==================== mux8_rr_sched
mux8_rr_sched/clock_map.png
Scale bar: 10 um.
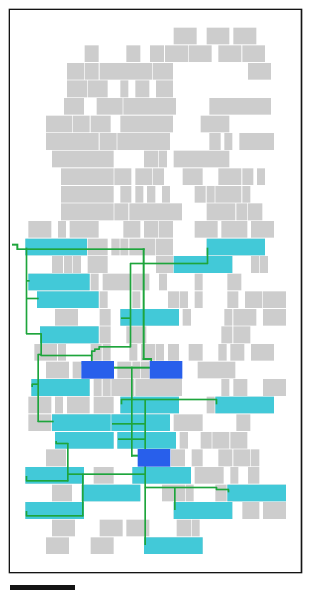

==> config.mk <==
export PLATFORM = sky130hd
export DESIGN_NAME = mux8_rr_sched
export DESIGN_NICKNAME = d
export VERILOG_FILES = /design/src/rtl/mux8_rr_sched_pkg.sv /design/src/rtl/mux8_rr_sched_rr_pick8.sv /design/src/rtl/mux8_rr_sched.sv
export SDC_FILE = /design/constraint.sdc
export NUM_CORES = 1
export LEC_CHECK = 0
export CAP_MARGIN = 10
export CORE_AREA = 2 2 43 85
export DETAILED_ROUTE_END_ITERATION = 6
export DIE_AREA = 0 0 45 87
export GPL_ROUTABILITY_DRIVEN = 0
export PLACE_DENSITY_LB_ADDON = 0.12
export RECOVER_POWER = 100
export SYNTH_ARGS = -nofsm -noshare
export SYNTH_HDL_FRONTEND = slang
export SYNTH_HIERARCHICAL = 1
export SYNTH_SLANG_ARGS = --single-unit
==> constraint.sdc <==
create_clock -name clk -period 4.7 [get_ports clk]
set_input_delay 0.47 -clock clk [delete_from_list [all_inputs] [get_ports clk]]
set_output_delay 0.47 -clock clk [all_outputs]
set_load 0.02 [all_outputs]
==> src/rtl/mux8_rr_sched_pkg.sv <==
// Shared definitions for the 8-input round-robin mux scheduler.
package mux8_rr_sched_pkg;

  localparam int N_IN  = 8;
  localparam int SEL_W = 3;

  typedef enum logic [1:0] {
    ST_IDLE  = 2'd0,
    ST_GRANT = 2'd1,
    ST_GUARD = 2'd2
  } state_e;

  function automatic logic [N_IN-1:0] onehot_of(input logic [SEL_W-1:0] idx);
    onehot_of = N_IN'(1) << idx;
  endfunction

endpackage

==> src/rtl/mux8_rr_sched_rr_pick8.sv <==
// Round-robin pick: rotate requests so last+1 sits at bit 0, fixed-priority
// encode the lowest set bit, then un-rotate back to a real index.
module rr_pick8
  import mux8_rr_sched_pkg::*;
(
  input  logic [N_IN-1:0]  req,
  input  logic [SEL_W-1:0] last,
  output logic [SEL_W-1:0] idx,
  output logic             found
);

  logic [SEL_W-1:0]  base_s;
  logic [2*N_IN-1:0] dbl_s;
  logic [N_IN-1:0]   rot_s;
  logic [SEL_W-1:0]  enc_s;

  // rotate / encode / un-rotate
  always_comb begin
    base_s = last + 3'd1;
    dbl_s  = {req, req} >> base_s;
    rot_s  = dbl_s[N_IN-1:0];
    found  = |rot_s;
    enc_s  = '0;
    for (int i = N_IN-1; i >= 0; i--) begin
      if (rot_s[i]) begin
        enc_s = SEL_W'(i);
      end else begin
        enc_s = enc_s;
      end
    end
    idx = enc_s + base_s;
  end

endmodule

==> src/rtl/mux8_rr_sched.sv <==
// Round-robin owner scheduler for an 8:1 mux: registered one-hot grant and
// select, starvation-bounded holds, and a one-cycle guard gap between owners.
module mux8_rr_sched
  import mux8_rr_sched_pkg::*;
#(
  parameter int MAX_HOLD = 16,
  parameter int CNT_W    = 5
) (
  input  logic             clk,
  input  logic             rst_n,
  input  logic             en,
  input  logic [N_IN-1:0]  req,
  output logic [N_IN-1:0]  gnt,
  output logic [SEL_W-1:0] sel,
  output logic             sel_valid
);

  localparam logic [CNT_W-1:0] HOLD_LAST = CNT_W'(MAX_HOLD - 1);

  state_e           state_q, state_d;
  logic [N_IN-1:0]  gnt_q, gnt_d;
  logic [SEL_W-1:0] sel_q, sel_d;
  logic             sel_valid_q, sel_valid_d;
  logic [CNT_W-1:0] hold_cnt_q, hold_cnt_d;
  logic [SEL_W-1:0] last_q, last_d;

  logic [SEL_W-1:0] pick_idx_s;
  logic             pick_found_s;
  logic             arb_go_s;
  logic             others_s;
  logic             release_s;

  rr_pick8 u_pick (
    .req   (req),
    .last  (last_q),
    .idx   (pick_idx_s),
    .found (pick_found_s)
  );

  assign arb_go_s  = en & pick_found_s;
  assign others_s  = |(req & ~onehot_of(sel_q));
  assign release_s = ~req[sel_q] | ~en | ((hold_cnt_q == HOLD_LAST) & others_s);

  // next-state and next-output logic
  always_comb begin
    state_d     = state_q;
    gnt_d       = gnt_q;
    sel_d       = sel_q;
    sel_valid_d = sel_valid_q;
    hold_cnt_d  = hold_cnt_q;
    last_d      = last_q;
    case (state_q)
      ST_IDLE, ST_GUARD: begin
        if (arb_go_s) begin
          state_d     = ST_GRANT;
          gnt_d       = onehot_of(pick_idx_s);
          sel_d       = pick_idx_s;
          sel_valid_d = 1'b1;
          last_d      = pick_idx_s;
          hold_cnt_d  = '0;
        end else begin
          state_d     = ST_IDLE;
          gnt_d       = '0;
          sel_valid_d = 1'b0;
        end
      end
      ST_GRANT: begin
        if (release_s) begin
          state_d     = ST_GUARD;
          gnt_d       = '0;
          sel_valid_d = 1'b0;
        end else if (hold_cnt_q != HOLD_LAST) begin
          hold_cnt_d  = hold_cnt_q + CNT_W'(1);
        end else begin
          hold_cnt_d  = hold_cnt_q;
        end
      end
      default: begin
        state_d     = ST_IDLE;
        gnt_d       = '0;
        sel_d       = '0;
        sel_valid_d = 1'b0;
        hold_cnt_d  = '0;
      end
    endcase
  end

  // state and output registers; pointer resets to 7 so index 0 wins first
  always_ff @(posedge clk or negedge rst_n) begin
    if (!rst_n) begin
      state_q     <= ST_IDLE;
      gnt_q       <= '0;
      sel_q       <= '0;
      sel_valid_q <= 1'b0;
      hold_cnt_q  <= '0;
      last_q      <= 3'd7;
    end else begin
      state_q     <= state_d;
      gnt_q       <= gnt_d;
      sel_q       <= sel_d;
      sel_valid_q <= sel_valid_d;
      hold_cnt_q  <= hold_cnt_d;
      last_q      <= last_d;
    end
  end

  assign gnt       = gnt_q;
  assign sel       = sel_q;
  assign sel_valid = sel_valid_q;

endmodule

==================== ps2_receiver
===== src/rtl/ps2_receiver.sv =====
// ----------------------------------------------------------------------------
// ps2_receiver
//
// Turns the raw PS/2 keyboard line into 8-bit scan-code bytes. Both PS/2 lines
// are synchronized, the PS/2 clock is glitch-filtered, and an 11-bit frame
// (start, 8 data LSB-first, odd parity, stop) is assembled on each filtered
// falling edge. A correctly framed byte gives a one-cycle oFlag strobe with the
// byte on oData. A framing error or a stalled frame gives a one-cycle oErr
// strobe instead.
//
// Optional feature macro: PS2_PARITY_CHECK_EN
//   defined     -> the parity bit is checked; a parity failure raises oErr.
//   not defined -> the parity bit is consumed but ignored.
//
// Parameters:
//   FILTER_LEN      identical synchronized clock samples needed to change the
//                   filtered clock level (2..32)
//   TIMEOUT_CYCLES  iClk cycles without a filtered falling edge that abort a
//                   frame in progress
//
// Ports:
//   iClk      system clock, rising edge
//   iReset_n  asynchronous active-low reset
//   iPs2Clk   raw PS/2 clock (asynchronous)
//   iPs2Data  raw PS/2 data (asynchronous)
//   oData     last valid byte received
//   oFlag     one-cycle strobe, oData has just been updated
//   oErr      one-cycle strobe on frame error or timeout
// ----------------------------------------------------------------------------
module ps2_receiver #(
    parameter int FILTER_LEN     = 8,
    parameter int TIMEOUT_CYCLES = 50000
) (
    input  logic       iClk,
    input  logic       iReset_n,
    input  logic       iPs2Clk,
    input  logic       iPs2Data,
    output logic [7:0] oData,
    output logic       oFlag,
    output logic       oErr
);

    localparam int TO_W = $clog2(TIMEOUT_CYCLES + 1);
    // The counter value in the last stall cycle before the frame is abandoned.
    localparam logic [TO_W-1:0] TO_LAST = TO_W'(TIMEOUT_CYCLES - 1);

    typedef enum logic [1:0] {
        IDLE   = 2'd0,
        DATA   = 2'd1,
        PARITY = 2'd2,
        STOP   = 2'd3
    } state_t;

    // Synchronizers (reset to the idle-high line level)
    logic clk_s1_q, clk_s2_q;
    logic dat_s1_q, dat_s2_q;

    // Glitch filter
    logic [FILTER_LEN-1:0] filt_sr_q, filt_sr_d;
    logic                  filt_clk_q, filt_clk_d;
    logic                  fall_event;

    // Frame assembly
    state_t            state_q, state_d;
    logic [2:0]        bit_cnt_q, bit_cnt_d;
    logic [7:0]        sh_q, sh_d;
    logic [TO_W-1:0]   to_cnt_q, to_cnt_d;
    logic [7:0]        data_q, data_d;
    logic              flag_q, flag_d;
    logic              err_q, err_d;
    logic              frame_ok;
`ifdef PS2_PARITY_CHECK_EN
    logic              par_q, par_d;
`endif

    // ------------------------------------------------------------------
    // Filter: the level only changes once every tap agrees.
    // ------------------------------------------------------------------
    always_comb begin
        filt_sr_d  = {filt_sr_q[FILTER_LEN-2:0], clk_s2_q};
        filt_clk_d = filt_clk_q;
        if (filt_sr_q == '0) begin
            filt_clk_d = 1'b0;
        end else if (&filt_sr_q) begin
            filt_clk_d = 1'b1;
        end
    end

    // Single-cycle strobe in the cycle the filtered clock commits to low.
    assign fall_event = filt_clk_q & ~filt_clk_d;

    // Stop bit must be 1; with the parity check enabled, data plus parity
    // must also carry an odd number of ones.
`ifdef PS2_PARITY_CHECK_EN
    assign frame_ok = dat_s2_q & (^{sh_q, par_q});
`else
    assign frame_ok = dat_s2_q;
`endif

    // ------------------------------------------------------------------
    // Frame FSM, timeout and output strobes
    // ------------------------------------------------------------------
    always_comb begin
        state_d   = state_q;
        bit_cnt_d = bit_cnt_q;
        sh_d      = sh_q;
        to_cnt_d  = '0;
        data_d    = data_q;
        flag_d    = 1'b0;
        err_d     = 1'b0;
`ifdef PS2_PARITY_CHECK_EN
        par_d     = par_q;
`endif

        // A fall event wins over expiry in the same cycle, so expiry is only
        // evaluated when there is no fall event.
        if (state_q != IDLE) begin
            if (fall_event) begin
                to_cnt_d = '0;
            end else if (to_cnt_q == TO_LAST) begin
                err_d   = 1'b1;
                state_d = IDLE;
            end else begin
                to_cnt_d = to_cnt_q + 1'b1;
            end
        end

        case (state_q)
            IDLE: begin
                if (fall_event && !dat_s2_q) begin
                    state_d   = DATA;
                    bit_cnt_d = 3'd0;
                end
            end
            DATA: begin
                if (fall_event) begin
                    sh_d      = {dat_s2_q, sh_q[7:1]};
                    bit_cnt_d = bit_cnt_q + 3'd1;
                    if (bit_cnt_q == 3'd7) begin
                        state_d = PARITY;
                    end
                end
            end
            PARITY: begin
                if (fall_event) begin
`ifdef PS2_PARITY_CHECK_EN
                    par_d   = dat_s2_q;
`endif
                    state_d = STOP;
                end
            end
            STOP: begin
                if (fall_event) begin
                    if (frame_ok) begin
                        data_d = sh_q;
                        flag_d = 1'b1;
                    end else begin
                        err_d  = 1'b1;
                    end
                    state_d = IDLE;
                end
            end
            default: state_d = IDLE;
        endcase
    end

    always_ff @(posedge iClk or negedge iReset_n) begin
        if (!iReset_n) begin
            clk_s1_q   <= 1'b1;
            clk_s2_q   <= 1'b1;
            dat_s1_q   <= 1'b1;
            dat_s2_q   <= 1'b1;
            filt_sr_q  <= '1;
            filt_clk_q <= 1'b1;
            state_q    <= IDLE;
            bit_cnt_q  <= 3'd0;
            sh_q       <= 8'h00;
            to_cnt_q   <= '0;
            data_q     <= 8'h00;
            flag_q     <= 1'b0;
            err_q      <= 1'b0;
`ifdef PS2_PARITY_CHECK_EN
            par_q      <= 1'b0;
`endif
        end else begin
            clk_s1_q   <= iPs2Clk;
            clk_s2_q   <= clk_s1_q;
            dat_s1_q   <= iPs2Data;
            dat_s2_q   <= dat_s1_q;
            filt_sr_q  <= filt_sr_d;
            filt_clk_q <= filt_clk_d;
            state_q    <= state_d;
            bit_cnt_q  <= bit_cnt_d;
            sh_q       <= sh_d;
            to_cnt_q   <= to_cnt_d;
            data_q     <= data_d;
            flag_q     <= flag_d;
            err_q      <= err_d;
`ifdef PS2_PARITY_CHECK_EN
            par_q      <= par_d;
`endif
        end
    end

    assign oData = data_q;
    assign oFlag = flag_q;
    assign oErr  = err_q;

endmodule

===== config.mk =====
export PLATFORM = sky130hd
export DESIGN_NAME = ps2_receiver
export DESIGN_NICKNAME = d
export VERILOG_FILES = /design/src/rtl/ps2_receiver.sv
export SDC_FILE = /design/constraint.sdc
export NUM_CORES = 1
export LEC_CHECK = 0
export CORE_AREA = 2 2 63 65
export CTS_CLUSTER_DIAMETER = 50
export DETAILED_ROUTE_END_ITERATION = 16
export DIE_AREA = 0 0 65 67
export PLACE_DENSITY = 0.9
export SYNTH_ARGS = -nofsm -noshare
export SYNTH_HDL_FRONTEND = slang
export SYNTH_SLANG_ARGS = --single-unit

===== constraint.sdc =====
create_clock -name iClk -period 3.5 [get_ports iClk]
set_input_delay 0.35 -clock iClk [delete_from_list [all_inputs] [get_ports iClk]]
set_output_delay 0.35 -clock iClk [all_outputs]
set_load 0.01 [all_outputs]

==================== mips_run_controller
--- config.mk ---
export PLATFORM = sky130hd
export DESIGN_NAME = mips_run_controller
export DESIGN_NICKNAME = d
export VERILOG_FILES = /design/src/rtl/mips_run_controller.sv
export SDC_FILE = /design/constraint.sdc
export NUM_CORES = 1
export LEC_CHECK = 0
export CAP_MARGIN = 10
export CELL_PAD_IN_SITES_DETAIL_PLACEMENT = 0
export CELL_PAD_IN_SITES_GLOBAL_PLACEMENT = 1
export CORE_ASPECT_RATIO = 2
export CORE_MARGIN = 4
export CORE_UTILIZATION = 25
export DETAILED_ROUTE_END_ITERATION = 10
export PLACE_DENSITY_LB_ADDON = 0.3
export SYNTH_ARGS = -nofsm -noshare
export SYNTH_HDL_FRONTEND = slang
export SYNTH_SLANG_ARGS = --single-unit
--- constraint.sdc ---
create_clock -name clk -period 1.7 [get_ports clk]
set_clock_uncertainty 0.05 [all_clocks]
set_input_delay 0.34 -clock clk [delete_from_list [all_inputs] [get_ports clk]]
set_output_delay 0.34 -clock clk [all_outputs]
set_load 0.01 [all_outputs]
--- src/rtl/mips_run_controller.sv ---
// Run sequencer for the single-cycle MIPS core: loads imem, releases core reset, captures stores.
// Optional RUN_TIMEOUT_EN aborts a run once the cycle count reaches MAX_CYCLES.
module mips_run_controller #(
  parameter int IMEM_DEPTH = 16,
  parameter int ADDR_W     = 4,
  parameter int CNT_W      = 8,
  parameter int MAX_CYCLES = 64
) (
  input  logic              clk,
  input  logic              reset,
  input  logic              ld_valid,
  output logic              ld_ready,
  input  logic [31:0]       ld_data,
  input  logic              ld_last,
  input  logic              start,
  output logic              imem_we,
  output logic [ADDR_W-1:0] imem_addr,
  output logic [31:0]       imem_wdata,
  output logic              cpu_reset,
  input  logic [31:0]       cpu_pc,
  input  logic              cpu_store,
  input  logic [31:0]       cpu_out,
  output logic              busy,
  output logic              done,
  output logic [31:0]       result,
  output logic [CNT_W-1:0]  cycles,
  output logic              timeout_err
);

  typedef enum logic [1:0] {IDLE, RUN, DONE} state_t;

  if (MAX_CYCLES < 1 || MAX_CYCLES >= (1 << CNT_W)) begin : g_chk
    $error("MAX_CYCLES must fit in the cycle counter");
  end

  state_t            state_q, state_d;
  logic [ADDR_W-1:0] wr_ptr_q, wr_ptr_d;
  logic [ADDR_W:0]   prog_len_q, prog_len_d;
  logic              full_q, full_d;
  logic              restart_q, restart_d;
  logic              imem_we_q, imem_we_d;
  logic [ADDR_W-1:0] imem_addr_q, imem_addr_d;
  logic [31:0]       imem_wdata_q, imem_wdata_d;
  logic              cpu_reset_q, cpu_reset_d;
  logic              busy_q, busy_d;
  logic              done_q, done_d;
  logic [31:0]       result_q, result_d;
  logic [CNT_W-1:0]  cycles_q, cycles_d;
  logic              tmo_q, tmo_d;

  logic              xfer;
  logic [ADDR_W-1:0] eff_ptr;
  logic              pc_hit;

  assign ld_ready = (state_q != RUN) && !full_q;
  assign xfer     = ld_valid && ld_ready;
  // restart_q marks that the next accepted word begins a new program at address 0
  assign eff_ptr  = restart_q ? '0 : wr_ptr_q;
  assign pc_hit   = (cpu_pc == 32'(prog_len_q));

  always_comb begin
    state_d      = state_q;
    wr_ptr_d     = wr_ptr_q;
    prog_len_d   = prog_len_q;
    full_d       = full_q;
    restart_d    = restart_q;
    imem_we_d    = xfer;
    imem_addr_d  = xfer ? eff_ptr : imem_addr_q;
    imem_wdata_d = xfer ? ld_data : imem_wdata_q;
    cpu_reset_d  = cpu_reset_q;
    busy_d       = busy_q;
    done_d       = done_q;
    result_d     = result_q;
    cycles_d     = cycles_q;
    tmo_d        = tmo_q;
    case (state_q)
      IDLE, DONE: begin
        if (xfer) begin
          state_d   = IDLE;
          wr_ptr_d  = eff_ptr + 1'b1;
          restart_d = 1'b0;
          if (restart_q) begin
            // a new program invalidates the resident one until its last word arrives
            done_d     = 1'b0;
            result_d   = '0;
            prog_len_d = '0;
          end
          if (ld_last || eff_ptr == ADDR_W'(IMEM_DEPTH - 1)) begin
            prog_len_d = {1'b0, eff_ptr} + 1'b1;
            full_d     = 1'b1;
          end
        end else if (start && prog_len_q != '0) begin
          state_d     = RUN;
          cpu_reset_d = 1'b0;
          busy_d      = 1'b1;
          done_d      = 1'b0;
          cycles_d    = '0;
          tmo_d       = 1'b0;
          full_d      = 1'b0;
          restart_d   = 1'b1;
        end
      end
      RUN: begin
        if (cycles_q != '1) cycles_d = cycles_q + 1'b1;
        if (cpu_store) result_d = cpu_out;
        if (pc_hit) begin
          state_d     = DONE;
          cpu_reset_d = 1'b1;
          busy_d      = 1'b0;
          done_d      = 1'b1;
        end
`ifdef RUN_TIMEOUT_EN
        else if (cycles_q == CNT_W'(MAX_CYCLES)) begin
          state_d     = DONE;
          cpu_reset_d = 1'b1;
          busy_d      = 1'b0;
          done_d      = 1'b1;
          tmo_d       = 1'b1;
        end
`endif
      end
      default: state_d = IDLE;
    endcase
  end

  always_ff @(posedge clk) begin
    if (reset) begin
      state_q      <= IDLE;
      wr_ptr_q     <= '0;
      prog_len_q   <= '0;
      full_q       <= 1'b0;
      restart_q    <= 1'b1;
      imem_we_q    <= 1'b0;
      imem_addr_q  <= '0;
      imem_wdata_q <= '0;
      cpu_reset_q  <= 1'b1;
      busy_q       <= 1'b0;
      done_q       <= 1'b0;
      result_q     <= '0;
      cycles_q     <= '0;
      tmo_q        <= 1'b0;
    end else begin
      state_q      <= state_d;
      wr_ptr_q     <= wr_ptr_d;
      prog_len_q   <= prog_len_d;
      full_q       <= full_d;
      restart_q    <= restart_d;
      imem_we_q    <= imem_we_d;
      imem_addr_q  <= imem_addr_d;
      imem_wdata_q <= imem_wdata_d;
      cpu_reset_q  <= cpu_reset_d;
      busy_q       <= busy_d;
      done_q       <= done_d;
      result_q     <= result_d;
      cycles_q     <= cycles_d;
      tmo_q        <= tmo_d;
    end
  end

  assign imem_we    = imem_we_q;
  assign imem_addr  = imem_addr_q;
  assign imem_wdata = imem_wdata_q;
  assign cpu_reset  = cpu_reset_q;
  assign busy       = busy_q;
  assign done       = done_q;
  assign result     = result_q;
  assign cycles     = cycles_q;
`ifdef RUN_TIMEOUT_EN
  assign timeout_err = tmo_q;
`else
  assign timeout_err = 1'b0;
`endif

endmodule

ps2_receiver/clock_map.png
Scale bar: 20 um.
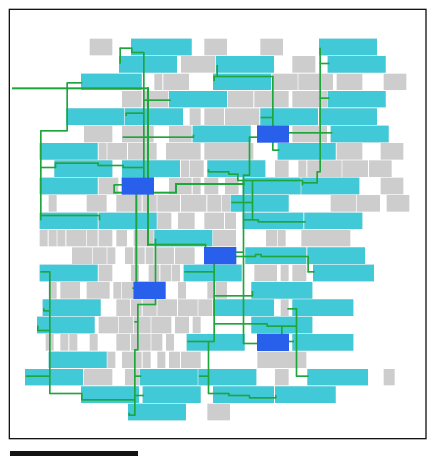
legend:
  cells driving clock nets:
    color: blue
    count: 5
  flip-flops:
    color: cyan
    count: 52
  clock wires:
    color: green
    length: 512 um
flops lie: spread over the die

ps2_receiver/final_clocks.png
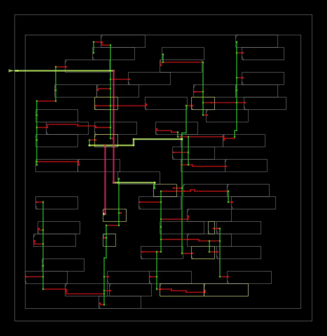
Clock Skew: 0.006030 ns
clk_buf instances: 7
clk latency late pin: 0.30 ns

==> flow_metrics.tcl, ps2_receiver <==
# collected from the flow reports
set metrics [dict create \
    status "finished clean" \
    dp.cells 224 \
    top_layer "met4" \
    slew_headroom_pct 25.36 \
    final_nets 190 \
    post-cts-setup-buffers 0 \
    p_clk_mw 0.343 \
    numCtsBuffers 5 \
    topCombFamilyByArea "simple AND/OR/NAND/NOR gates" \
    tightest_slew_ns 1.115 \
    grt_use_met3_pct 3.716 \
    avgSynthCellArea_um2 13.13 \
    dr.pass1.iters 4 \
    synth_dominant_cell_count "dfrtp_1" \
    place_area_um2 2357 \
    num-fill-cells 243 \
    rsz0062_at_grt "no" \
    hp-class "input pin to asynchronous set/reset pin" \
    rrSetupSlack_ns 1.53 \
    yosys.area_share.simple_pct 16.79 \
    fin_util_pct 67.97 \
    synth_xor_xnor_area_share_pct 5.559 \
    antenna_left 0 \
    synthMuxAreaShare_pct 11.00 \
    ys_sh_adder_pct 1.702 \
    p_comb_mw 0.0188 \
    grt_use_total_pct 19.41 \
    yosysSeqAreaShare_pct 59.73 \
    synth_area_leader_cell "dfrtp_1" \
]
mips_run_controller/metal_stack.png
Scale bar: 20 um.
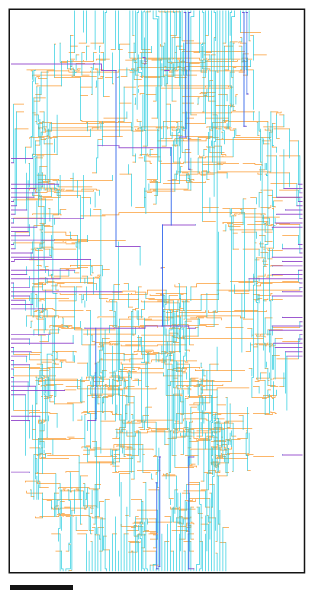
legend:
  met3:
    color: purple
    wire_length: 695 um
  met4:
    color: blue
    wire_length: 390 um
  met1:
    color: orange
    wire_length: 4,350 um
  met2:
    color: cyan
    wire_length: 7,240 um

==> flow_metrics.tcl, mips_run_controller <==
# collected from the flow reports
set metrics [dict create \
    violations "negative setup slack" \
    status "finished with violations" \
    crit_type "flop to flop" \
    top_cells_by_count "nand2_1, dfxtp_1, a21oi_1" \
    cts_sinks 93 \
    fmax_ghz 0.5535 \
    first_global_vias 4058 \
    cts_hold_buf 0 \
    hp-class "input pin to flop" \
    fin_area_um2 6341 \
    die_area_um2 16540 \
    yosys.area_share.aoi_pct 16.47 \
    inverters 4 \
    gr-usage-met1_pct 14.00 \
    synth_flops 93 \
    rrSetupSlack_ns -0.11 \
    setup_viol 8 \
    drt_iter0_markers 88 \
    reg2reg_depth 6 \
    wl_met3_um 695 \
    r2r_end "cycles[4]" \
    avgRoutedWirePerCell_um 14.75 \
    yosysUniqueCellTypes 42 \
    post-cts-setup-buffers 3 \
    cts_buffer_depth 2 \
    dp.cells 838 \
    setup_ws_ns -0.1068 \
    p_comb_share_pct 16.1 \
    p_sw_mw 1.287 \
    seq_cell_count 93 \
    drive_gt1_share_pct 12.11 \
    gr-total-overflow 0 \
]
mux8_rr_sched/final_clocks.png
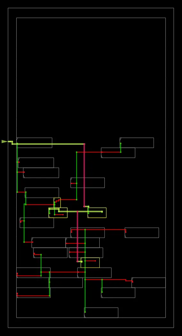
P_clk: 0.120 mW
flip-flops: 21
clk latency late pin: 0.26 ns

About mux8_rr_sched/clock_map.png:
legend:
  cells driving clock nets:
    color: blue
    count: 3
  clock wires:
    color: green
    length: 267 um
  flip-flops:
    color: cyan
    count: 21
routed clock nets: 4
clock share of power: 8.6%
Clock Skew: 0.005523 ns

==> flow_metrics.tcl, mux8_rr_sched <==
# collected from the flow reports
set metrics [dict create \
    busiest_layer "met2" \
    status "finished clean" \
    hp-start "last_q[2]" \
    area_delta_synth_final_pct 14.52 \
    fmax_ghz 0.2480 \
    power_mw 1.404 \
    setup_viol 0 \
    cts_root_buf "clkbuf_8" \
    htreeDepth 1 \
    cpPeakStageDelay_ns 0.86 \
    gr-usage-met1_pct 30.43 \
    avgSynthCellArea_um2 10.12 \
    endpoint "gnt[3]" \
    ys_sh_adder_pct 4.673 \
    swShare_pct 49.11 \
    p_leak_nw 0.8181 \
    cp-end-kind "flop" \
    stdcell_count 223 \
    wl_met2_mm 1.994 \
    drc 0 \
    yosysUniqueCellTypes 53 \
    clk_pin_slew_ns 0.07 \
    taps 32 \
    synth_xor_xnor_area_share_pct 1.510 \
    die_area_um2 3915 \
    synthArstFlopShare_pct 100.0 \
    crit_family "adder cells" \
    cts_resized 0 \
    core_area_um2 3303 \
    topCombFamilyByArea "simple AND/OR/NAND/NOR gates" \
]

==================== frame_loader
frame_loader/final_clocks.png
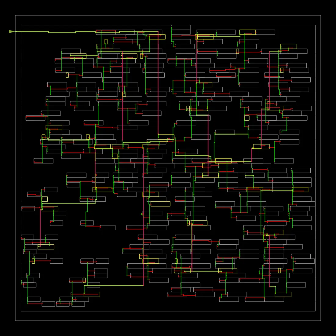

File: config.mk
export PLATFORM = sky130hd
export DESIGN_NAME = frame_loader
export DESIGN_NICKNAME = d
export VERILOG_FILES = /design/src/rtl/frame_loader_pkg.sv /design/src/rtl/frame_loader_bank.sv /design/src/rtl/frame_loader.sv
export SDC_FILE = /design/constraint.sdc
export NUM_CORES = 1
export LEC_CHECK = 0
export CORE_MARGIN = 3
export CORE_UTILIZATION = 48
export DETAILED_ROUTE_END_ITERATION = 10
export PLACE_DENSITY = 0.63
export SLEW_MARGIN = 30
export SYNTH_ARGS = -nofsm -noshare
export SYNTH_HDL_FRONTEND = slang
export SYNTH_SLANG_ARGS = --single-unit
File: constraint.sdc
create_clock -name clk -period 2.55 [get_ports clk]
set_input_delay 0.51 -clock clk [delete_from_list [all_inputs] [get_ports clk]]
set_output_delay 0.51 -clock clk [all_outputs]
set_load 0.01 [all_outputs]
File: src/rtl/frame_loader_pkg.sv
// Shared definitions for the frame loader: FSM encoding, frame geometry
// and the default header byte.
package frame_loader_pkg;

  // Number of columns (data bytes) in one frame and the column address width.
  localparam int FRAME_COLS = 16;
  localparam int COL_W      = 4;

  // Width of the inter-byte gap counter.
  localparam int GAP_W = 16;

  // Header byte that opens a frame unless overridden at instantiation.
  localparam logic [7:0] DEFAULT_SYNC_BYTE = 8'hA5;

  // Receiver states: waiting for a header, collecting data, awaiting checksum.
  typedef enum logic [1:0] {
    ST_IDLE  = 2'd0,
    ST_DATA  = 2'd1,
    ST_CHECK = 2'd2
  } state_e;

  // True when the column index points at the final data byte of a frame.
  function automatic logic is_last_col(input logic [COL_W-1:0] idx);
    return idx == COL_W'(FRAME_COLS - 1);
  endfunction

endpackage

File: src/rtl/frame_loader_bank.sv
// One 16x8 display bank: a register per column, synchronous write port,
// asynchronous read port and synchronous clear on active-low reset.
module frame_bank
  import frame_loader_pkg::*;
(
  input  logic             clk,
  input  logic             reset_i,   // active low, synchronous
  input  logic             we_i,
  input  logic [COL_W-1:0] waddr_i,
  input  logic [7:0]       wdata_i,
  input  logic [COL_W-1:0] raddr_i,
  output logic [7:0]       rdata_o
);

  logic [7:0] mem_q [FRAME_COLS];

  genvar gi;
  generate
    for (gi = 0; gi < FRAME_COLS; gi++) begin : g_col
      // Each column register clears on reset and loads when addressed.
      always_ff @(posedge clk) begin
        if (!reset_i) begin
          mem_q[gi] <= 8'h00;
        end else if (we_i && (waddr_i == COL_W'(gi))) begin
          mem_q[gi] <= wdata_i;
        end
      end
    end
  endgenerate

  // Read is combinational so the scanner sees data in the same cycle.
  assign rdata_o = mem_q[raddr_i];

endmodule

File: src/rtl/frame_loader.sv
// UART frame loader: collects a header + 16 data bytes + XOR checksum into
// the back bank of a double-buffered 16x8 display, and swaps banks at the
// scanner's end-of-scan strobe once a frame has been validated.
module frame_loader
  import frame_loader_pkg::*;
#(
  parameter logic [7:0] SYNC_BYTE      = DEFAULT_SYNC_BYTE,
  parameter int         TIMEOUT_CYCLES = 20000
) (
  input  logic             clk,
  input  logic             reset,        // active low, synchronous
  input  logic             rx_valid,
  input  logic [7:0]       rx_byte,
  input  logic             frame_done,
  input  logic [COL_W-1:0] rd_col,
  output logic [7:0]       rd_data,
  output logic             swap_pending,
  output logic             busy,
  output logic             frame_ok,
  output logic             frame_err,
  output logic             dropped
);

  // Last gap count before a timeout fires: the error pulse then appears
  // exactly TIMEOUT_CYCLES clocks after the last accepted byte.
  localparam logic [GAP_W-1:0] GAP_LAST = GAP_W'(TIMEOUT_CYCLES - 1);

  state_e           state_q, state_d;
  logic [COL_W-1:0] idx_q, idx_d;
  logic [7:0]       csum_q, csum_d;
  logic [GAP_W-1:0] gap_q, gap_d;
  logic             bank_sel_q, bank_sel_d;
  logic             swap_pending_q, swap_pending_d;
  logic             frame_ok_q, frame_ok_d;
  logic             frame_err_q, frame_err_d;
  logic             dropped_q, dropped_d;
  logic             wr_en;
  logic [7:0]       bank_rdata [2];

  // Receive FSM: header detection, data capture, checksum and gap timeout.
  always_comb begin
    state_d     = state_q;
    idx_d       = idx_q;
    csum_d      = csum_q;
    gap_d       = gap_q;
    frame_ok_d  = 1'b0;
    frame_err_d = 1'b0;
    dropped_d   = 1'b0;
    wr_en       = 1'b0;

    case (state_q)
      ST_IDLE: begin
        gap_d = '0;
        if (rx_valid && (rx_byte == SYNC_BYTE)) begin
          if (swap_pending_q) begin
            // Back bank still holds an undisplayed frame; refuse to overwrite.
            dropped_d = 1'b1;
          end else begin
            state_d = ST_DATA;
            idx_d   = '0;
            csum_d  = 8'h00;
          end
        end
      end

      ST_DATA: begin
        if (rx_valid) begin
          // Sync-valued bytes are plain data here.
          wr_en  = 1'b1;
          csum_d = csum_q ^ rx_byte;
          idx_d  = idx_q + 1'b1;
          gap_d  = '0;
          if (is_last_col(idx_q)) begin
            state_d = ST_CHECK;
          end
        end else if (gap_q == GAP_LAST) begin
          frame_err_d = 1'b1;
          state_d     = ST_IDLE;
          gap_d       = '0;
        end else begin
          gap_d = gap_q + 1'b1;
        end
      end

      ST_CHECK: begin
        if (rx_valid) begin
          gap_d   = '0;
          state_d = ST_IDLE;
          if (rx_byte == csum_q) begin
            frame_ok_d = 1'b1;
          end else begin
            frame_err_d = 1'b1;
          end
        end else if (gap_q == GAP_LAST) begin
          frame_err_d = 1'b1;
          state_d     = ST_IDLE;
          gap_d       = '0;
        end else begin
          gap_d = gap_q + 1'b1;
        end
      end

      default: begin
        state_d = ST_IDLE;
        gap_d   = '0;
      end
    endcase
  end

  // Bank swap control: a new validated frame takes priority over a swap in
  // the same cycle, which cannot coexist anyway because a frame is only
  // accepted while nothing is pending.
  always_comb begin
    bank_sel_d     = bank_sel_q;
    swap_pending_d = swap_pending_q;
    if (frame_ok_d) begin
      swap_pending_d = 1'b1;
    end else if (frame_done && swap_pending_q) begin
      bank_sel_d     = ~bank_sel_q;
      swap_pending_d = 1'b0;
    end
  end

  // State and status registers; reset abandons any frame silently.
  always_ff @(posedge clk) begin
    if (!reset) begin
      state_q        <= ST_IDLE;
      idx_q          <= '0;
      csum_q         <= 8'h00;
      gap_q          <= '0;
      bank_sel_q     <= 1'b0;
      swap_pending_q <= 1'b0;
      frame_ok_q     <= 1'b0;
      frame_err_q    <= 1'b0;
      dropped_q      <= 1'b0;
    end else begin
      state_q        <= state_d;
      idx_q          <= idx_d;
      csum_q         <= csum_d;
      gap_q          <= gap_d;
      bank_sel_q     <= bank_sel_d;
      swap_pending_q <= swap_pending_d;
      frame_ok_q     <= frame_ok_d;
      frame_err_q    <= frame_err_d;
      dropped_q      <= dropped_d;
    end
  end

  // Two physical banks; bank_sel picks the front one, writes go to the other.
  genvar gi;
  generate
    for (gi = 0; gi < 2; gi++) begin : g_bank
      frame_bank u_bank (
        .clk     (clk),
        .reset_i (reset),
        .we_i    (wr_en && (bank_sel_q != 1'(gi))),
        .waddr_i (idx_q),
        .wdata_i (rx_byte),
        .raddr_i (rd_col),
        .rdata_o (bank_rdata[gi])
      );
    end
  endgenerate

  assign rd_data      = bank_rdata[bank_sel_q];
  assign swap_pending = swap_pending_q;
  assign busy         = (state_q != ST_IDLE);
  assign frame_ok     = frame_ok_q;
  assign frame_err    = frame_err_q;
  assign dropped      = dropped_q;

endmodule

==================== demux_rr_scheduler
[config.mk]
export PLATFORM = sky130hd
export DESIGN_NAME = demux_rr_scheduler
export DESIGN_NICKNAME = d
export VERILOG_FILES = /design/src/rtl/demux_rr_scheduler.sv
export SDC_FILE = /design/constraint.sdc
export NUM_CORES = 1
export LEC_CHECK = 0
export CAP_MARGIN = 10
export CORE_UTILIZATION = 53
export DETAILED_ROUTE_END_ITERATION = 8
export PLACE_DENSITY_LB_ADDON = 0.15
export SYNTH_ARGS = -nofsm -noshare
export SYNTH_HDL_FRONTEND = slang
export SYNTH_SLANG_ARGS = --single-unit
[constraint.sdc]
create_clock -name CLK -period 3.62 [get_ports CLK]
set_input_delay 0.543 -clock CLK [delete_from_list [all_inputs] [get_ports CLK]]
set_output_delay 0.543 -clock CLK [all_outputs]
set_load 0.05 [all_outputs]
[src/rtl/demux_rr_scheduler.sv]
// Round-robin scheduler for the 1-to-8 demux: one grant at a time,
// HOLD cycles per grant, one dead cycle on each side of D.
module demux_rr_scheduler #(
    parameter int HOLD = 4
) (
    input  logic       CLK,
    input  logic       RESET,
    input  logic       EN,
    input  logic [7:0] REQ,
    output logic [2:0] SEL,
    output logic       D,
    output logic [7:0] GNT,
    output logic       BUSY,
    output logic       DONE
);

    localparam int CW = $clog2(HOLD + 1);

    typedef enum logic [1:0] {
        IDLE,
        SETUP,
        ACTIVE,
        GAP
    } state_t;

    state_t        state;
    logic [CW-1:0] cnt;
    logic [2:0]    last;
    logic [2:0]    pick;
    logic [2:0]    idx;
    logic          found;

    // Search starts just after the last grant, so it ends up lowest priority.
    always_comb begin
        pick  = '0;
        idx   = '0;
        found = 1'b0;
        for (int i = 1; i <= 8; i++) begin
            idx = last + 3'(i);
            if (!found && REQ[idx]) begin
                pick  = idx;
                found = 1'b1;
            end
        end
    end

    always_ff @(posedge CLK) begin
        if (RESET) begin
            state <= IDLE;
            SEL   <= '0;
            D     <= 1'b0;
            BUSY  <= 1'b0;
            DONE  <= 1'b0;
            cnt   <= '0;
            last  <= 3'd7;
        end else begin
            DONE <= 1'b0;
            unique case (state)
                IDLE: begin
                    if (EN && found) begin
                        state <= SETUP;
                        SEL   <= pick;
                        last  <= pick;
                        BUSY  <= 1'b1;
                    end
                end
                SETUP: begin
                    state <= ACTIVE;
                    D     <= 1'b1;
                    cnt   <= CW'(HOLD - 1);
                end
                ACTIVE: begin
                    if (cnt == '0) begin
                        state <= GAP;
                        D     <= 1'b0;
                        DONE  <= 1'b1;
                    end else begin
                        cnt <= cnt - CW'(1);
                    end
                end
                GAP: begin
                    state <= IDLE;
                    BUSY  <= 1'b0;
                end
                default: state <= IDLE;
            endcase
        end
    end

    assign GNT = D ? (8'b1 << SEL) : 8'd0;

endmodule
==================== bank_select_sequencer
$ cat src/rtl/bank_seq_pkg.sv
// Shared types and constants for the bank select sequencer.
// Holds the FSM state encoding and a helper for sizing the phase counter.
package bank_seq_pkg;

    localparam int BANK_W = 2;

    typedef enum logic [1:0] {
        IDLE    = 2'd0,
        SETUP   = 2'd1,
        ACTIVE  = 2'd2,
        RECOVER = 2'd3
    } state_t;

    function automatic int max3(input int a, input int b, input int c);
        int m;
        m = a;
        if (b > m) m = b;
        if (c > m) m = c;
        return m;
    endfunction

endpackage

$ cat src/rtl/bank_select_sequencer_fifo.sv
// Small synchronous FIFO queueing bank requests ahead of the sequencer.
// Pointers carry one extra wrap bit so full and empty are distinguishable.
import bank_seq_pkg::*;

module sync_fifo #(
    parameter int WIDTH = BANK_W,
    parameter int DEPTH = 4
) (
    input  logic             clk,
    input  logic             rst_n,
    input  logic             i_push,
    input  logic [WIDTH-1:0] i_din,
    input  logic             i_pop,
    output logic             o_full,
    output logic             o_empty,
    output logic [WIDTH-1:0] o_dout
);

    localparam int AW = $clog2(DEPTH);
    localparam logic [AW:0] PTR_ONE = {{AW{1'b0}}, 1'b1};

    logic [AW:0]      r_wr_ptr;
    logic [AW:0]      r_rd_ptr;
    logic [WIDTH-1:0] r_mem [DEPTH];
    logic             w_do_push;
    logic             w_do_pop;

    assign o_empty   = (r_wr_ptr == r_rd_ptr);
    assign o_full    = (r_wr_ptr[AW] != r_rd_ptr[AW]) &&
                       (r_wr_ptr[AW-1:0] == r_rd_ptr[AW-1:0]);
    assign w_do_push = i_push && !o_full;
    assign w_do_pop  = i_pop && !o_empty;
    assign o_dout    = r_mem[r_rd_ptr[AW-1:0]];

    always_ff @(posedge clk or negedge rst_n) begin
        if (!rst_n) begin
            r_wr_ptr <= '0;
            r_rd_ptr <= '0;
        end else begin
            if (w_do_push) r_wr_ptr <= r_wr_ptr + PTR_ONE;
            if (w_do_pop)  r_rd_ptr <= r_rd_ptr + PTR_ONE;
        end
    end

    // Storage needs no reset: entries are only visible between the pointers.
    always_ff @(posedge clk) begin
        if (w_do_push) r_mem[r_wr_ptr[AW-1:0]] <= i_din;
    end

endmodule

$ cat src/rtl/bank_select_sequencer.sv
// Queues bank requests and replays each as a timed, glitch-free chip-select
// cycle (setup / active / recover) towards a 2-to-4 active-low bank decoder.
import bank_seq_pkg::*;

module bank_select_sequencer #(
    parameter int FIFO_DEPTH     = 4,
    parameter int SETUP_CYCLES   = 1,
    parameter int HOLD_CYCLES    = 2,
    parameter int RECOVER_CYCLES = 1
) (
    input  logic              clk,
    input  logic              rst_n,
    input  logic              req_valid,
    input  logic [BANK_W-1:0] req_bank,
    output logic              req_ready,
    output logic              Cs,
    output logic              A1,
    output logic              A0,
    output logic              busy,
    output logic              done
);

    localparam int MAXC = max3(SETUP_CYCLES, HOLD_CYCLES, RECOVER_CYCLES);
    localparam int CW   = $clog2(MAXC + 1);

    localparam logic [CW-1:0] C_SETUP   = CW'(SETUP_CYCLES);
    localparam logic [CW-1:0] C_HOLD    = CW'(HOLD_CYCLES);
    localparam logic [CW-1:0] C_RECOVER = CW'(RECOVER_CYCLES);
    localparam logic [CW-1:0] C_ONE     = CW'(1);

    state_t              r_state;
    state_t              w_next_state;
    logic [CW-1:0]       r_cnt;
    logic [CW-1:0]       w_cnt_next;
    logic                w_pop;
    logic                w_push;
    logic                w_fifo_full;
    logic                w_fifo_empty;
    logic [BANK_W-1:0]   w_fifo_dout;
    logic [BANK_W-1:0]   r_addr;
    logic                r_cs;
    logic                r_done;

    // Ready depends only on registered FIFO state, so a full FIFO refuses
    // a push even in a cycle where the sequencer pops.
    assign req_ready = !w_fifo_full;
    assign w_push    = req_valid && !w_fifo_full;

    sync_fifo #(
        .WIDTH (BANK_W),
        .DEPTH (FIFO_DEPTH)
    ) u_fifo (
        .clk     (clk),
        .rst_n   (rst_n),
        .i_push  (w_push),
        .i_din   (req_bank),
        .i_pop   (w_pop),
        .o_full  (w_fifo_full),
        .o_empty (w_fifo_empty),
        .o_dout  (w_fifo_dout)
    );

    always_ff @(posedge clk or negedge rst_n) begin
        if (!rst_n) begin
            r_state <= IDLE;
            r_cnt   <= '0;
        end else begin
            r_state <= w_next_state;
            r_cnt   <= w_cnt_next;
        end
    end

    always_comb begin
        w_next_state = r_state;
        w_cnt_next   = r_cnt;
        w_pop        = 1'b0;
        unique case (r_state)
            IDLE: begin
                if (!w_fifo_empty) begin
                    w_pop        = 1'b1;
                    w_next_state = SETUP;
                    w_cnt_next   = C_SETUP;
                end
            end
            SETUP: begin
                if (r_cnt == C_ONE) begin
                    w_next_state = ACTIVE;
                    w_cnt_next   = C_HOLD;
                end else begin
                    w_cnt_next = r_cnt - C_ONE;
                end
            end
            ACTIVE: begin
                if (r_cnt == C_ONE) begin
                    w_next_state = RECOVER;
                    w_cnt_next   = C_RECOVER;
                end else begin
                    w_cnt_next = r_cnt - C_ONE;
                end
            end
            RECOVER: begin
                if (r_cnt == C_ONE) begin
                    if (!w_fifo_empty) begin
                        w_pop        = 1'b1;
                        w_next_state = SETUP;
                        w_cnt_next   = C_SETUP;
                    end else begin
                        w_next_state = IDLE;
                        w_cnt_next   = '0;
                    end
                end else begin
                    w_cnt_next = r_cnt - C_ONE;
                end
            end
            default: begin
                w_next_state = IDLE;
                w_cnt_next   = '0;
            end
        endcase
    end

    // Outputs are decoded from the next state so they are registered yet
    // aligned with the state they belong to; the address only loads on a pop.
    always_ff @(posedge clk or negedge rst_n) begin
        if (!rst_n) begin
            r_addr <= '0;
            r_cs   <= 1'b1;
            r_done <= 1'b0;
        end else begin
            if (w_pop) r_addr <= w_fifo_dout;
            r_cs   <= (w_next_state != ACTIVE);
            r_done <= (w_next_state == RECOVER) && (r_state != RECOVER);
        end
    end

    assign Cs   = r_cs;
    assign A1   = r_addr[1];
    assign A0   = r_addr[0];
    assign done = r_done;
    assign busy = (r_state != IDLE) || !w_fifo_empty;

endmodule

$ cat config.mk
export PLATFORM = sky130hd
export DESIGN_NAME = bank_select_sequencer
export DESIGN_NICKNAME = d
export VERILOG_FILES = /design/src/rtl/bank_seq_pkg.sv /design/src/rtl/bank_select_sequencer_fifo.sv /design/src/rtl/bank_select_sequencer.sv
export SDC_FILE = /design/constraint.sdc
export NUM_CORES = 1
export LEC_CHECK = 0
export ABC_AREA = 0
export CORE_AREA = 2 2 56 58
export DETAILED_ROUTE_END_ITERATION = 6
export DIE_AREA = 0 0 58 60
export SYNTH_ARGS = -nofsm -noshare
export SYNTH_HDL_FRONTEND = slang
export SYNTH_SLANG_ARGS = --single-unit
$ cat constraint.sdc
create_clock -name clk -period 1.7 [get_ports clk]
set_input_delay 0.425 -clock clk [delete_from_list [all_inputs] [get_ports clk]]
set_output_delay 0.425 -clock clk [all_outputs]
set_load 0.01 [all_outputs]
==================== div32_iter
**src/rtl/div32_iter.sv**
```systemverilog
// div32_iter: iterative radix-2 restoring divider, one quotient bit per clock.
// Optional feature macro: DIV_SIGNED_EN (signed operands selected by the sign port).
// Results appear WIDTH+1 clocks after the accepted start. done is a one-cycle pulse
// and q/r are held until the next completed division.
module div32_iter #(
   parameter int WIDTH = 32
) (
   input  logic             clk,
   input  logic             clrn,
   input  logic             start,
   input  logic             cancel,
   input  logic             sign,
   input  logic [WIDTH-1:0] dividend,
   input  logic [WIDTH-1:0] divisor,
   output logic [WIDTH-1:0] q,
   output logic [WIDTH-1:0] r,
   output logic             busy,
   output logic             done
);

   localparam int CW = $clog2(WIDTH + 1);

   typedef enum logic [1:0] {S_IDLE, S_BUSY, S_DONE} state_t;

   state_t           state_reg, state_next;
   logic [WIDTH-1:0] dvs_reg;
   logic [WIDTH-1:0] quo_reg;
   logic [WIDTH-1:0] rem_reg;
   logic [CW-1:0]    count_reg;
   logic [WIDTH-1:0] q_reg, r_reg;
   logic             done_reg;

   // Shift/trial-subtract datapath. The shifted remainder is WIDTH+1 bits and the
   // trial result carries one more bit so that its MSB is an exact borrow.
   logic [WIDTH:0]   rem_shift;
   logic [WIDTH+1:0] trial;
   logic [WIDTH-1:0] quo_step, rem_step;
   logic             unused_trial_bit;

   // Operand magnitudes loaded on start and the final fixed-up results.
   logic [WIDTH-1:0] mag_a, mag_b;
   logic [WIDTH-1:0] fix_q, fix_r;

`ifdef DIV_SIGNED_EN
   logic             neg_a, neg_b;
   logic             neg_q_reg, neg_r_reg, dz_reg;
   logic [WIDTH-1:0] a_orig_reg;

   // Convert signed operands to magnitudes; undo the signs on the way out.
   always_comb begin
      neg_a = sign & dividend[WIDTH-1];
      neg_b = sign & divisor[WIDTH-1];
      mag_a = neg_a ? (~dividend + 1'b1) : dividend;
      mag_b = neg_b ? (~divisor + 1'b1) : divisor;
      if (dz_reg) begin
         // Divide by zero reports all ones and hands back the original dividend.
         fix_q = '1;
         fix_r = a_orig_reg;
      end else begin
         fix_q = neg_q_reg ? (~quo_reg + 1'b1) : quo_reg;
         fix_r = neg_r_reg ? (~rem_reg + 1'b1) : rem_reg;
      end
   end

   // Capture the sign bookkeeping together with the operands.
   always_ff @(posedge clk or negedge clrn) begin
      if (!clrn) begin
         neg_q_reg  <= 1'b0;
         neg_r_reg  <= 1'b0;
         dz_reg     <= 1'b0;
         a_orig_reg <= '0;
      end else if (state_reg == S_IDLE && start) begin
         neg_q_reg  <= neg_a ^ neg_b;
         neg_r_reg  <= neg_a;
         dz_reg     <= (divisor == '0);
         a_orig_reg <= dividend;
      end
   end
`else
   logic unused_sign;

   // Unsigned only: operands pass straight through and sign is ignored.
   always_comb begin
      mag_a       = dividend;
      mag_b       = divisor;
      fix_q       = quo_reg;
      fix_r       = rem_reg;
      unused_sign = sign;
   end
`endif

   // One restoring step: shift {rem,quo} left, keep the trial result if it did not borrow.
   always_comb begin
      rem_shift        = {rem_reg, quo_reg[WIDTH-1]};
      trial            = {1'b0, rem_shift} - {2'b00, dvs_reg};
      unused_trial_bit = trial[WIDTH];
      if (!trial[WIDTH+1]) begin
         rem_step = trial[WIDTH-1:0];
         quo_step = {quo_reg[WIDTH-2:0], 1'b1};
      end else begin
         rem_step = rem_shift[WIDTH-1:0];
         quo_step = {quo_reg[WIDTH-2:0], 1'b0};
      end
   end

   // State register.
   always_ff @(posedge clk or negedge clrn) begin
      if (!clrn) state_reg <= S_IDLE;
      else       state_reg <= state_next;
   end

   // Next-state logic. start wins over cancel in IDLE, and cancel is ignored in DONE.
   always_comb begin
      state_next = state_reg;
      case (state_reg)
         S_IDLE: if (start) state_next = S_BUSY;
         S_BUSY: begin
            if (cancel)                       state_next = S_IDLE;
            else if (count_reg == CW'(1))     state_next = S_DONE;
         end
         S_DONE:  state_next = S_IDLE;
         default: state_next = S_IDLE;
      endcase
   end

   // Datapath registers: load on start, iterate in BUSY, publish results in DONE.
   always_ff @(posedge clk or negedge clrn) begin
      if (!clrn) begin
         dvs_reg   <= '0;
         quo_reg   <= '0;
         rem_reg   <= '0;
         count_reg <= '0;
         q_reg     <= '0;
         r_reg     <= '0;
         done_reg  <= 1'b0;
      end else begin
         done_reg <= (state_reg == S_DONE);
         case (state_reg)
            S_IDLE: if (start) begin
               dvs_reg   <= mag_b;
               quo_reg   <= mag_a;
               rem_reg   <= '0;
               count_reg <= CW'(WIDTH);
            end
            S_BUSY: if (!cancel) begin
               quo_reg   <= quo_step;
               rem_reg   <= rem_step;
               count_reg <= count_reg - 1'b1;
            end
            S_DONE: begin
               q_reg <= fix_q;
               r_reg <= fix_r;
            end
            default: ;
         endcase
      end
   end

   assign q    = q_reg;
   assign r    = r_reg;
   assign busy = (state_reg == S_BUSY);
   assign done = done_reg;

endmodule
```
**config.mk**
```make
export PLATFORM = sky130hd
export DESIGN_NAME = div32_iter
export DESIGN_NICKNAME = d
export VERILOG_FILES = /design/src/rtl/div32_iter.sv
export SDC_FILE = /design/constraint.sdc
export NUM_CORES = 1
export LEC_CHECK = 0
export CORE_MARGIN = 4
export CORE_UTILIZATION = 58
export CTS_CLUSTER_DIAMETER = 100
export DETAILED_ROUTE_END_ITERATION = 8
export PLACE_DENSITY = 0.86
export SLEW_MARGIN = 40
export SYNTH_ARGS = -nofsm -noshare
export SYNTH_HDL_FRONTEND = slang
export SYNTH_SLANG_ARGS = --single-unit
```
**constraint.sdc**
```tcl
create_clock -name clk -period 4.2 [get_ports clk]
set_clock_uncertainty 0.15 [all_clocks]
set_input_delay 0.84 -clock clk [delete_from_list [all_inputs] [get_ports clk]]
set_output_delay 0.84 -clock clk [all_outputs]
set_load 0.03 [all_outputs]
```
==================== branch_target_buffer
--- src/rtl/branch_target_buffer.sv ---
// branch_target_buffer: direct-mapped BTB with 2-bit counters and a saturating mispredict count
module branch_target_buffer #(
    parameter int ENTRIES = 16
) (
    input  logic        CLK,
    input  logic        RST,
    input  logic [31:0] cpc,
    output logic        phit,
    output logic [31:0] baddr,
    output logic [31:0] pc4,
    input  logic        upd_en,
    input  logic [31:0] upd_pc,
    input  logic        upd_taken,
    input  logic [31:0] upd_target,
    input  logic        upd_phit,
    input  logic [31:0] upd_baddr,
    output logic        mispred,
    output logic [15:0] mispred_cnt
);
    localparam int IDX_W = $clog2(ENTRIES);
    localparam int TAG_W = 30 - IDX_W;
    logic [ENTRIES-1:0] valid;
    logic [TAG_W-1:0]   tag    [ENTRIES];
    logic [31:0]        target [ENTRIES];
    logic [1:0]         ctr    [ENTRIES];
    logic [IDX_W-1:0]   idx, uidx;
    logic               hit, uhit, mis;
    logic               unused;
    assign unused = ^{cpc[1:0], upd_pc[1:0]};
    always_comb begin
        idx   = cpc[IDX_W+1:2];
        uidx  = upd_pc[IDX_W+1:2];
        hit   = valid[idx] && tag[idx] == cpc[31:IDX_W+2];
        uhit  = valid[uidx] && tag[uidx] == upd_pc[31:IDX_W+2];
        phit  = hit && ctr[idx][1];
        baddr = hit ? target[idx] : 32'd0;
        pc4   = cpc + 32'd4;
        mis   = upd_en && (upd_phit != upd_taken || (upd_taken && upd_phit && upd_baddr != upd_target));
    end
    always_ff @(posedge CLK) begin
        if (RST) begin
            valid       <= '0;
            mispred     <= 1'b0;
            mispred_cnt <= 16'd0;
            for (int i = 0; i < ENTRIES; i++) begin
                tag[i]    <= '0;
                target[i] <= 32'd0;
                ctr[i]    <= 2'b01;
            end
        end else begin
            mispred <= mis;
            if (mis && mispred_cnt != 16'hFFFF)
                mispred_cnt <= mispred_cnt + 16'd1;
            if (upd_en && uhit) begin
                ctr[uidx] <= upd_taken ? (ctr[uidx] == 2'b11 ? 2'b11 : ctr[uidx] + 2'd1)
                                       : (ctr[uidx] == 2'b00 ? 2'b00 : ctr[uidx] - 2'd1);
                if (upd_taken)
                    target[uidx] <= upd_target;
            end else if (upd_en && upd_taken) begin
                // taken miss allocates or evicts the aliasing line
                valid[uidx]  <= 1'b1;
                tag[uidx]    <= upd_pc[31:IDX_W+2];
                target[uidx] <= upd_target;
                ctr[uidx]    <= 2'b10;
            end
        end
    end
endmodule

--- config.mk ---
export PLATFORM = sky130hd
export DESIGN_NAME = branch_target_buffer
export DESIGN_NICKNAME = d
export VERILOG_FILES = /design/src/rtl/branch_target_buffer.sv
export SDC_FILE = /design/constraint.sdc
export NUM_CORES = 2
export LEC_CHECK = 0
export ABC_AREA = 1
export CORE_MARGIN = 10
export CORE_UTILIZATION = 30
export DETAILED_ROUTE_END_ITERATION = 6
export PLACE_DENSITY = 0.47
export SYNTH_ARGS = -nofsm -noshare
export SYNTH_HDL_FRONTEND = slang
export SYNTH_SLANG_ARGS = --single-unit
--- constraint.sdc ---
create_clock -name CLK -period 14.4 [get_ports CLK]
set_input_delay 2.88 -clock CLK [delete_from_list [all_inputs] [get_ports CLK]]
set_output_delay 2.88 -clock CLK [all_outputs]
set_load 0.05 [all_outputs]
demux_rr_scheduler/clock_map.png
Scale bar: 20 um.
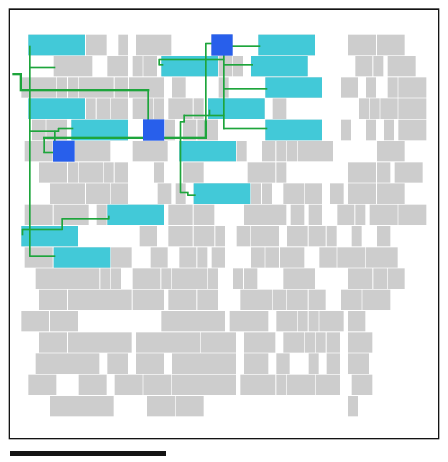
legend:
  cells driving clock nets:
    color: blue
    count: 3
  clock wires:
    color: green
    length: 177 um
  flip-flops:
    color: cyan
    count: 14
routed clock nets: 4

==> flow_metrics.tcl, demux_rr_scheduler <==
# collected from the flow reports
set metrics [dict create \
    status "finished clean" \
    synth_xor_xnor_area_share_pct 1.778 \
    p_comb_share_pct 78.9 \
    fin_util_pct 69.86 \
    m1WireLength_mm 1.680 \
    synth_top_area_share_pct 18.97 \
    endpoint "BUSY" \
    cts_tree "yes" \
    power_mw 1.945 \
    ioPinCount 25 \
    ys_sh_adder_pct 7.621 \
    place_hpwl_mm 2.677 \
    avgSynthCellArea_um2 8.541 \
    setup_tns_ns 0 \
    setup_viol 0 \
    synthCells 173 \
    path_max_fanout 7 \
    taps 30 \
    crit_type "flop to flop" \
    skew_ns 0.001752 \
    cts_hold_buf 0 \
    swShare_pct 51.61 \
    synth_warnings 0 \
    cellPowerDensity_nw_per_um2 1094 \
    largest_class "logic gates" \
    wl_met2_mm 1.585 \
    min_period_ns 2.878 \
    crit_slowest_cell "ha_1" \
    logic_gates 139 \
    hold_path_end "cnt[0]" \
    core.rowCount 18 \
    grt_pass1_wl_mm 5.575 \
    stdcell_count 228 \
    worst-path-buf-inv 1 \
    sh_seq_area_pct 15.76 \
    hold-path-cell-count 1 \
    slew_headroom_pct 51.04 \
    drv_slew 0 \
    clockPowerShare_pct 5.8 \
    busiest_layer "met2" \
    synth_flops 14 \
    comb_share_pct 62.35 \
    p_clk_mw 0.113 \
    synth_nets 193 \
]
bank_select_sequencer/metal_stack.png
Scale bar: 20 um.
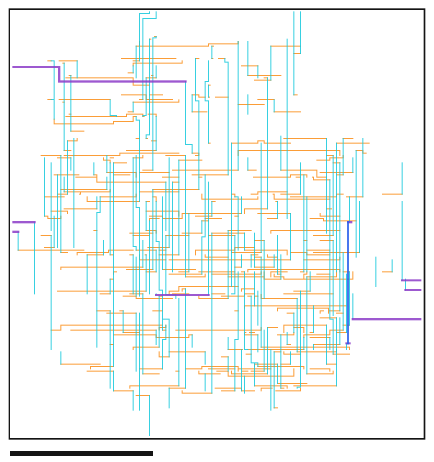
legend:
  met3:
    color: purple
    wire_length: 51.7 um
  met1:
    color: orange
    wire_length: 1,050 um
  met2:
    color: cyan
    wire_length: 1,350 um
  met4:
    color: blue
    wire_length: 17.0 um

==> flow_metrics.tcl, bank_select_sequencer <==
# collected from the flow reports
set metrics [dict create \
    fin_util_pct 59.70 \
    final_nets 159 \
    cellPowerDensity_nw_per_um2 2269 \
    cts_buffer_depth 2 \
    finalHoldViolations 0 \
    synth_xor_xnor_area_share_pct 6.925 \
    topCombFamilyByArea "adder cells" \
    violations "negative setup slack" \
    worst-path-buf-inv 2 \
    setup_viol 1 \
    htreeDepth 1 \
    cts_resized 14 \
    status "finished with violations" \
    power_mw 3.932 \
    swShare_pct 38.52 \
    avgSynthCellArea_um2 12.80 \
    setup_ws_ns -0.04932 \
    antenna_left 0 \
    whs_ns 0.3521 \
    ys_sh_adder_pct 13.24 \
    synth_area_leader_cell "dfrtp_1" \
    place_ws_ns -0.1279 \
    reg2reg_depth 6 \
]
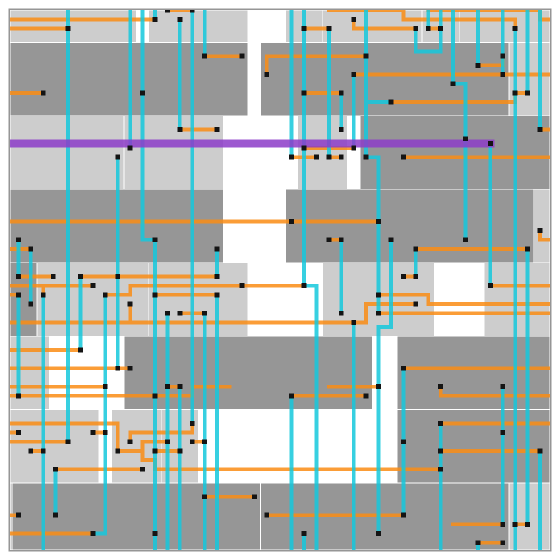
div32_iter/zoom.png
Region (22, 22) to (42, 42) um. Cells in gray, sequential cells in the stronger gray; small squares are vias.
legend:
  met2:
    color: cyan
  met1:
    color: orange
  met3:
    color: purple
most frequent: dfrtp_1 (10)
sequential cells in the window: 10
cells with their middle in the window: 18
netlist names of flops here include: `fix_q` (3), `q` (3), `r` (2)

div32_iter/clock_map.png
Scale bar: 50 um.
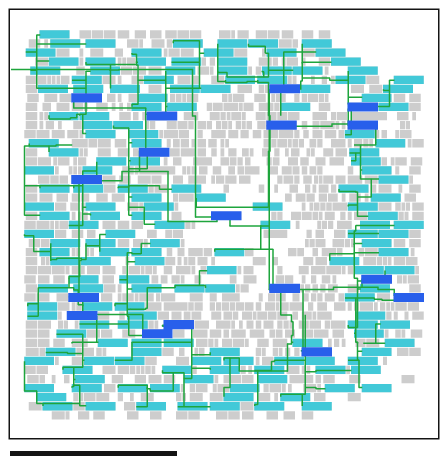
legend:
  flip-flops:
    color: cyan
    count: 169
  cells driving clock nets:
    color: blue
    count: 17
  clock wires:
    color: green
    length: 1,950 um
routed clock nets: 18
flops lie: spread over the die

==> flow_metrics.tcl, div32_iter <==
# collected from the flow reports
set metrics [dict create \
    worst_ir_drop_vdd_uv 413.5 \
    power.internal_mw 3.597 \
    cts_tree "yes" \
    cts_resized 0 \
    avgSynthCellArea_um2 10.41 \
    reg2reg_from "fix_q[31]" \
    num-fill-cells 981 \
    portBuffers 133 \
    ioPinCount 135 \
    clk_pin_slew_ns 0.06 \
    nNonClkBuffers 145 \
    worst_ep_required_time_ns 3.21 \
    tightest_slew_ns 0.7230 \
    area_delta_synth_final_pct 25.22 \
    crit_family "buffers and inverters" \
    maxCapViolCount 0 \
    dieHeight_um 128.4 \
    synthArstFlopShare_pct 100.0 \
    critical_path_depth 3 \
    drt_iter0_markers 272 \
    diodes 0 \
    place_area_um2 9936 \
    clkCellAreaFrac_pct 5.541 \
    largest_class "sequential cells" \
    busiest_layer "met2" \
    synthCells 807 \
    synth_dominant_cell_count "dfrtp_1" \
    status "finished clean" \
    min_period_ns 3.316 \
    top_cells_by_count "dfrtp_1, nand2_1, mux2_2" \
    rsz0062_at_grt "no" \
    grt_antenna_before_repair 0 \
    wl_met3_mm 1.334 \
    synth_flops 169 \
    inverters 40 \
    sh_seq_area_pct 40.19 \
]
branch_target_buffer/registers.png
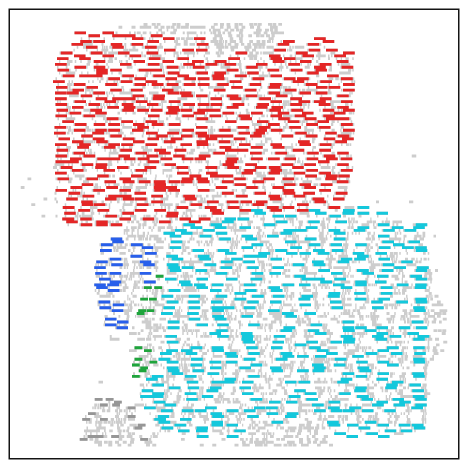
legend:
  `valid`:
    color: green
    placed_flops: 16
  `tag`:
    color: cyan
    placed_flops: 416
  `ctr`:
    color: blue
    placed_flops: 32
    where: left middle
  `target`:
    color: red
    placed_flops: 512
Post-Route Utilization: 34.71%
Sequential Power: 3.37 mW
fraction of area in registers: 52.07%

==> flow_metrics.tcl, branch_target_buffer <==
# collected from the flow reports
set metrics [dict create \
    status "finished clean" \
    die_area_um2 181200 \
    drv_slew 0 \
    cts_root_buf "clkbuf_16" \
    clkCellAreaFrac_pct 5.998 \
    ys.flop_type "edfxtp_1" \
    final_nets 5546 \
    p_comb_share_pct 11.5 \
    die_w_um 425.7 \
    worstPathArrival_ns 8.56 \
    cts_sinks 993 \
    clockPowerShare_pct 39.6 \
    area_delta_synth_final_pct 14.69 \
    diodes 1 \
    hold-path-cell-count 2 \
    top_layer "met5" \
    min_period_ns 11.44 \
    whs_ns 0.4797 \
    gr-usage-met1_pct 28.32 \
    finalHoldViolations 0 \
]
frame_loader/metal_stack.png
Scale bar: 50 um.
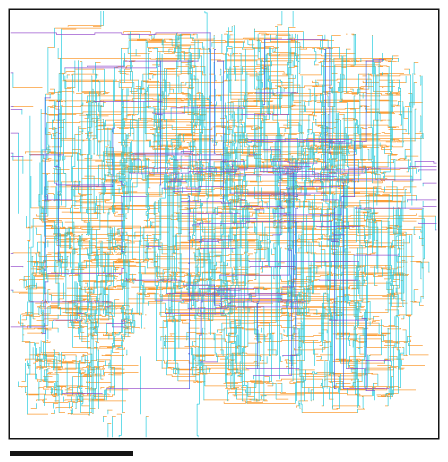
legend:
  met2:
    color: cyan
    wire_length: 16,000 um
  met1:
    color: orange
    wire_length: 14,600 um
  met4:
    color: blue
    wire_length: 1,130 um
  met3:
    color: purple
    wire_length: 2,150 um

frame_loader/pins.png
Pins as bars across the die edge, other pins in gray.
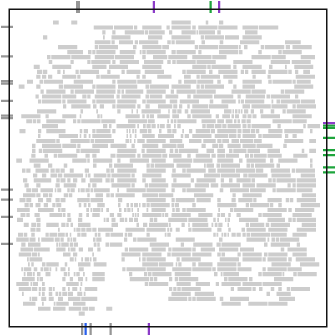
legend:
  `rd_data`:
    color: green
    pins: 8
    direction: output
    edge: 7 right, 1 top
  `rd_col`:
    color: purple
    pins: 4
    direction: input
    edge: 2 top, 1 bottom, 1 right
  `dropped`:
    color: blue
    pins: 1
    direction: output
    edge: bottom
all pins by edge: 11 left, 8 right, 5 bottom, 5 top

## Picture notes: frame_loader/final_clocks.png
clk latency late pin: 0.56 ns
flip-flops: 291

==> flow_metrics.tcl, frame_loader <==
# collected from the flow reports
set metrics [dict create \
    synth.cell_area_um2 13580 \
    place_hpwl_mm 22.58 \
    largest_reg_flops 256 \
    setup_tns_ns 0 \
    clkCellAreaFrac_pct 5.629 \
    hp-class "flop to flop" \
    fin_area_um2 16270 \
    ioPinCount 29 \
    grt_pass1_wl_mm 52.18 \
    dieHeight_um 174.2 \
    status "finished clean" \
    maxCapViolCount 0 \
    top_regs "g_bank.u_bank.mem_q x256, gap_q x16, csum_q x8" \
    cts_buffer_depth 3 \
    fp_util_pct 49.55 \
    cellPowerDensity_nw_per_um2 637.8 \
    avgSynthCellArea_um2 13.76 \
    num-fill-cells 2120 \
    logic_area_um2 5230 \
    grtUsageMet2_pct 35.44 \
    power_leader "sequential cells" \
    inverters 14 \
    p_sw_mw 2.331 \
    rrSetupSlack_ns 0.49 \
    cts_hold_buf 0 \
    die_w_um 174.2 \
    skew_ns 0.01872 \
    vias_per_cell 5.709 \
    core_area_um2 27400 \
    ys_cells 987 \
    synth_dominant_cell_count "and2_1" \
    path_common_cell "buf_4" \
    place_ws_ns -0.7533 \
    start_kind "flop" \
]

==================== fetch_unit
fetch_unit/clock_map.png
Scale bar: 20 um.
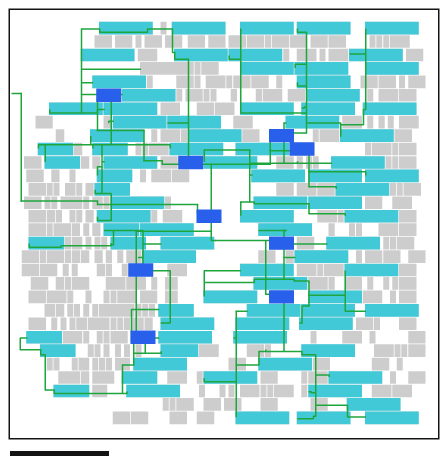

[src/rtl/riscv_pkg.sv]
// riscv_pkg: shared fetch-path widths and the default instruction-buffer entry type
package riscv_pkg;
  localparam int INST_W = 32;
  localparam int DEFAULT_ADDR_W = 4;
  typedef struct packed {
    logic [INST_W-1:0] inst;
    logic [DEFAULT_ADDR_W-1:0] pc;
  } fetch_entry_t;
endpackage

[src/rtl/fetch_fifo.sv]
// fetch_fifo: DEPTH-entry instruction buffer with synchronous flush and occupancy count
module fetch_fifo
  import riscv_pkg::*;
#(
  parameter int DEPTH = 2,
  parameter type entry_t = fetch_entry_t,
  localparam int PW = $clog2(DEPTH),
  localparam int CW = $clog2(DEPTH + 1)
) (
  input  logic clk,
  input  logic rst,
  input  logic push,
  input  entry_t push_data,
  input  logic pop,
  input  logic flush,
  output entry_t head,
  output logic [CW-1:0] count
);
  entry_t mem_q [DEPTH];
  logic [PW-1:0] rd_q, wr_q;
  logic [CW-1:0] count_q, count_d;
  logic do_push, do_pop;
  function automatic logic [PW-1:0] inc(input logic [PW-1:0] p);
    return p == PW'(DEPTH - 1) ? '0 : p + 1'b1;
  endfunction
  assign do_pop = pop && count_q != '0;
  assign do_push = push && (count_q != CW'(DEPTH) || do_pop);
  assign count_d = count_q + CW'(do_push) - CW'(do_pop);
  assign head = mem_q[rd_q];
  assign count = count_q;
  always_ff @(posedge clk) begin
    if (!rst || flush) begin
      rd_q <= '0;
      wr_q <= '0;
      count_q <= '0;
    end else begin
      wr_q <= do_push ? inc(wr_q) : wr_q;
      rd_q <= do_pop ? inc(rd_q) : rd_q;
      count_q <= count_d;
    end
  end
  always_ff @(posedge clk)
    if (rst && !flush && do_push) mem_q[wr_q] <= push_data;
endmodule

[src/rtl/fetch_unit.sv]
// fetch_unit: PC sequencing, single in-flight imem request, redirect flush and buffered delivery
module fetch_unit
  import riscv_pkg::*;
#(
  parameter int ADDR_W = DEFAULT_ADDR_W,
  parameter int DEPTH = 2
) (
  input  logic clk,
  input  logic rst,
  output logic imem_en,
  output logic [ADDR_W-1:0] imem_addr,
  input  logic [INST_W-1:0] imem_rdata,
  input  logic redirect_valid,
  input  logic [ADDR_W-1:0] redirect_pc,
  output logic out_valid,
  input  logic out_ready,
  output logic [INST_W-1:0] out_inst,
  output logic [ADDR_W-1:0] out_pc
);
  localparam int CW = $clog2(DEPTH + 1);
  typedef struct packed {
    logic [INST_W-1:0] inst;
    logic [ADDR_W-1:0] pc;
  } entry_t;
  logic [ADDR_W-1:0] pc_q, pc_d, tag_q, tag_d;
  logic inflight_q, inflight_d, pop;
  logic [CW-1:0] count;
  entry_t head, push_entry;
  assign imem_addr = pc_q;
  assign out_valid = rst && count != '0;
  assign pop = out_valid && out_ready;
  // in-flight request already owns a slot, a same-cycle pop frees one
  assign imem_en = rst && !redirect_valid &&
    ({1'b0, count} + (CW + 1)'(inflight_q) - (CW + 1)'(pop) < (CW + 1)'(DEPTH));
  assign out_inst = out_valid ? head.inst : '0;
  assign out_pc = out_valid ? head.pc : '0;
  assign push_entry = {imem_rdata, tag_q};
  always_comb begin
    pc_d = redirect_valid ? redirect_pc : imem_en ? pc_q + 1'b1 : pc_q;
    inflight_d = imem_en;
    tag_d = imem_en ? pc_q : tag_q;
  end
  always_ff @(posedge clk) begin
    if (!rst) begin
      pc_q <= '0;
      tag_q <= '0;
      inflight_q <= 1'b0;
    end else begin
      pc_q <= pc_d;
      tag_q <= tag_d;
      inflight_q <= inflight_d;
    end
  end
  fetch_fifo #(.DEPTH(DEPTH), .entry_t(entry_t)) u_fifo (
    .clk(clk),
    .rst(rst),
    .push(inflight_q && !redirect_valid),
    .push_data(push_entry),
    .pop(pop),
    .flush(redirect_valid),
    .head(head),
    .count(count)
  );
endmodule

[config.mk]
export PLATFORM = sky130hd
export DESIGN_NAME = fetch_unit
export DESIGN_NICKNAME = d
export VERILOG_FILES = /design/src/rtl/riscv_pkg.sv /design/src/rtl/fetch_fifo.sv /design/src/rtl/fetch_unit.sv
export SDC_FILE = /design/constraint.sdc
export NUM_CORES = 1
export LEC_CHECK = 0
export ABC_AREA = 1
export CORE_MARGIN = 2
export CORE_UTILIZATION = 54
export CTS_CLUSTER_DIAMETER = 30
export DETAILED_ROUTE_END_ITERATION = 12
export PLACE_DENSITY = 0.9
export SYNTH_ARGS = -nofsm -noshare
export SYNTH_HDL_FRONTEND = slang
export SYNTH_SLANG_ARGS = --single-unit
[constraint.sdc]
create_clock -name clk -period 6.75 [get_ports clk]
set_input_delay 0.675 -clock clk [delete_from_list [all_inputs] [get_ports clk]]
set_output_delay 0.675 -clock clk [all_outputs]
set_load 0.05 [all_outputs]
==================== lead_norm_pipe_flat
### config.mk
export PLATFORM = sky130hd
export DESIGN_NAME = lead_norm_pipe_flat
export DESIGN_NICKNAME = d
export VERILOG_FILES = /design/src/rtl/lead_norm_pipe_if.sv /design/src/rtl/lead_norm_pipe.sv /design/src/flat_wrapper.sv
export SDC_FILE = /design/constraint.sdc
export NUM_CORES = 1
export LEC_CHECK = 0
export CAP_MARGIN = 15
export CORE_UTILIZATION = 51
export DETAILED_ROUTE_END_ITERATION = 12
export PLACE_DENSITY = 0.87
export SLEW_MARGIN = 10
export SYNTH_ARGS = -nofsm -noshare
export SYNTH_HDL_FRONTEND = slang
export SYNTH_SLANG_ARGS = --single-unit
### constraint.sdc
create_clock -name CLK -period 1.4 [get_ports CLK]
set_input_delay 0.14 -clock CLK [delete_from_list [all_inputs] [get_ports CLK]]
set_output_delay 0.14 -clock CLK [all_outputs]
set_load 0.1 [all_outputs]
### src/rtl/lead_norm_pipe_if.sv
`default_nettype none
// ============================================================================
// Module   : lead_norm_pipe_if
// Brief    : Operand/result handshake bundle for the lead_norm_pipe
//            normalisation unit (input valid/ready, output valid/ready).
// Revision : 1.0 - initial release
// ============================================================================
interface lead_norm_pipe_if #(
    parameter int WIDTH = 8,
    parameter int CW    = $clog2(WIDTH + 1)
);
    logic             InValid;
    logic             InReady;
    logic [WIDTH-1:0] A;
    logic [1:0]       Mode;
    logic             OutValid;
    logic             OutReady;
    logic [WIDTH-1:0] Z;
    logic [CW-1:0]    Cnt;
    logic             AllSame;

    // Block side of the bundle
    modport slave (
        input  InValid, A, Mode, OutReady,
        output InReady, OutValid, Z, Cnt, AllSame
    );

    // Producer/consumer side of the bundle
    modport master (
        output InValid, A, Mode, OutReady,
        input  InReady, OutValid, Z, Cnt, AllSame
    );
endinterface
`default_nettype wire

### src/rtl/lead_norm_pipe.sv
`default_nettype none
// ============================================================================
// Module   : lead_norm_pipe
// Brief    : Two-stage elastic normaliser. Stage 1 counts leading zeros,
//            ones or redundant sign bits; stage 2 left-shifts the operand by
//            that count. Valid/ready flow control, one operand per cycle.
// Revision : 1.0 - initial release
// ============================================================================
module lead_norm_pipe #(
    parameter int WIDTH = 8,
    parameter int SPEED = 1     // 1 = log-depth prefix tree, 0 = ripple chain
) (
    input  wire logic       CLK,
    input  wire logic       RST,
    lead_norm_pipe_if.slave bus
);
    localparam int CW           = $clog2(WIDTH + 1);
    localparam int c_SPEED_FAST = 1;
    localparam int c_LEVELS     = (WIDTH > 1) ? $clog2(WIDTH) : 1;

    // Stage-1 detect signals
    logic             w_ref;
    logic [WIDTH-1:0] w_xor;
    logic [WIDTH-1:0] w_diff;     // 1 where a bit differs from the reference
    logic [WIDTH-1:0] w_nz;
    logic [WIDTH-1:0] w_pre;      // w_pre[i] = no differing bit in [WIDTH-1:i]
    logic [WIDTH-1:0] w_onehot;
    logic             w_all;
    logic [CW-1:0]    w_cnt;

    // Pipeline registers and handshake terms
    logic             r_v1;
    logic [WIDTH-1:0] r_a1;
    logic             r_sgn1;
    logic [CW-1:0]    r_cnt1;
    logic             r_v2;
    logic [WIDTH-1:0] r_z2;
    logic [CW-1:0]    r_cnt2;
    logic             r_all2;
    logic             w_ld1;
    logic             w_ld2;
    logic             w_all1;
    logic [WIDTH-1:0] w_z1;

    // Difference vector. In sign mode the sign bit itself is dropped and a
    // sentinel 1 is appended at the bottom: this shifts the scan window down
    // by one and makes the all-sign case land on WIDTH-1 without an adder.
    always_comb begin
        w_ref  = bus.Mode[1] ? bus.A[WIDTH-1] : bus.Mode[0];
        w_xor  = bus.A ^ {WIDTH{w_ref}};
        w_diff = bus.Mode[1] ? {w_xor[WIDTH-2:0], 1'b1} : w_xor;
    end

    assign w_nz = ~w_diff;

    generate
        if (SPEED == c_SPEED_FAST) begin : g_fast
            logic [WIDTH-1:0] w_lvl;
            // Kogge-Stone suffix-AND from the MSB; vacated top bits pass through
            always_comb begin
                w_lvl = w_nz;
                for (int l = 0; l < c_LEVELS; l++) begin
                    w_lvl = w_lvl & ((w_lvl >> (1 << l)) | ~({WIDTH{1'b1}} >> (1 << l)));
                end
                w_pre = w_lvl;
            end
        end else begin : g_slow
            logic [WIDTH-1:0] w_chain;
            // Ripple suffix-AND from the MSB down
            always_comb begin
                w_chain            = w_nz;
                w_chain[WIDTH-1]   = w_nz[WIDTH-1];
                for (int i = WIDTH - 2; i >= 0; i--) begin
                    w_chain[i] = w_chain[i+1] & w_nz[i];
                end
                w_pre = w_chain;
            end
        end
    endgenerate

    // One-hot first differing bit, then OR-encode its distance from the MSB
    always_comb begin
        w_onehot = w_diff & {1'b1, w_pre[WIDTH-1:1]};
        w_all    = w_pre[0];
        w_cnt    = w_all ? CW'(WIDTH) : '0;
        for (int i = 0; i < WIDTH; i++) begin
            if (w_onehot[i]) begin
                w_cnt = w_cnt | CW'(WIDTH - 1 - i);
            end
        end
    end

    // Handshake: a stage loads when it is empty or its successor can load
    assign w_ld2       = ~r_v2 | bus.OutReady;
    assign w_ld1       = ~r_v1 | w_ld2;
    assign bus.InReady = w_ld1 & ~RST;

    // Stage 1: capture operand, sign-mode flag and count on accept
    always_ff @(posedge CLK) begin
        if (RST) begin
            r_v1   <= 1'b0;
            r_a1   <= '0;
            r_sgn1 <= 1'b0;
            r_cnt1 <= '0;
        end else if (w_ld1) begin
            r_v1 <= bus.InValid;
            if (bus.InValid) begin
                r_a1   <= bus.A;
                r_sgn1 <= bus.Mode[1];
                r_cnt1 <= w_cnt;
            end
        end
    end

    // Saturation is recognised from the count: WIDTH-1 in sign mode, WIDTH otherwise
    always_comb begin
        w_all1 = r_sgn1 ? (r_cnt1 == CW'(WIDTH - 1)) : (r_cnt1 == CW'(WIDTH));
        w_z1   = r_a1 << r_cnt1;
    end

    // Stage 2: shift result, count and saturation flag
    always_ff @(posedge CLK) begin
        if (RST) begin
            r_v2   <= 1'b0;
            r_z2   <= '0;
            r_cnt2 <= '0;
            r_all2 <= 1'b0;
        end else if (w_ld2) begin
            r_v2 <= r_v1;
            if (r_v1) begin
                r_z2   <= w_z1;
                r_cnt2 <= r_cnt1;
                r_all2 <= w_all1;
            end
        end
    end

    assign bus.OutValid = r_v2;
    assign bus.Z        = r_z2;
    assign bus.Cnt      = r_cnt2;
    assign bus.AllSame  = r_all2;
endmodule
`default_nettype wire

### src/flat_wrapper.sv
// flat-port wrapper written by rule: the top's interface ports become plain ports
module lead_norm_pipe_flat 
#(
    parameter int WIDTH = 8,
    parameter int SPEED = 1                                                   
)
  (CLK, RST, bus_InValid, bus_A, bus_Mode, bus_OutReady, bus_InReady, bus_OutValid, bus_Z, bus_Cnt, bus_AllSame);
  lead_norm_pipe_if #(.WIDTH(WIDTH)) bus_i ();
  input  wire logic CLK;
  input  wire logic RST;
  input wire logic [$bits(bus_i.InValid)-1:0] bus_InValid;
  input wire logic [$bits(bus_i.A)-1:0] bus_A;
  input wire logic [$bits(bus_i.Mode)-1:0] bus_Mode;
  input wire logic [$bits(bus_i.OutReady)-1:0] bus_OutReady;
  output wire logic [$bits(bus_i.InReady)-1:0] bus_InReady;
  output wire logic [$bits(bus_i.OutValid)-1:0] bus_OutValid;
  output wire logic [$bits(bus_i.Z)-1:0] bus_Z;
  output wire logic [$bits(bus_i.Cnt)-1:0] bus_Cnt;
  output wire logic [$bits(bus_i.AllSame)-1:0] bus_AllSame;
  assign bus_i.InValid = bus_InValid;
  assign bus_i.A = bus_A;
  assign bus_i.Mode = bus_Mode;
  assign bus_i.OutReady = bus_OutReady;
  assign bus_InReady = bus_i.InReady;
  assign bus_OutValid = bus_i.OutValid;
  assign bus_Z = bus_i.Z;
  assign bus_Cnt = bus_i.Cnt;
  assign bus_AllSame = bus_i.AllSame;
  lead_norm_pipe #(.WIDTH(WIDTH), .SPEED(SPEED)) u_core (.CLK(CLK), .RST(RST), .bus(bus_i));
endmodule
==================== osd_char_row_scheduler
## src/rtl/osd_pkg.sv

```systemverilog
// Shared constants, FSM state type and font-address helper for the OSD character path.
package osd_pkg;

    localparam int unsigned DefCharPicWidth  = 9;
    localparam int unsigned DefCharPicHeight = 18;
    localparam int unsigned DefCharCodeW     = 7;
    localparam int unsigned DefRomAddrW      = 12;
    localparam int unsigned DefScreenWidth   = 1920;
    localparam int unsigned DefScreenHeight  = 1080;

    typedef enum logic [1:0] {
        StIdle,
        StFetch,
        StWait,
        StSend
    } state_e;

    // Glyphs are stored back to back, `height` rows per code.
    function automatic int unsigned glyph_addr(input int unsigned code,
                                               input int unsigned row,
                                               input int unsigned height);
        return code * height + row;
    endfunction

endpackage

```

## src/rtl/osd_char_row_scheduler.sv

```systemverilog
// Fetches one glyph row at a time from the font ROM and hands each row, with its screen
// coordinates, to the pixel shifter; clips rows below the screen and drops off-screen glyphs.
module osd_char_row_scheduler
    import osd_pkg::*;
#(
    parameter int unsigned CHAR_PIC_WIDTH  = DefCharPicWidth,
    parameter int unsigned CHAR_PIC_HEIGHT = DefCharPicHeight,
    parameter int unsigned CHAR_CODE_W     = DefCharCodeW,
    parameter int unsigned ROM_ADDR_W      = DefRomAddrW,
    parameter int unsigned SCREEN_WIDTH    = DefScreenWidth,
    parameter int unsigned SCREEN_HEIGHT   = DefScreenHeight
) (
    input  logic                      clk,
    input  logic                      reset,
    input  logic [CHAR_CODE_W-1:0]    s_char_code,
    input  logic [10:0]               s_char_posX,
    input  logic [10:0]               s_char_posY,
    input  logic                      s_char_valid,
    output logic                      s_char_ready,
    output logic                      rom_en,
    output logic [ROM_ADDR_W-1:0]     rom_addr,
    input  logic [CHAR_PIC_WIDTH-1:0] rom_data,
    output logic [CHAR_PIC_WIDTH-1:0] m_row_data,
    output logic [10:0]               m_row_posX,
    output logic [10:0]               m_row_posY,
    output logic                      m_row_valid,
    input  logic                      m_row_ready,
    output logic                      busy,
    output logic                      char_done
);

    localparam int unsigned RowW = (CHAR_PIC_HEIGHT > 1) ? $clog2(CHAR_PIC_HEIGHT) : 1;

    state_e                    state_q;
    logic [CHAR_CODE_W-1:0]    code_q;
    logic [10:0]               posx_q;
    logic [10:0]               posy_q;
    logic [RowW-1:0]           row_q;
    logic                      s_char_ready_q;
    logic                      rom_en_q;
    logic [ROM_ADDR_W-1:0]     rom_addr_q;
    logic [CHAR_PIC_WIDTH-1:0] m_row_data_q;
    logic [10:0]               m_row_posx_q;
    logic [10:0]               m_row_posy_q;
    logic                      m_row_valid_q;
    logic                      busy_q;
    logic                      char_done_q;

    logic [11:0]           row_y;
    logic [11:0]           row_y_next;
    logic                  last_row;
    logic                  off_screen;
    logic [ROM_ADDR_W-1:0] addr_first;
    logic [ROM_ADDR_W-1:0] addr_next;

    // Line arithmetic is one bit wider so the bottom-clip compare cannot wrap.
    always_comb begin
        row_y      = {1'b0, posy_q} + 12'(row_q);
        row_y_next = row_y + 12'd1;
        last_row   = (32'(row_q) == CHAR_PIC_HEIGHT - 1) ||
                     (32'(row_y_next) >= SCREEN_HEIGHT);
        off_screen = (32'(s_char_posX) >= SCREEN_WIDTH) ||
                     (32'(s_char_posY) >= SCREEN_HEIGHT);
        addr_first = ROM_ADDR_W'(glyph_addr(32'(s_char_code), 32'd0, CHAR_PIC_HEIGHT));
        addr_next  = ROM_ADDR_W'(glyph_addr(32'(code_q), 32'(row_q) + 32'd1, CHAR_PIC_HEIGHT));
    end

    always_ff @(posedge clk or posedge reset) begin
        if (reset) begin
            state_q        <= StIdle;
            code_q         <= '0;
            posx_q         <= '0;
            posy_q         <= '0;
            row_q          <= '0;
            s_char_ready_q <= 1'b1;
            rom_en_q       <= 1'b0;
            rom_addr_q     <= '0;
            m_row_data_q   <= '0;
            m_row_posx_q   <= '0;
            m_row_posy_q   <= '0;
            m_row_valid_q  <= 1'b0;
            busy_q         <= 1'b0;
            char_done_q    <= 1'b0;
        end else begin
            char_done_q <= 1'b0;
            rom_en_q    <= 1'b0;
            unique case (state_q)
                StIdle: begin
                    if (s_char_valid && s_char_ready_q) begin
                        code_q <= s_char_code;
                        posx_q <= s_char_posX;
                        posy_q <= s_char_posY;
                        row_q  <= '0;
                        if (off_screen) begin
                            char_done_q <= 1'b1;
                        end else begin
                            state_q        <= StFetch;
                            rom_en_q       <= 1'b1;
                            rom_addr_q     <= addr_first;
                            s_char_ready_q <= 1'b0;
                            busy_q         <= 1'b1;
                        end
                    end
                end
                StFetch: begin
                    state_q <= StWait;
                end
                StWait: begin
                    m_row_data_q  <= rom_data;
                    m_row_posx_q  <= posx_q;
                    m_row_posy_q  <= row_y[10:0];
                    m_row_valid_q <= 1'b1;
                    state_q       <= StSend;
                end
                StSend: begin
                    if (m_row_ready) begin
                        m_row_valid_q <= 1'b0;
                        if (last_row) begin
                            char_done_q    <= 1'b1;
                            s_char_ready_q <= 1'b1;
                            busy_q         <= 1'b0;
                            state_q        <= StIdle;
                        end else begin
                            row_q      <= row_q + RowW'(1);
                            rom_en_q   <= 1'b1;
                            rom_addr_q <= addr_next;
                            state_q    <= StFetch;
                        end
                    end
                end
                default: begin
                    state_q <= StIdle;
                end
            endcase
        end
    end

    assign s_char_ready = s_char_ready_q;
    assign rom_en       = rom_en_q;
    assign rom_addr     = rom_addr_q;
    assign m_row_data   = m_row_data_q;
    assign m_row_posX   = m_row_posx_q;
    assign m_row_posY   = m_row_posy_q;
    assign m_row_valid  = m_row_valid_q;
    assign busy         = busy_q;
    assign char_done    = char_done_q;

endmodule

```

## config.mk

```make
export PLATFORM = sky130hd
export DESIGN_NAME = osd_char_row_scheduler
export DESIGN_NICKNAME = d
export VERILOG_FILES = /design/src/rtl/osd_pkg.sv /design/src/rtl/osd_char_row_scheduler.sv
export SDC_FILE = /design/constraint.sdc
export NUM_CORES = 1
export LEC_CHECK = 0
export ABC_AREA = 1
export CAP_MARGIN = 20
export CORE_MARGIN = 2
export CORE_UTILIZATION = 53
export DETAILED_ROUTE_END_ITERATION = 12
export PLACE_DENSITY = 0.81
export SYNTH_ARGS = -nofsm -noshare
export SYNTH_HDL_FRONTEND = slang
export SYNTH_SLANG_ARGS = --single-unit
export TNS_END_PERCENT = 1
```

## constraint.sdc

```tcl
create_clock -name clk -period 3.05 [get_ports clk]
set_input_delay 0.305 -clock clk [delete_from_list [all_inputs] [get_ports clk]]
set_output_delay 0.305 -clock clk [all_outputs]
set_load 0.05 [all_outputs]
```


==> notes/layouts.md <==
Pictures saved along the way, in no particular order.

Metal layers overlaid.
Scale bar: 20 um.
picture 1
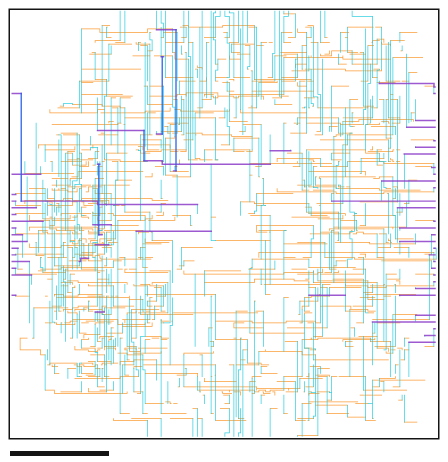
picture 2
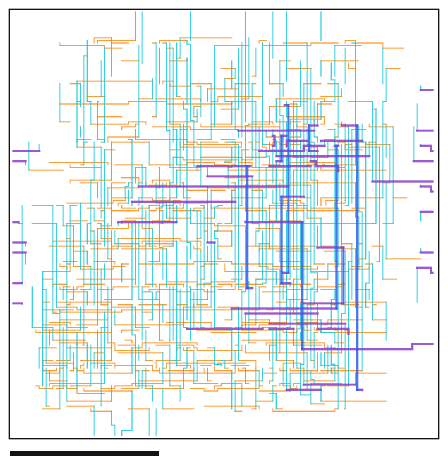
picture 3
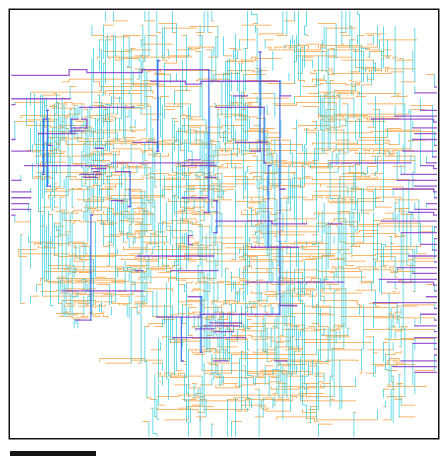
For fetch_unit, see picture 1.
For osd_char_row_scheduler, see picture 3.
For lead_norm_pipe_flat, see picture 2.

Key to picture 1:
legend:
  met3:
    color: purple
    wire_length: 279 um
  met1:
    color: orange
    wire_length: 2,930 um
  met4:
    color: blue
    wire_length: 86.4 um
  met2:
    color: cyan
    wire_length: 3,390 um

osd_char_row_scheduler/clock_map.png
Scale bar: 20 um.
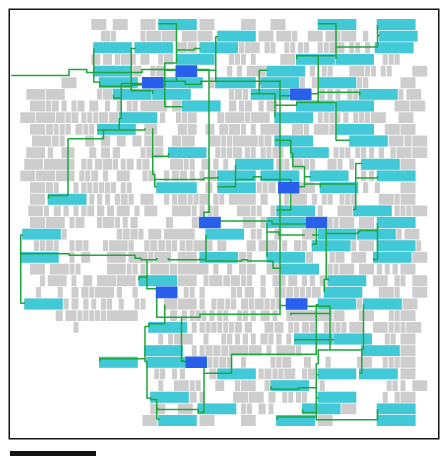
legend:
  clock wires:
    color: green
    length: 1,050 um
  cells driving clock nets:
    color: blue
    count: 9
  flip-flops:
    color: cyan
    count: 84
routed clock nets: 10

osd_char_row_scheduler/pins.png
Pins as bars across the die edge, other pins in gray.
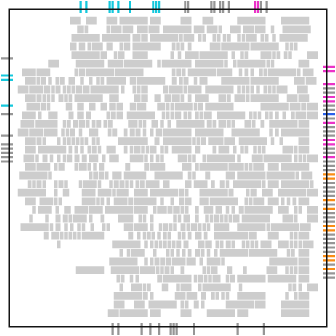
legend:
  `rom_data`:
    color: orange
    pins: 9
    direction: input
    edge: right
  `m_row_posX`:
    color: magenta
    pins: 11
    direction: output
    edge: 9 right, 2 top
  `rom_addr`:
    color: cyan
    pins: 12
    direction: output
    edge: 9 top, 3 left
  `rom_en`:
    color: blue
    pins: 1
    direction: output
    edge: right
all pins by edge: 48 right, 20 top, 11 left, 11 bottom
Die Height: 99.94 um
die width: 99.94 um
number of port buffers: 89

==> flow_metrics.tcl, osd_char_row_scheduler <==
# collected from the flow reports
set metrics [dict create \
    nNonClkBuffers 95 \
    crit_type "flop to flop" \
    layout_top_cell "nand2_1" \
    path_common_cell "nand2_1" \
    m1WireLength_mm 5.141 \
    avgRoutedWirePerCell_um 14.14 \
    edf_count 0 \
    gr-total-overflow 0 \
    fin_area_um2 6082 \
    cts_hold_buf 0 \
    topCombFamilyByArea "simple AND/OR/NAND/NOR gates" \
    routabilityCongestion 0.9003 \
    comb_share_pct 41.10 \
    cp-end-kind "flop" \
    area_delta_synth_final_pct 24.67 \
    status "finished clean" \
    seq-power_mw 1.47 \
    core_area_um2 9065 \
    drc 0 \
    p_sw_mw 2.129 \
    stdcell_count 841 \
    largest_reg_flops 12 \
    seq_cell_count 84 \
    diodes 0 \
    cts_root_buf "clkbuf_8" \
    r2r_end "rom_addr[10]" \
    place_hpwl_mm 8.853 \
    clkCellAreaFrac_pct 3.394 \
    drt_iter0_markers 294 \
    grt_max_degree 37 \
    post-cts-setup-buffers 0 \
    synth_xor_xnor_area_share_pct 1.975 \
    p_comb_mw 2.24 \
    synth_flops 84 \
    numCtsBuffers 9 \
    logic_gates 483 \
    cts_buffer_depth 2 \
    clock_buffers 9 \
    cts_resized 0 \
    reg2reg_depth 17 \
    fin_crit_sh_pct 89.53 \
    num-fill-cells 757 \
    whs_ns 0.3101 \
]
fetch_unit/final_clocks.png
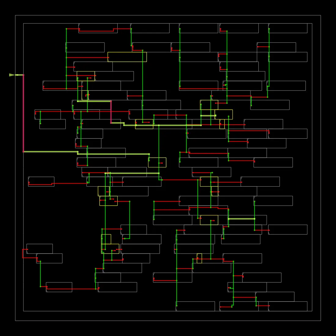
CTS buffer count: 9
clock sink total: 86
flip-flops: 86
clk latency late pin: 0.34 ns
P_clk: 0.342 mW

About fetch_unit/clock_map.png:
legend:
  flip-flops:
    color: cyan
    count: 86
  cells driving clock nets:
    color: blue
    count: 9
  clock wires:
    color: green
    length: 900 um
flops lie: spread over the die
Clock Skew: 0.007631 ns
clock share of power: 33.8%

==> flow_metrics.tcl, fetch_unit <==
# collected from the flow reports
set metrics [dict create \
    status "finished clean" \
    taps 80 \
    worst-path-buf-inv 3 \
    area_delta_synth_final_pct 28.72 \
    ys_sh_adder_pct 1.901 \
    wl_met3_um 278 \
    place_ws_ns 2.215 \
    sh_seq_area_pct 51.50 \
    setup_ws_ns 2.199 \
    setup_tns_ns 0 \
    synth_flops 86 \
    final-seq-area_um2 2444 \
    crit_family "buffers and inverters" \
    dieHeight_um 86.62 \
    setup_viol 0 \
    vias 2347 \
    stdcell_count 468 \
    synthMuxAreaShare_pct 11.00 \
    p_sw_mw 0.2225 \
    finalHoldViolations 0 \
    routabilityCongestion 0.8680 \
    busiest_layer "met2" \
    min_period_ns 4.551 \
    slew_headroom_pct 28.86 \
    p_comb_mw 0.0813 \
    core_area_um2 6681 \
    clk_pin_slew_ns 0.08 \
    grt_max_degree 38 \
    power.internal_mw 0.7894 \
    cts_root_buf "clkbuf_8" \
    place_area_um2 4557 \
    inverters 52 \
    antenna_left 0 \
    whs_ns 0.4764 \
    worstPathArrival_ns 3.88 \
    reg2reg_depth 14 \
    path_max_fanout 9 \
    nonClkBufAreaFrac_pct 17.41 \
    r2r_end "imem_addr[3]" \
    clkCellAreaFrac_pct 3.956 \
    power_mw 1.012 \
    regMostFlops "u_fifo.mem_q" \
    rrSetupSlack_ns 4.18 \
]
lead_norm_pipe_flat/clock_map.png
Scale bar: 20 um.
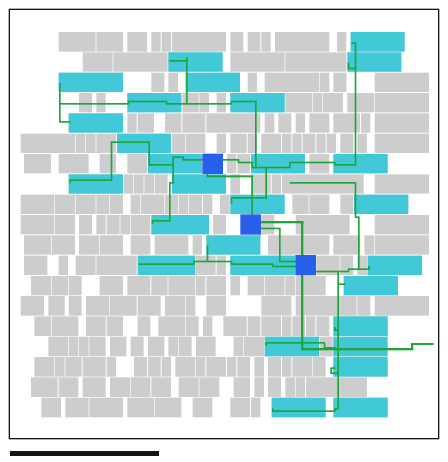
legend:
  cells driving clock nets:
    color: blue
    count: 3
  flip-flops:
    color: cyan
    count: 28
  clock wires:
    color: green
    length: 305 um
routed clock nets: 4
P_clk: 0.533 mW
clock share of power: 27.5%
clk latency late pin: 0.33 ns
Clock Skew: 0.01302 ns

lead_norm_pipe_flat/registers.png
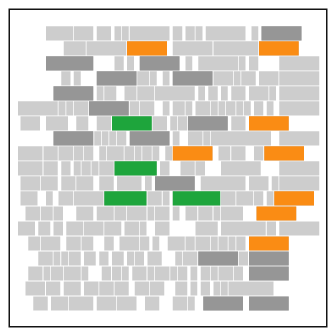
legend:
  `u_core.r_cnt1`:
    color: green
    placed_flops: 4
    where: middle
  `u_core.bus.Z`:
    color: orange
    placed_flops: 8
not colored: 16
Sequential Power: 0.878 mW
register cell area after layout: 570.5 um2
fraction of area in registers: 24.72%

==> flow_metrics.tcl, lead_norm_pipe_flat <==
# collected from the flow reports
set metrics [dict create \
    status "finished with violations" \
    violations "design-rule violations" \
    crit_family "AND-OR/OR-AND gates" \
    synth_nets 218 \
    yosysSeqAreaShare_pct 35.96 \
    dp.cells 277 \
    wl_met3_um 255 \
    grt_pass1_wl_mm 7.058 \
    grtUsageMet2_pct 47.73 \
    cpPeakStageDelay_ns 0.43 \
    area_delta_synth_final_pct 48.07 \
    drc 3 \
    logic_gates 155 \
    numCtsBuffers 3 \
    grt_max_degree 27 \
    swShare_pct 30.06 \
    fin_area_um2 2308 \
    setup_tns_ns 0 \
    wl_met2_mm 2.229 \
    synthCells 204 \
    hp-class "input pin to flop" \
    synth_xor_xnor_area_share_pct 0.5618 \
    wirelength_mm 4.277 \
    cellPowerDensity_nw_per_um2 839.2 \
    num-fill-cells 173 \
    antenna_left 0 \
]

==================== bit_serial_adder
bit_serial_adder/clock_map.png
Scale bar: 50 um.
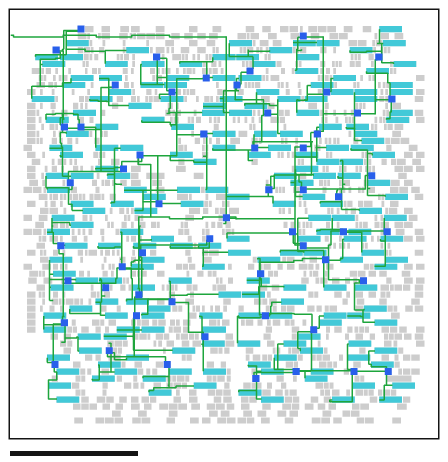

--- src/rtl/serial_arith_pkg.sv ---
// Shared types and constants for the serial arithmetic blocks.
// Holds the FSM state encoding, the flag bit positions and the default width.
package serial_arith_pkg;

    typedef enum logic [1:0] {
        IDLE = 2'd0,
        RUN  = 2'd1,
        DONE = 2'd2
    } state_t;

    localparam int FLAG_N = 3;
    localparam int FLAG_Z = 2;
    localparam int FLAG_C = 1;
    localparam int FLAG_V = 0;

    localparam int DEFAULT_WIDTH = 64;

endpackage

--- src/rtl/fullAdder.sv ---
// Gate-level 1-bit full adder.
// This is the only adding element in the serial datapath.
module fullAdder (
    input  logic a,
    input  logic b,
    input  logic cin,
    output logic sum,
    output logic cout
);

    logic axb, g, p;

    xor u_x0 (axb, a, b);
    xor u_x1 (sum, axb, cin);
    and u_a0 (g, a, b);
    and u_a1 (p, axb, cin);
    or  u_o0 (cout, g, p);

endmodule

--- src/rtl/bit_serial_adder.sv ---
// Bit-serial add/subtract: one bit pair per clock, LSB first, through a single full adder.
// Result and ARM64-style NZCV flags are held in DONE until the consumer takes them.
module bit_serial_adder
    import serial_arith_pkg::*;
#(
    parameter int WIDTH = DEFAULT_WIDTH
) (
    input  logic             clk,
    input  logic             reset,
    input  logic             in_valid,
    output logic             in_ready,
    input  logic [WIDTH-1:0] A,
    input  logic [WIDTH-1:0] B,
    input  logic             sub,
    output logic             out_valid,
    input  logic             out_ready,
    output logic [WIDTH-1:0] result,
    output logic [3:0]       flags
);

    localparam int CNT_W = (WIDTH > 1) ? $clog2(WIDTH) : 1;
    localparam logic [CNT_W-1:0] LAST = CNT_W'(WIDTH - 1);

    state_t           state_q;
    logic             in_ready_q, out_valid_q;
    logic [WIDTH-1:0] a_q, b_q, result_q;
    logic             carry_q;
    logic [CNT_W-1:0] count_q;
    logic [3:0]       flags_q;

    logic             fa_sum, fa_cout;
    logic [WIDTH-1:0] res_d;
    logic [3:0]       flags_d;

    fullAdder u_fa (
        .a    (a_q[0]),
        .b    (b_q[0]),
        .cin  (carry_q),
        .sum  (fa_sum),
        .cout (fa_cout)
    );

    // Flags are formed from the result as it will look after the final shift.
    // carry_q is the carry into the MSB when the last bit pair is processed.
    always_comb begin
        res_d           = {fa_sum, result_q[WIDTH-1:1]};
        flags_d         = '0;
        flags_d[FLAG_N] = res_d[WIDTH-1];
        flags_d[FLAG_Z] = (res_d == '0);
        flags_d[FLAG_C] = fa_cout;
        flags_d[FLAG_V] = carry_q ^ fa_cout;
    end

    always_ff @(posedge clk or posedge reset) begin
        if (reset) begin
            state_q     <= IDLE;
            in_ready_q  <= 1'b1;
            out_valid_q <= 1'b0;
            a_q         <= '0;
            b_q         <= '0;
            carry_q     <= 1'b0;
            count_q     <= '0;
            result_q    <= '0;
            flags_q     <= '0;
        end else begin
            case (state_q)
                IDLE: begin
                    if (in_valid) begin
                        a_q        <= A;
                        b_q        <= B ^ {WIDTH{sub}};
                        carry_q    <= sub;
                        count_q    <= '0;
                        in_ready_q <= 1'b0;
                        state_q    <= RUN;
                    end
                end
                RUN: begin
                    a_q      <= a_q >> 1;
                    b_q      <= b_q >> 1;
                    carry_q  <= fa_cout;
                    result_q <= res_d;
                    if (count_q == LAST) begin
                        flags_q     <= flags_d;
                        out_valid_q <= 1'b1;
                        state_q     <= DONE;
                    end else begin
                        count_q <= count_q + CNT_W'(1);
                    end
                end
                DONE: begin
                    // No accept on the exit edge: in_ready only rises here.
                    if (out_ready) begin
                        out_valid_q <= 1'b0;
                        in_ready_q  <= 1'b1;
                        state_q     <= IDLE;
                    end
                end
                default: begin
                    in_ready_q  <= 1'b1;
                    out_valid_q <= 1'b0;
                    state_q     <= IDLE;
                end
            endcase
        end
    end

    assign in_ready  = in_ready_q;
    assign out_valid = out_valid_q;
    assign result    = result_q;
    assign flags     = flags_q;

endmodule

--- config.mk ---
export PLATFORM = sky130hd
export DESIGN_NAME = bit_serial_adder
export DESIGN_NICKNAME = d
export VERILOG_FILES = /design/src/rtl/serial_arith_pkg.sv /design/src/rtl/fullAdder.sv /design/src/rtl/bit_serial_adder.sv
export SDC_FILE = /design/constraint.sdc
export NUM_CORES = 1
export LEC_CHECK = 0
export CORE_MARGIN = 5
export CORE_UTILIZATION = 40
export CTS_BUF_LIST = sky130_fd_sc_hd__clkbuf_4
export CTS_CLUSTER_SIZE = 25
export DETAILED_ROUTE_END_ITERATION = 6
export GPL_TIMING_DRIVEN = 0
export PLACE_DENSITY_LB_ADDON = 0.1
export SYNTH_ARGS = -nofsm -noshare
export SYNTH_HDL_FRONTEND = slang
export SYNTH_SLANG_ARGS = --single-unit
--- constraint.sdc ---
create_clock -name clk -period 13.7 [get_ports clk]
set_input_delay 2.74 -clock clk [delete_from_list [all_inputs] [get_ports clk]]
set_output_delay 2.74 -clock clk [all_outputs]
set_load 0.005 [all_outputs]
==================== ccp_double_wr_port_queue
===== src/rtl/ccp_double_wr_port_queue.sv =====
// Two-write-port, one-read-port show-ahead FIFO for recording expected transactions.
// An empty queue forwards the first same-cycle push straight to data_out.
module ccp_double_wr_port_queue #(
  parameter int QUEUE_DEPTH = 24,
  parameter int MEM_W       = 8
) (
  input  logic             clk,
  input  logic             reset_n,
  input  logic             push_1,
  input  logic [MEM_W-1:0] data_in_1,
  input  logic             push_2,
  input  logic [MEM_W-1:0] data_in_2,
  input  logic             pop,
  output logic [MEM_W-1:0] data_out,
  output logic             full,
  output logic             empty,
  output logic             sample_bit
);

  localparam int CNT_W = $clog2(QUEUE_DEPTH + 1);
  localparam int PTR_W = $clog2(QUEUE_DEPTH);
  localparam logic [CNT_W-1:0] DEPTH_C  = CNT_W'(QUEUE_DEPTH);
  localparam logic [PTR_W-1:0] LAST_PTR = PTR_W'(QUEUE_DEPTH - 1);

  logic [MEM_W-1:0] mem_q [QUEUE_DEPTH];
  logic [PTR_W-1:0] rd_ptr_q, rd_ptr_d;
  logic [PTR_W-1:0] wr_ptr_q, wr_ptr_d, wr_ptr_nxt;
  logic [CNT_W-1:0] count_q, count_d;
  logic             not_empty, pop_eff, pop_stored, pop_bypass;
  logic             acc_1, acc_2;
  logic [CNT_W:0]   space;
  logic [1:0]       n_wr;
  logic [MEM_W-1:0] wr_data_a;

  function automatic logic [PTR_W-1:0] ptr_inc(input logic [PTR_W-1:0] p);
    return (p == LAST_PTR) ? '0 : p + PTR_W'(1);
  endfunction

  // Handshake: push_1/push_2 are fire-and-forget write requests (no ready);
  // each is taken in port order only while a slot is free, otherwise dropped.
  // pop consumes the head only when data is presented (stored or bypassed).
  always_comb begin
    not_empty  = (count_q != '0);
    pop_eff    = pop & (not_empty | push_1 | push_2);
    pop_stored = pop_eff & not_empty;
    pop_bypass = pop_eff & ~not_empty;
    space      = {1'b0, DEPTH_C} - {1'b0, count_q} + {{CNT_W{1'b0}}, pop_stored};
    acc_1      = push_1 & (space != '0);
    acc_2      = push_2 & (space > {{CNT_W{1'b0}}, acc_1});
    // A bypass pop swallows the first accepted push, so fewer items get stored.
    n_wr       = {1'b0, acc_1} + {1'b0, acc_2} - {1'b0, pop_bypass};
    wr_data_a  = (acc_1 & ~pop_bypass) ? data_in_1 : data_in_2;
    wr_ptr_nxt = ptr_inc(wr_ptr_q);
    case (n_wr)
      2'd0:    wr_ptr_d = wr_ptr_q;
      2'd1:    wr_ptr_d = wr_ptr_nxt;
      default: wr_ptr_d = ptr_inc(wr_ptr_nxt);
    endcase
    rd_ptr_d = pop_stored ? ptr_inc(rd_ptr_q) : rd_ptr_q;
    count_d  = count_q + CNT_W'(acc_1) + CNT_W'(acc_2) - CNT_W'(pop_eff);
  end

  always_ff @(posedge clk or negedge reset_n) begin
    if (!reset_n) begin
      rd_ptr_q <= '0;
      wr_ptr_q <= '0;
      count_q  <= '0;
    end else begin
      rd_ptr_q <= rd_ptr_d;
      wr_ptr_q <= wr_ptr_d;
      count_q  <= count_d;
    end
  end

  // Storage is deliberately not reset; validity is tracked by count_q alone.
  always_ff @(posedge clk) begin
    if (n_wr != 2'd0) mem_q[wr_ptr_q]   <= wr_data_a;
    if (n_wr == 2'd2) mem_q[wr_ptr_nxt] <= data_in_2;
  end

  always_comb begin
    if (not_empty)   data_out = mem_q[rd_ptr_q];
    else if (push_1) data_out = data_in_1;
    else if (push_2) data_out = data_in_2;
    else             data_out = '0;
  end

  assign full       = (count_q == DEPTH_C);
  assign empty      = ~not_empty;
  assign sample_bit = data_out[0];

endmodule


===== config.mk =====
export PLATFORM = sky130hd
export DESIGN_NAME = ccp_double_wr_port_queue
export DESIGN_NICKNAME = d
export VERILOG_FILES = /design/src/rtl/ccp_double_wr_port_queue.sv
export SDC_FILE = /design/constraint.sdc
export NUM_CORES = 1
export LEC_CHECK = 0
export CAP_MARGIN = 20
export CORE_MARGIN = 5
export CORE_UTILIZATION = 60
export CTS_BUF_LIST = sky130_fd_sc_hd__clkbuf_16
export DETAILED_ROUTE_END_ITERATION = 6
export PLACE_DENSITY = 0.8
export SLEW_MARGIN = 20
export SYNTH_ARGS = -nofsm -noshare
export SYNTH_HDL_FRONTEND = slang
export SYNTH_SLANG_ARGS = --single-unit

===== constraint.sdc =====
create_clock -name clk -period 7.5 [get_ports clk]
set_clock_uncertainty 0.15 [all_clocks]
set_input_delay 1.5 -clock clk [delete_from_list [all_inputs] [get_ports clk]]
set_output_delay 1.5 -clock clk [all_outputs]
set_load 0.05 [all_outputs]

==================== srff_bank_arbiter
--- config.mk ---
export PLATFORM = sky130hd
export DESIGN_NAME = srff_bank_arbiter
export DESIGN_NICKNAME = d
export VERILOG_FILES = /design/src/rtl/srff_bank_arbiter.sv
export SDC_FILE = /design/constraint.sdc
export NUM_CORES = 1
export LEC_CHECK = 0
export CORE_ASPECT_RATIO = 1.5
export CORE_MARGIN = 1.5
export CORE_UTILIZATION = 35
export CTS_CLUSTER_DIAMETER = 60
export DETAILED_ROUTE_END_ITERATION = 10
export GPL_ROUTABILITY_DRIVEN = 0
export PLACE_DENSITY = 0.65
export SLEW_MARGIN = 0
export SYNTH_ARGS = -nofsm -noshare
export SYNTH_HDL_FRONTEND = slang
export SYNTH_SLANG_ARGS = --single-unit
export TNS_END_PERCENT = 100
--- constraint.sdc ---
create_clock -name clk -period 1.9 [get_ports clk]
set_input_delay 0.38 -clock clk [delete_from_list [all_inputs] [get_ports clk]]
set_output_delay 0.38 -clock clk [all_outputs]
set_load 0.03 [all_outputs]
--- src/rtl/srff_bank_arbiter.sv ---
// Round-robin arbitrated controller for a bank of SR flag bits (q/qbar pairs).
// Requesters send {r,s} commands on a valid/ready handshake. A command is granted in IDLE,
// then applied to the bank as the FSM leaves APPLY, so the bank accepts one command every
// two cycles.
// Optional build macro SRFF_BANK_FIXED_PRIO_EN: fixed priority, where the lowest index wins
// and there is no rotating pointer.
module srff_bank_arbiter #(
  parameter int unsigned NREQ  = 4,
  parameter int unsigned NFLAG = 8,
  parameter int unsigned IDXW  = (NFLAG > 1) ? $clog2(NFLAG) : 1,
  localparam int unsigned GIDW = (NREQ > 1) ? $clog2(NREQ) : 1
) (
  input  logic                 clk,
  input  logic                 rst_n,
  input  logic [NREQ-1:0]      req_valid,
  input  logic [2*NREQ-1:0]    req_rs,
  input  logic [IDXW*NREQ-1:0] req_idx,
  output logic [NREQ-1:0]      req_ready,
  output logic [NFLAG-1:0]     q,
  output logic [NFLAG-1:0]     qbar,
  output logic [GIDW-1:0]      grant_id,
  output logic                 busy,
  input  logic                 err_clr,
  output logic                 err
);

  localparam logic [GIDW-1:0] LastId = GIDW'(NREQ - 1);

  typedef enum logic {StIdle, StApply} state_e;

  state_e           state_q, state_d;
  logic [1:0]       rs_q, rs_d;
  logic [IDXW-1:0]  idx_q, idx_d;
  logic [GIDW-1:0]  grant_id_q, grant_id_d;
  logic [NFLAG-1:0] q_q, q_d, qbar_q, qbar_d;
  logic             err_q, err_d;
  logic [GIDW-1:0]  rr_ptr;

  logic             hi_found, lo_found, pick_found;
  logic [GIDW-1:0]  hi_id, lo_id, pick_id;
  logic [1:0]       pick_rs;
  logic [IDXW-1:0]  pick_idx;
  logic             idx_ok;

`ifdef SRFF_BANK_FIXED_PRIO_EN
  assign rr_ptr = '0;
`else
  logic [GIDW-1:0] rr_ptr_q, rr_ptr_d;

  // Pointer advances past the requester just served, when its command retires.
  always_comb begin
    rr_ptr_d = rr_ptr_q;
    if (state_q == StApply) begin
      rr_ptr_d = (grant_id_q == LastId) ? '0 : grant_id_q + 1'b1;
    end
  end

  // Round-robin pointer register.
  always_ff @(posedge clk or negedge rst_n) begin
    if (!rst_n) rr_ptr_q <= '0;
    else        rr_ptr_q <= rr_ptr_d;
  end

  assign rr_ptr = rr_ptr_q;
`endif

  // Pick the first valid requester at or above rr_ptr, else wrap to the lowest one below it.
  always_comb begin
    hi_found = 1'b0;
    lo_found = 1'b0;
    hi_id    = '0;
    lo_id    = '0;
    for (int k = NREQ - 1; k >= 0; k--) begin
      if (req_valid[k]) begin
        if (GIDW'(k) >= rr_ptr) begin
          hi_found = 1'b1;
          hi_id    = GIDW'(k);
        end else begin
          lo_found = 1'b1;
          lo_id    = GIDW'(k);
        end
      end
    end
    pick_found = hi_found | lo_found;
    pick_id    = hi_found ? hi_id : lo_id;
  end

  // Mux out the winner's command fields.
  always_comb begin
    pick_rs  = '0;
    pick_idx = '0;
    for (int k = 0; k < NREQ; k++) begin
      if (GIDW'(k) == pick_id) begin
        pick_rs  = req_rs[2*k +: 2];
        pick_idx = req_idx[IDXW*k +: IDXW];
      end
    end
  end

  assign idx_ok = (32'(idx_q) < NFLAG);

  // FSM next state: latch at grant, apply to the bank and flag errors on APPLY exit.
  always_comb begin
    state_d    = state_q;
    rs_d       = rs_q;
    idx_d      = idx_q;
    grant_id_d = grant_id_q;
    q_d        = q_q;
    qbar_d     = qbar_q;
    err_d      = err_q;
    if (err_clr) err_d = 1'b0;
    unique case (state_q)
      StIdle: begin
        if (pick_found) begin
          state_d    = StApply;
          rs_d       = pick_rs;
          idx_d      = pick_idx;
          grant_id_d = pick_id;
        end
      end
      StApply: begin
        state_d = StIdle;
        if (!idx_ok) begin
          err_d = 1'b1;
        end else begin
          for (int f = 0; f < NFLAG; f++) begin
            if (IDXW'(f) == idx_q) begin
              case (rs_q)
                2'b01: begin q_d[f] = 1'b1; qbar_d[f] = 1'b0; end
                2'b10: begin q_d[f] = 1'b0; qbar_d[f] = 1'b1; end
                2'b11: begin q_d[f] = 1'b1; qbar_d[f] = 1'b1; end
                default: ;
              endcase
            end
          end
          // Forbidden {1,1}; set beats a coincident err_clr.
          if (rs_q == 2'b11) err_d = 1'b1;
        end
      end
      default: state_d = StIdle;
    endcase
  end

  // State and bank registers.
  always_ff @(posedge clk or negedge rst_n) begin
    if (!rst_n) begin
      state_q    <= StIdle;
      rs_q       <= '0;
      idx_q      <= '0;
      grant_id_q <= '0;
      q_q        <= '0;
      qbar_q     <= '1;
      err_q      <= 1'b0;
    end else begin
      state_q    <= state_d;
      rs_q       <= rs_d;
      idx_q      <= idx_d;
      grant_id_q <= grant_id_d;
      q_q        <= q_d;
      qbar_q     <= qbar_d;
      err_q      <= err_d;
    end
  end

  // Ready is decoded from state so an asynchronous reset drops it at once.
  always_comb begin
    req_ready = '0;
    for (int k = 0; k < NREQ; k++) begin
      req_ready[k] = (state_q == StApply) && (grant_id_q == GIDW'(k));
    end
  end

  assign busy     = (state_q == StApply);
  assign q        = q_q;
  assign qbar     = qbar_q;
  assign grant_id = grant_id_q;
  assign err      = err_q;

endmodule

srff_bank_arbiter/registers.png
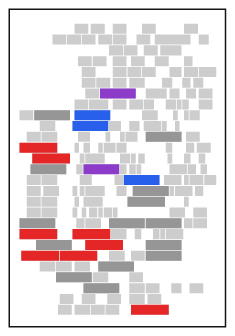
legend:
  `idx_q`:
    color: blue
    placed_flops: 3
  `rs_q`:
    color: purple
    placed_flops: 2
  `qbar`:
    color: red
    placed_flops: 8

==> flow_metrics.tcl, srff_bank_arbiter <==
# collected from the flow reports
set metrics [dict create \
    avgSynthCellArea_um2 11.48 \
    area_delta_synth_final_pct 50.92 \
    first_global_vias 1194 \
    r2r_end "idx_q[1]" \
    inverters 5 \
    cts_resized 6 \
    final-seq-area_um2 686.9 \
    top_layer "met4" \
    grt_max_degree 28 \
    crit_slowest_cell "clkdlybuf4s50_1" \
    nonClkBufAreaFrac_pct 29.00 \
    logic_gates 82 \
    hp-class "input pin to asynchronous set/reset pin" \
    clkCellAreaFrac_pct 2.245 \
    ys_chip_area_um2 1366 \
    cts_tree "yes" \
    clockPowerShare_pct 10.0 \
    antenna_left 0 \
    core.rowCount 27 \
    crit_type "flop to output pin" \
    drv_slew 0 \
    cp-end-kind "output pin" \
    nNonClkBuffers 62 \
    grtUsageMet2_pct 32.07 \
    status "finished clean" \
    top_cells_by_count "dfrtp_1, mux2_2, mux2i_1" \
    p_comb_share_pct 55.5 \
    ys_cells 119 \
    grt_pass1_wl_mm 5.540 \
    portBuffers 50 \
    logic_area_um2 658.1 \
    worst_ir_drop_vdd_uv 1054 \
    whs_ns 0.4840 \
    reg2reg_depth 7 \
    dp.cells 217 \
    cts_hold_buf 0 \
    tightest_slew_ns 0.4255 \
    warnings 29 \
]
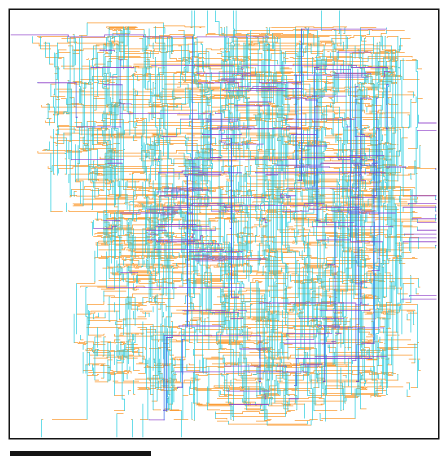
ccp_double_wr_port_queue/metal_stack.png
Scale bar: 50 um.
legend:
  met2:
    color: cyan
    wire_length: 14,400 um
  met3:
    color: purple
    wire_length: 2,190 um
  met1:
    color: orange
    wire_length: 13,000 um
  met4:
    color: blue
    wire_length: 994 um
vias: 7,915
drt wl/cell: 25.74 um
Tot GR Track Use: 26.03%

==> flow_metrics.tcl, ccp_double_wr_port_queue <==
# collected from the flow reports
set metrics [dict create \
    grt_use_met3_pct 4.039 \
    drive_gt1_share_pct 32.68 \
    finalHoldViolations 0 \
    critical_path_depth 20 \
    crit_slowest_cell "a211oi_2" \
    p_leak_nw 4.800 \
    tightest_slew_ns 1.013 \
    synth.cell_area_um2 12100 \
    ioPinCount 32 \
    grt_max_degree 64 \
    setup_ws_ns 1.275 \
    path_max_fanout 9 \
    nonClkBufAreaFrac_pct 3.976 \
    wl_met3_mm 2.186 \
    vias_per_cell 6.662 \
    cellPowerDensity_nw_per_um2 374.3 \
    whs_ns 0.4566 \
    synthCells 897 \
    fin_util_pct 66.90 \
    fmax_ghz 0.1606 \
    comb_share_pct 41.23 \
    antenna_left 0 \
    inverters 24 \
    wirelength_mm 30.58 \
    worst_ep_required_time_ns 7.62 \
    topCombFamilyByArea "multiplexers" \
    worstPathArrival_ns 6.35 \
    taps 270 \
    worst_ir_drop_vdd_uv 265.5 \
    avgSynthCellArea_um2 13.49 \
    final-seq-area_um2 6145 \
    rrSetupSlack_ns 1.73 \
    grt_pass1_wl_mm 47.52 \
    logic_area_um2 5527 \
    dieHeight_um 152.0 \
    cts_tree "yes" \
    edf_count 192 \
    final_nets 946 \
    status "finished clean" \
    warnings 35 \
    worst-path-buf-inv 6 \
    synthArstFlopShare_pct 7.246 \
    drt_iter0_markers 765 \
    place_ws_ns 0.7741 \
    hp-start "rd_ptr_q[4]" \
]
bit_serial_adder/metal_stack.png
Scale bar: 50 um.
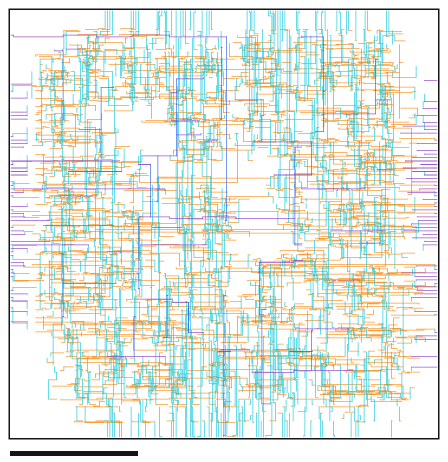
legend:
  met1:
    color: orange
    wire_length: 11,800 um
  met2:
    color: cyan
    wire_length: 11,400 um
  met4:
    color: blue
    wire_length: 569 um
  met3:
    color: purple
    wire_length: 1,390 um
drt wl/cell: 14.93 um
total length of routed wires: 25.20 mm
Tot GR Track Use: 17.94%

Notes on bit_serial_adder/clock_map.png above:
legend:
  clock wires:
    color: green
    length: 3,060 um
  cells driving clock nets:
    color: blue
    count: 56
  flip-flops:
    color: cyan
    count: 207
flops lie: spread over the die
routed clock nets: 57
Clock Skew: 0.02467 ns
P_clk: 0.529 mW
clock share of power: 23.2%

==> flow_metrics.tcl, bit_serial_adder <==
# collected from the flow reports
set metrics [dict create \
    status "finished clean" \
    fin_area_um2 12930 \
    crit_slowest_cell "dfstp_2" \
    p_comb_mw 0.710 \
    drc 0 \
    crit_chain "clkdlybuf4s50_1" \
    largest_class "sequential cells" \
    synth_area_leader_cell "dfrtp_1" \
    vias 8274 \
    taps 324 \
    final_nets 1463 \
    synthArstFlopShare_pct 100.0 \
    routabilityCongestion 0.7725 \
    sh_seq_area_pct 40.06 \
    maxCapViolCount 0 \
    final-seq-area_um2 5181 \
    logic_area_um2 4151 \
    critical_path_depth 1 \
    ys.flop_type "dfrtp_1" \
    reg2reg_depth 5 \
    slew_headroom_pct 50.75 \
    htreeDepth 2 \
    setup_tns_ns 0 \
    place_ws_ns 9.351 \
    synth.cell_area_um2 9802 \
    avgSynthCellArea_um2 9.178 \
    edf_count 0 \
    hold_path_end "result[0]" \
    diodes 2 \
    fp_util_pct 40.42 \
    rrSetupSlack_ns 11.63 \
    min_period_ns 4.431 \
    synth_flops 207 \
    cts_tree "yes" \
    die_w_um 166.5 \
    yosysSeqAreaShare_pct 52.86 \
    area_delta_synth_final_pct 31.96 \
    comb_share_pct 32.10 \
    worstPathArrival_ns 1.69 \
    grt_pass1_wl_mm 42.03 \
    busiest_layer "met2" \
    worst_ir_drop_vdd_uv 69.60 \
    swShare_pct 32.09 \
    yosysUniqueCellTypes 34 \
]


==> screenshots <==
Where the registers sit.
image #1
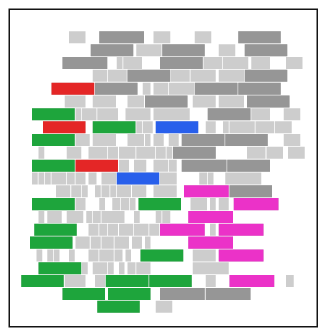
image #2
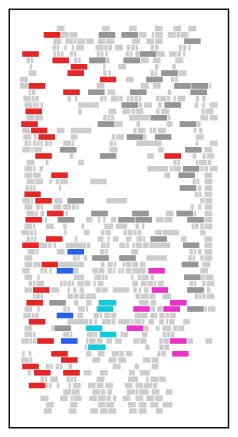
image #3
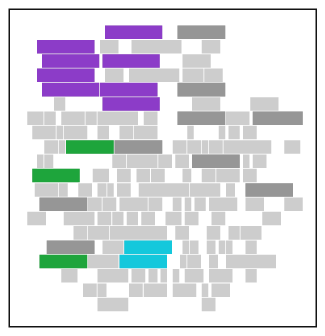
image #4
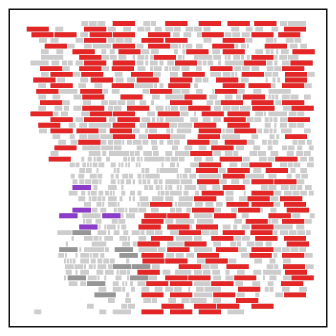
image #5
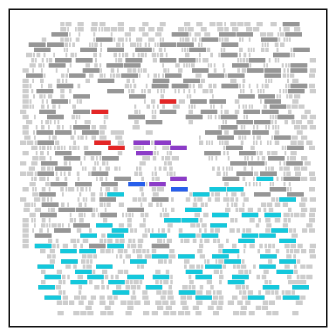
image #6
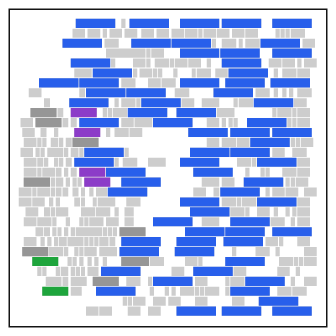
The one with the most cells is image #5.
For bank_select_sequencer, see image #3.
For mips_run_controller, see image #2.
For fetch_unit, see image #6.
For bit_serial_adder, see image #5.
For ps2_receiver, see image #1.
For ccp_double_wr_port_queue, see image #4.

Key to image #2:
legend:
  `cycles`:
    color: magenta
    placed_flops: 8
  `prog_len_q`:
    color: cyan
    placed_flops: 5
    where: bottom middle
  `imem_wdata`:
    color: red
    placed_flops: 32
    where: a vertical strip on the left
  `wr_ptr_q`:
    color: blue
    placed_flops: 4
not colored: 44


## Gallery

Metal layers overlaid.
(a)
Scale bar: 100 um.
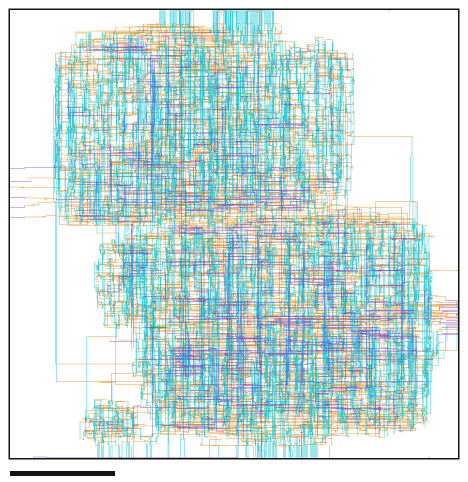
(b)
Scale bar: 50 um.
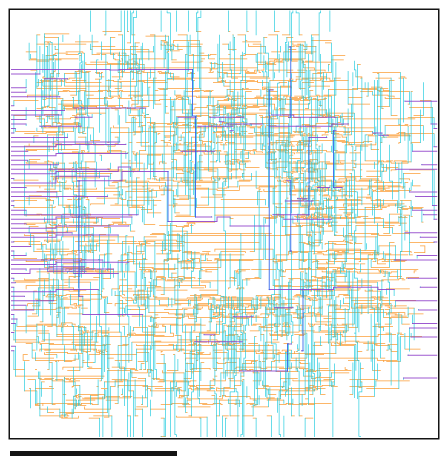
(c)
Scale bar: 20 um.
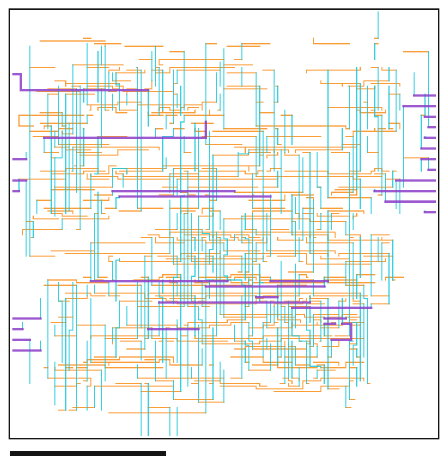
(d)
Scale bar: 20 um.
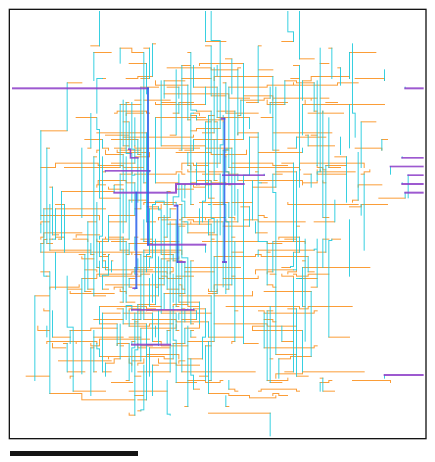
(e)
Scale bar: 20 um.
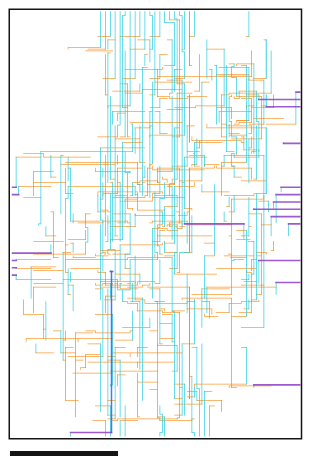
(f)
Scale bar: 10 um.
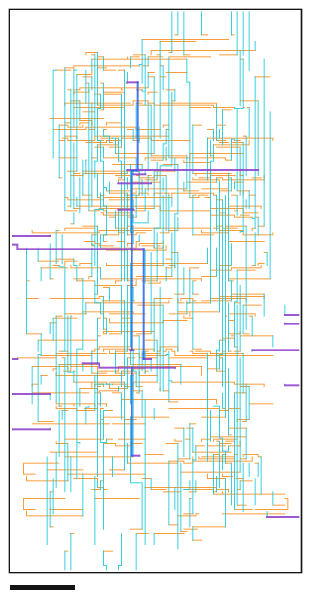
The one with the largest die is (a).
The one with the most wire is (a).
For branch_target_buffer, see (a).
For srff_bank_arbiter, see (e).
For demux_rr_scheduler, see (c).
For div32_iter, see (b).
For mux8_rr_sched, see (f).
For ps2_receiver, see (d).

No activity file was given, so power comes from the tool's default toggle rates.
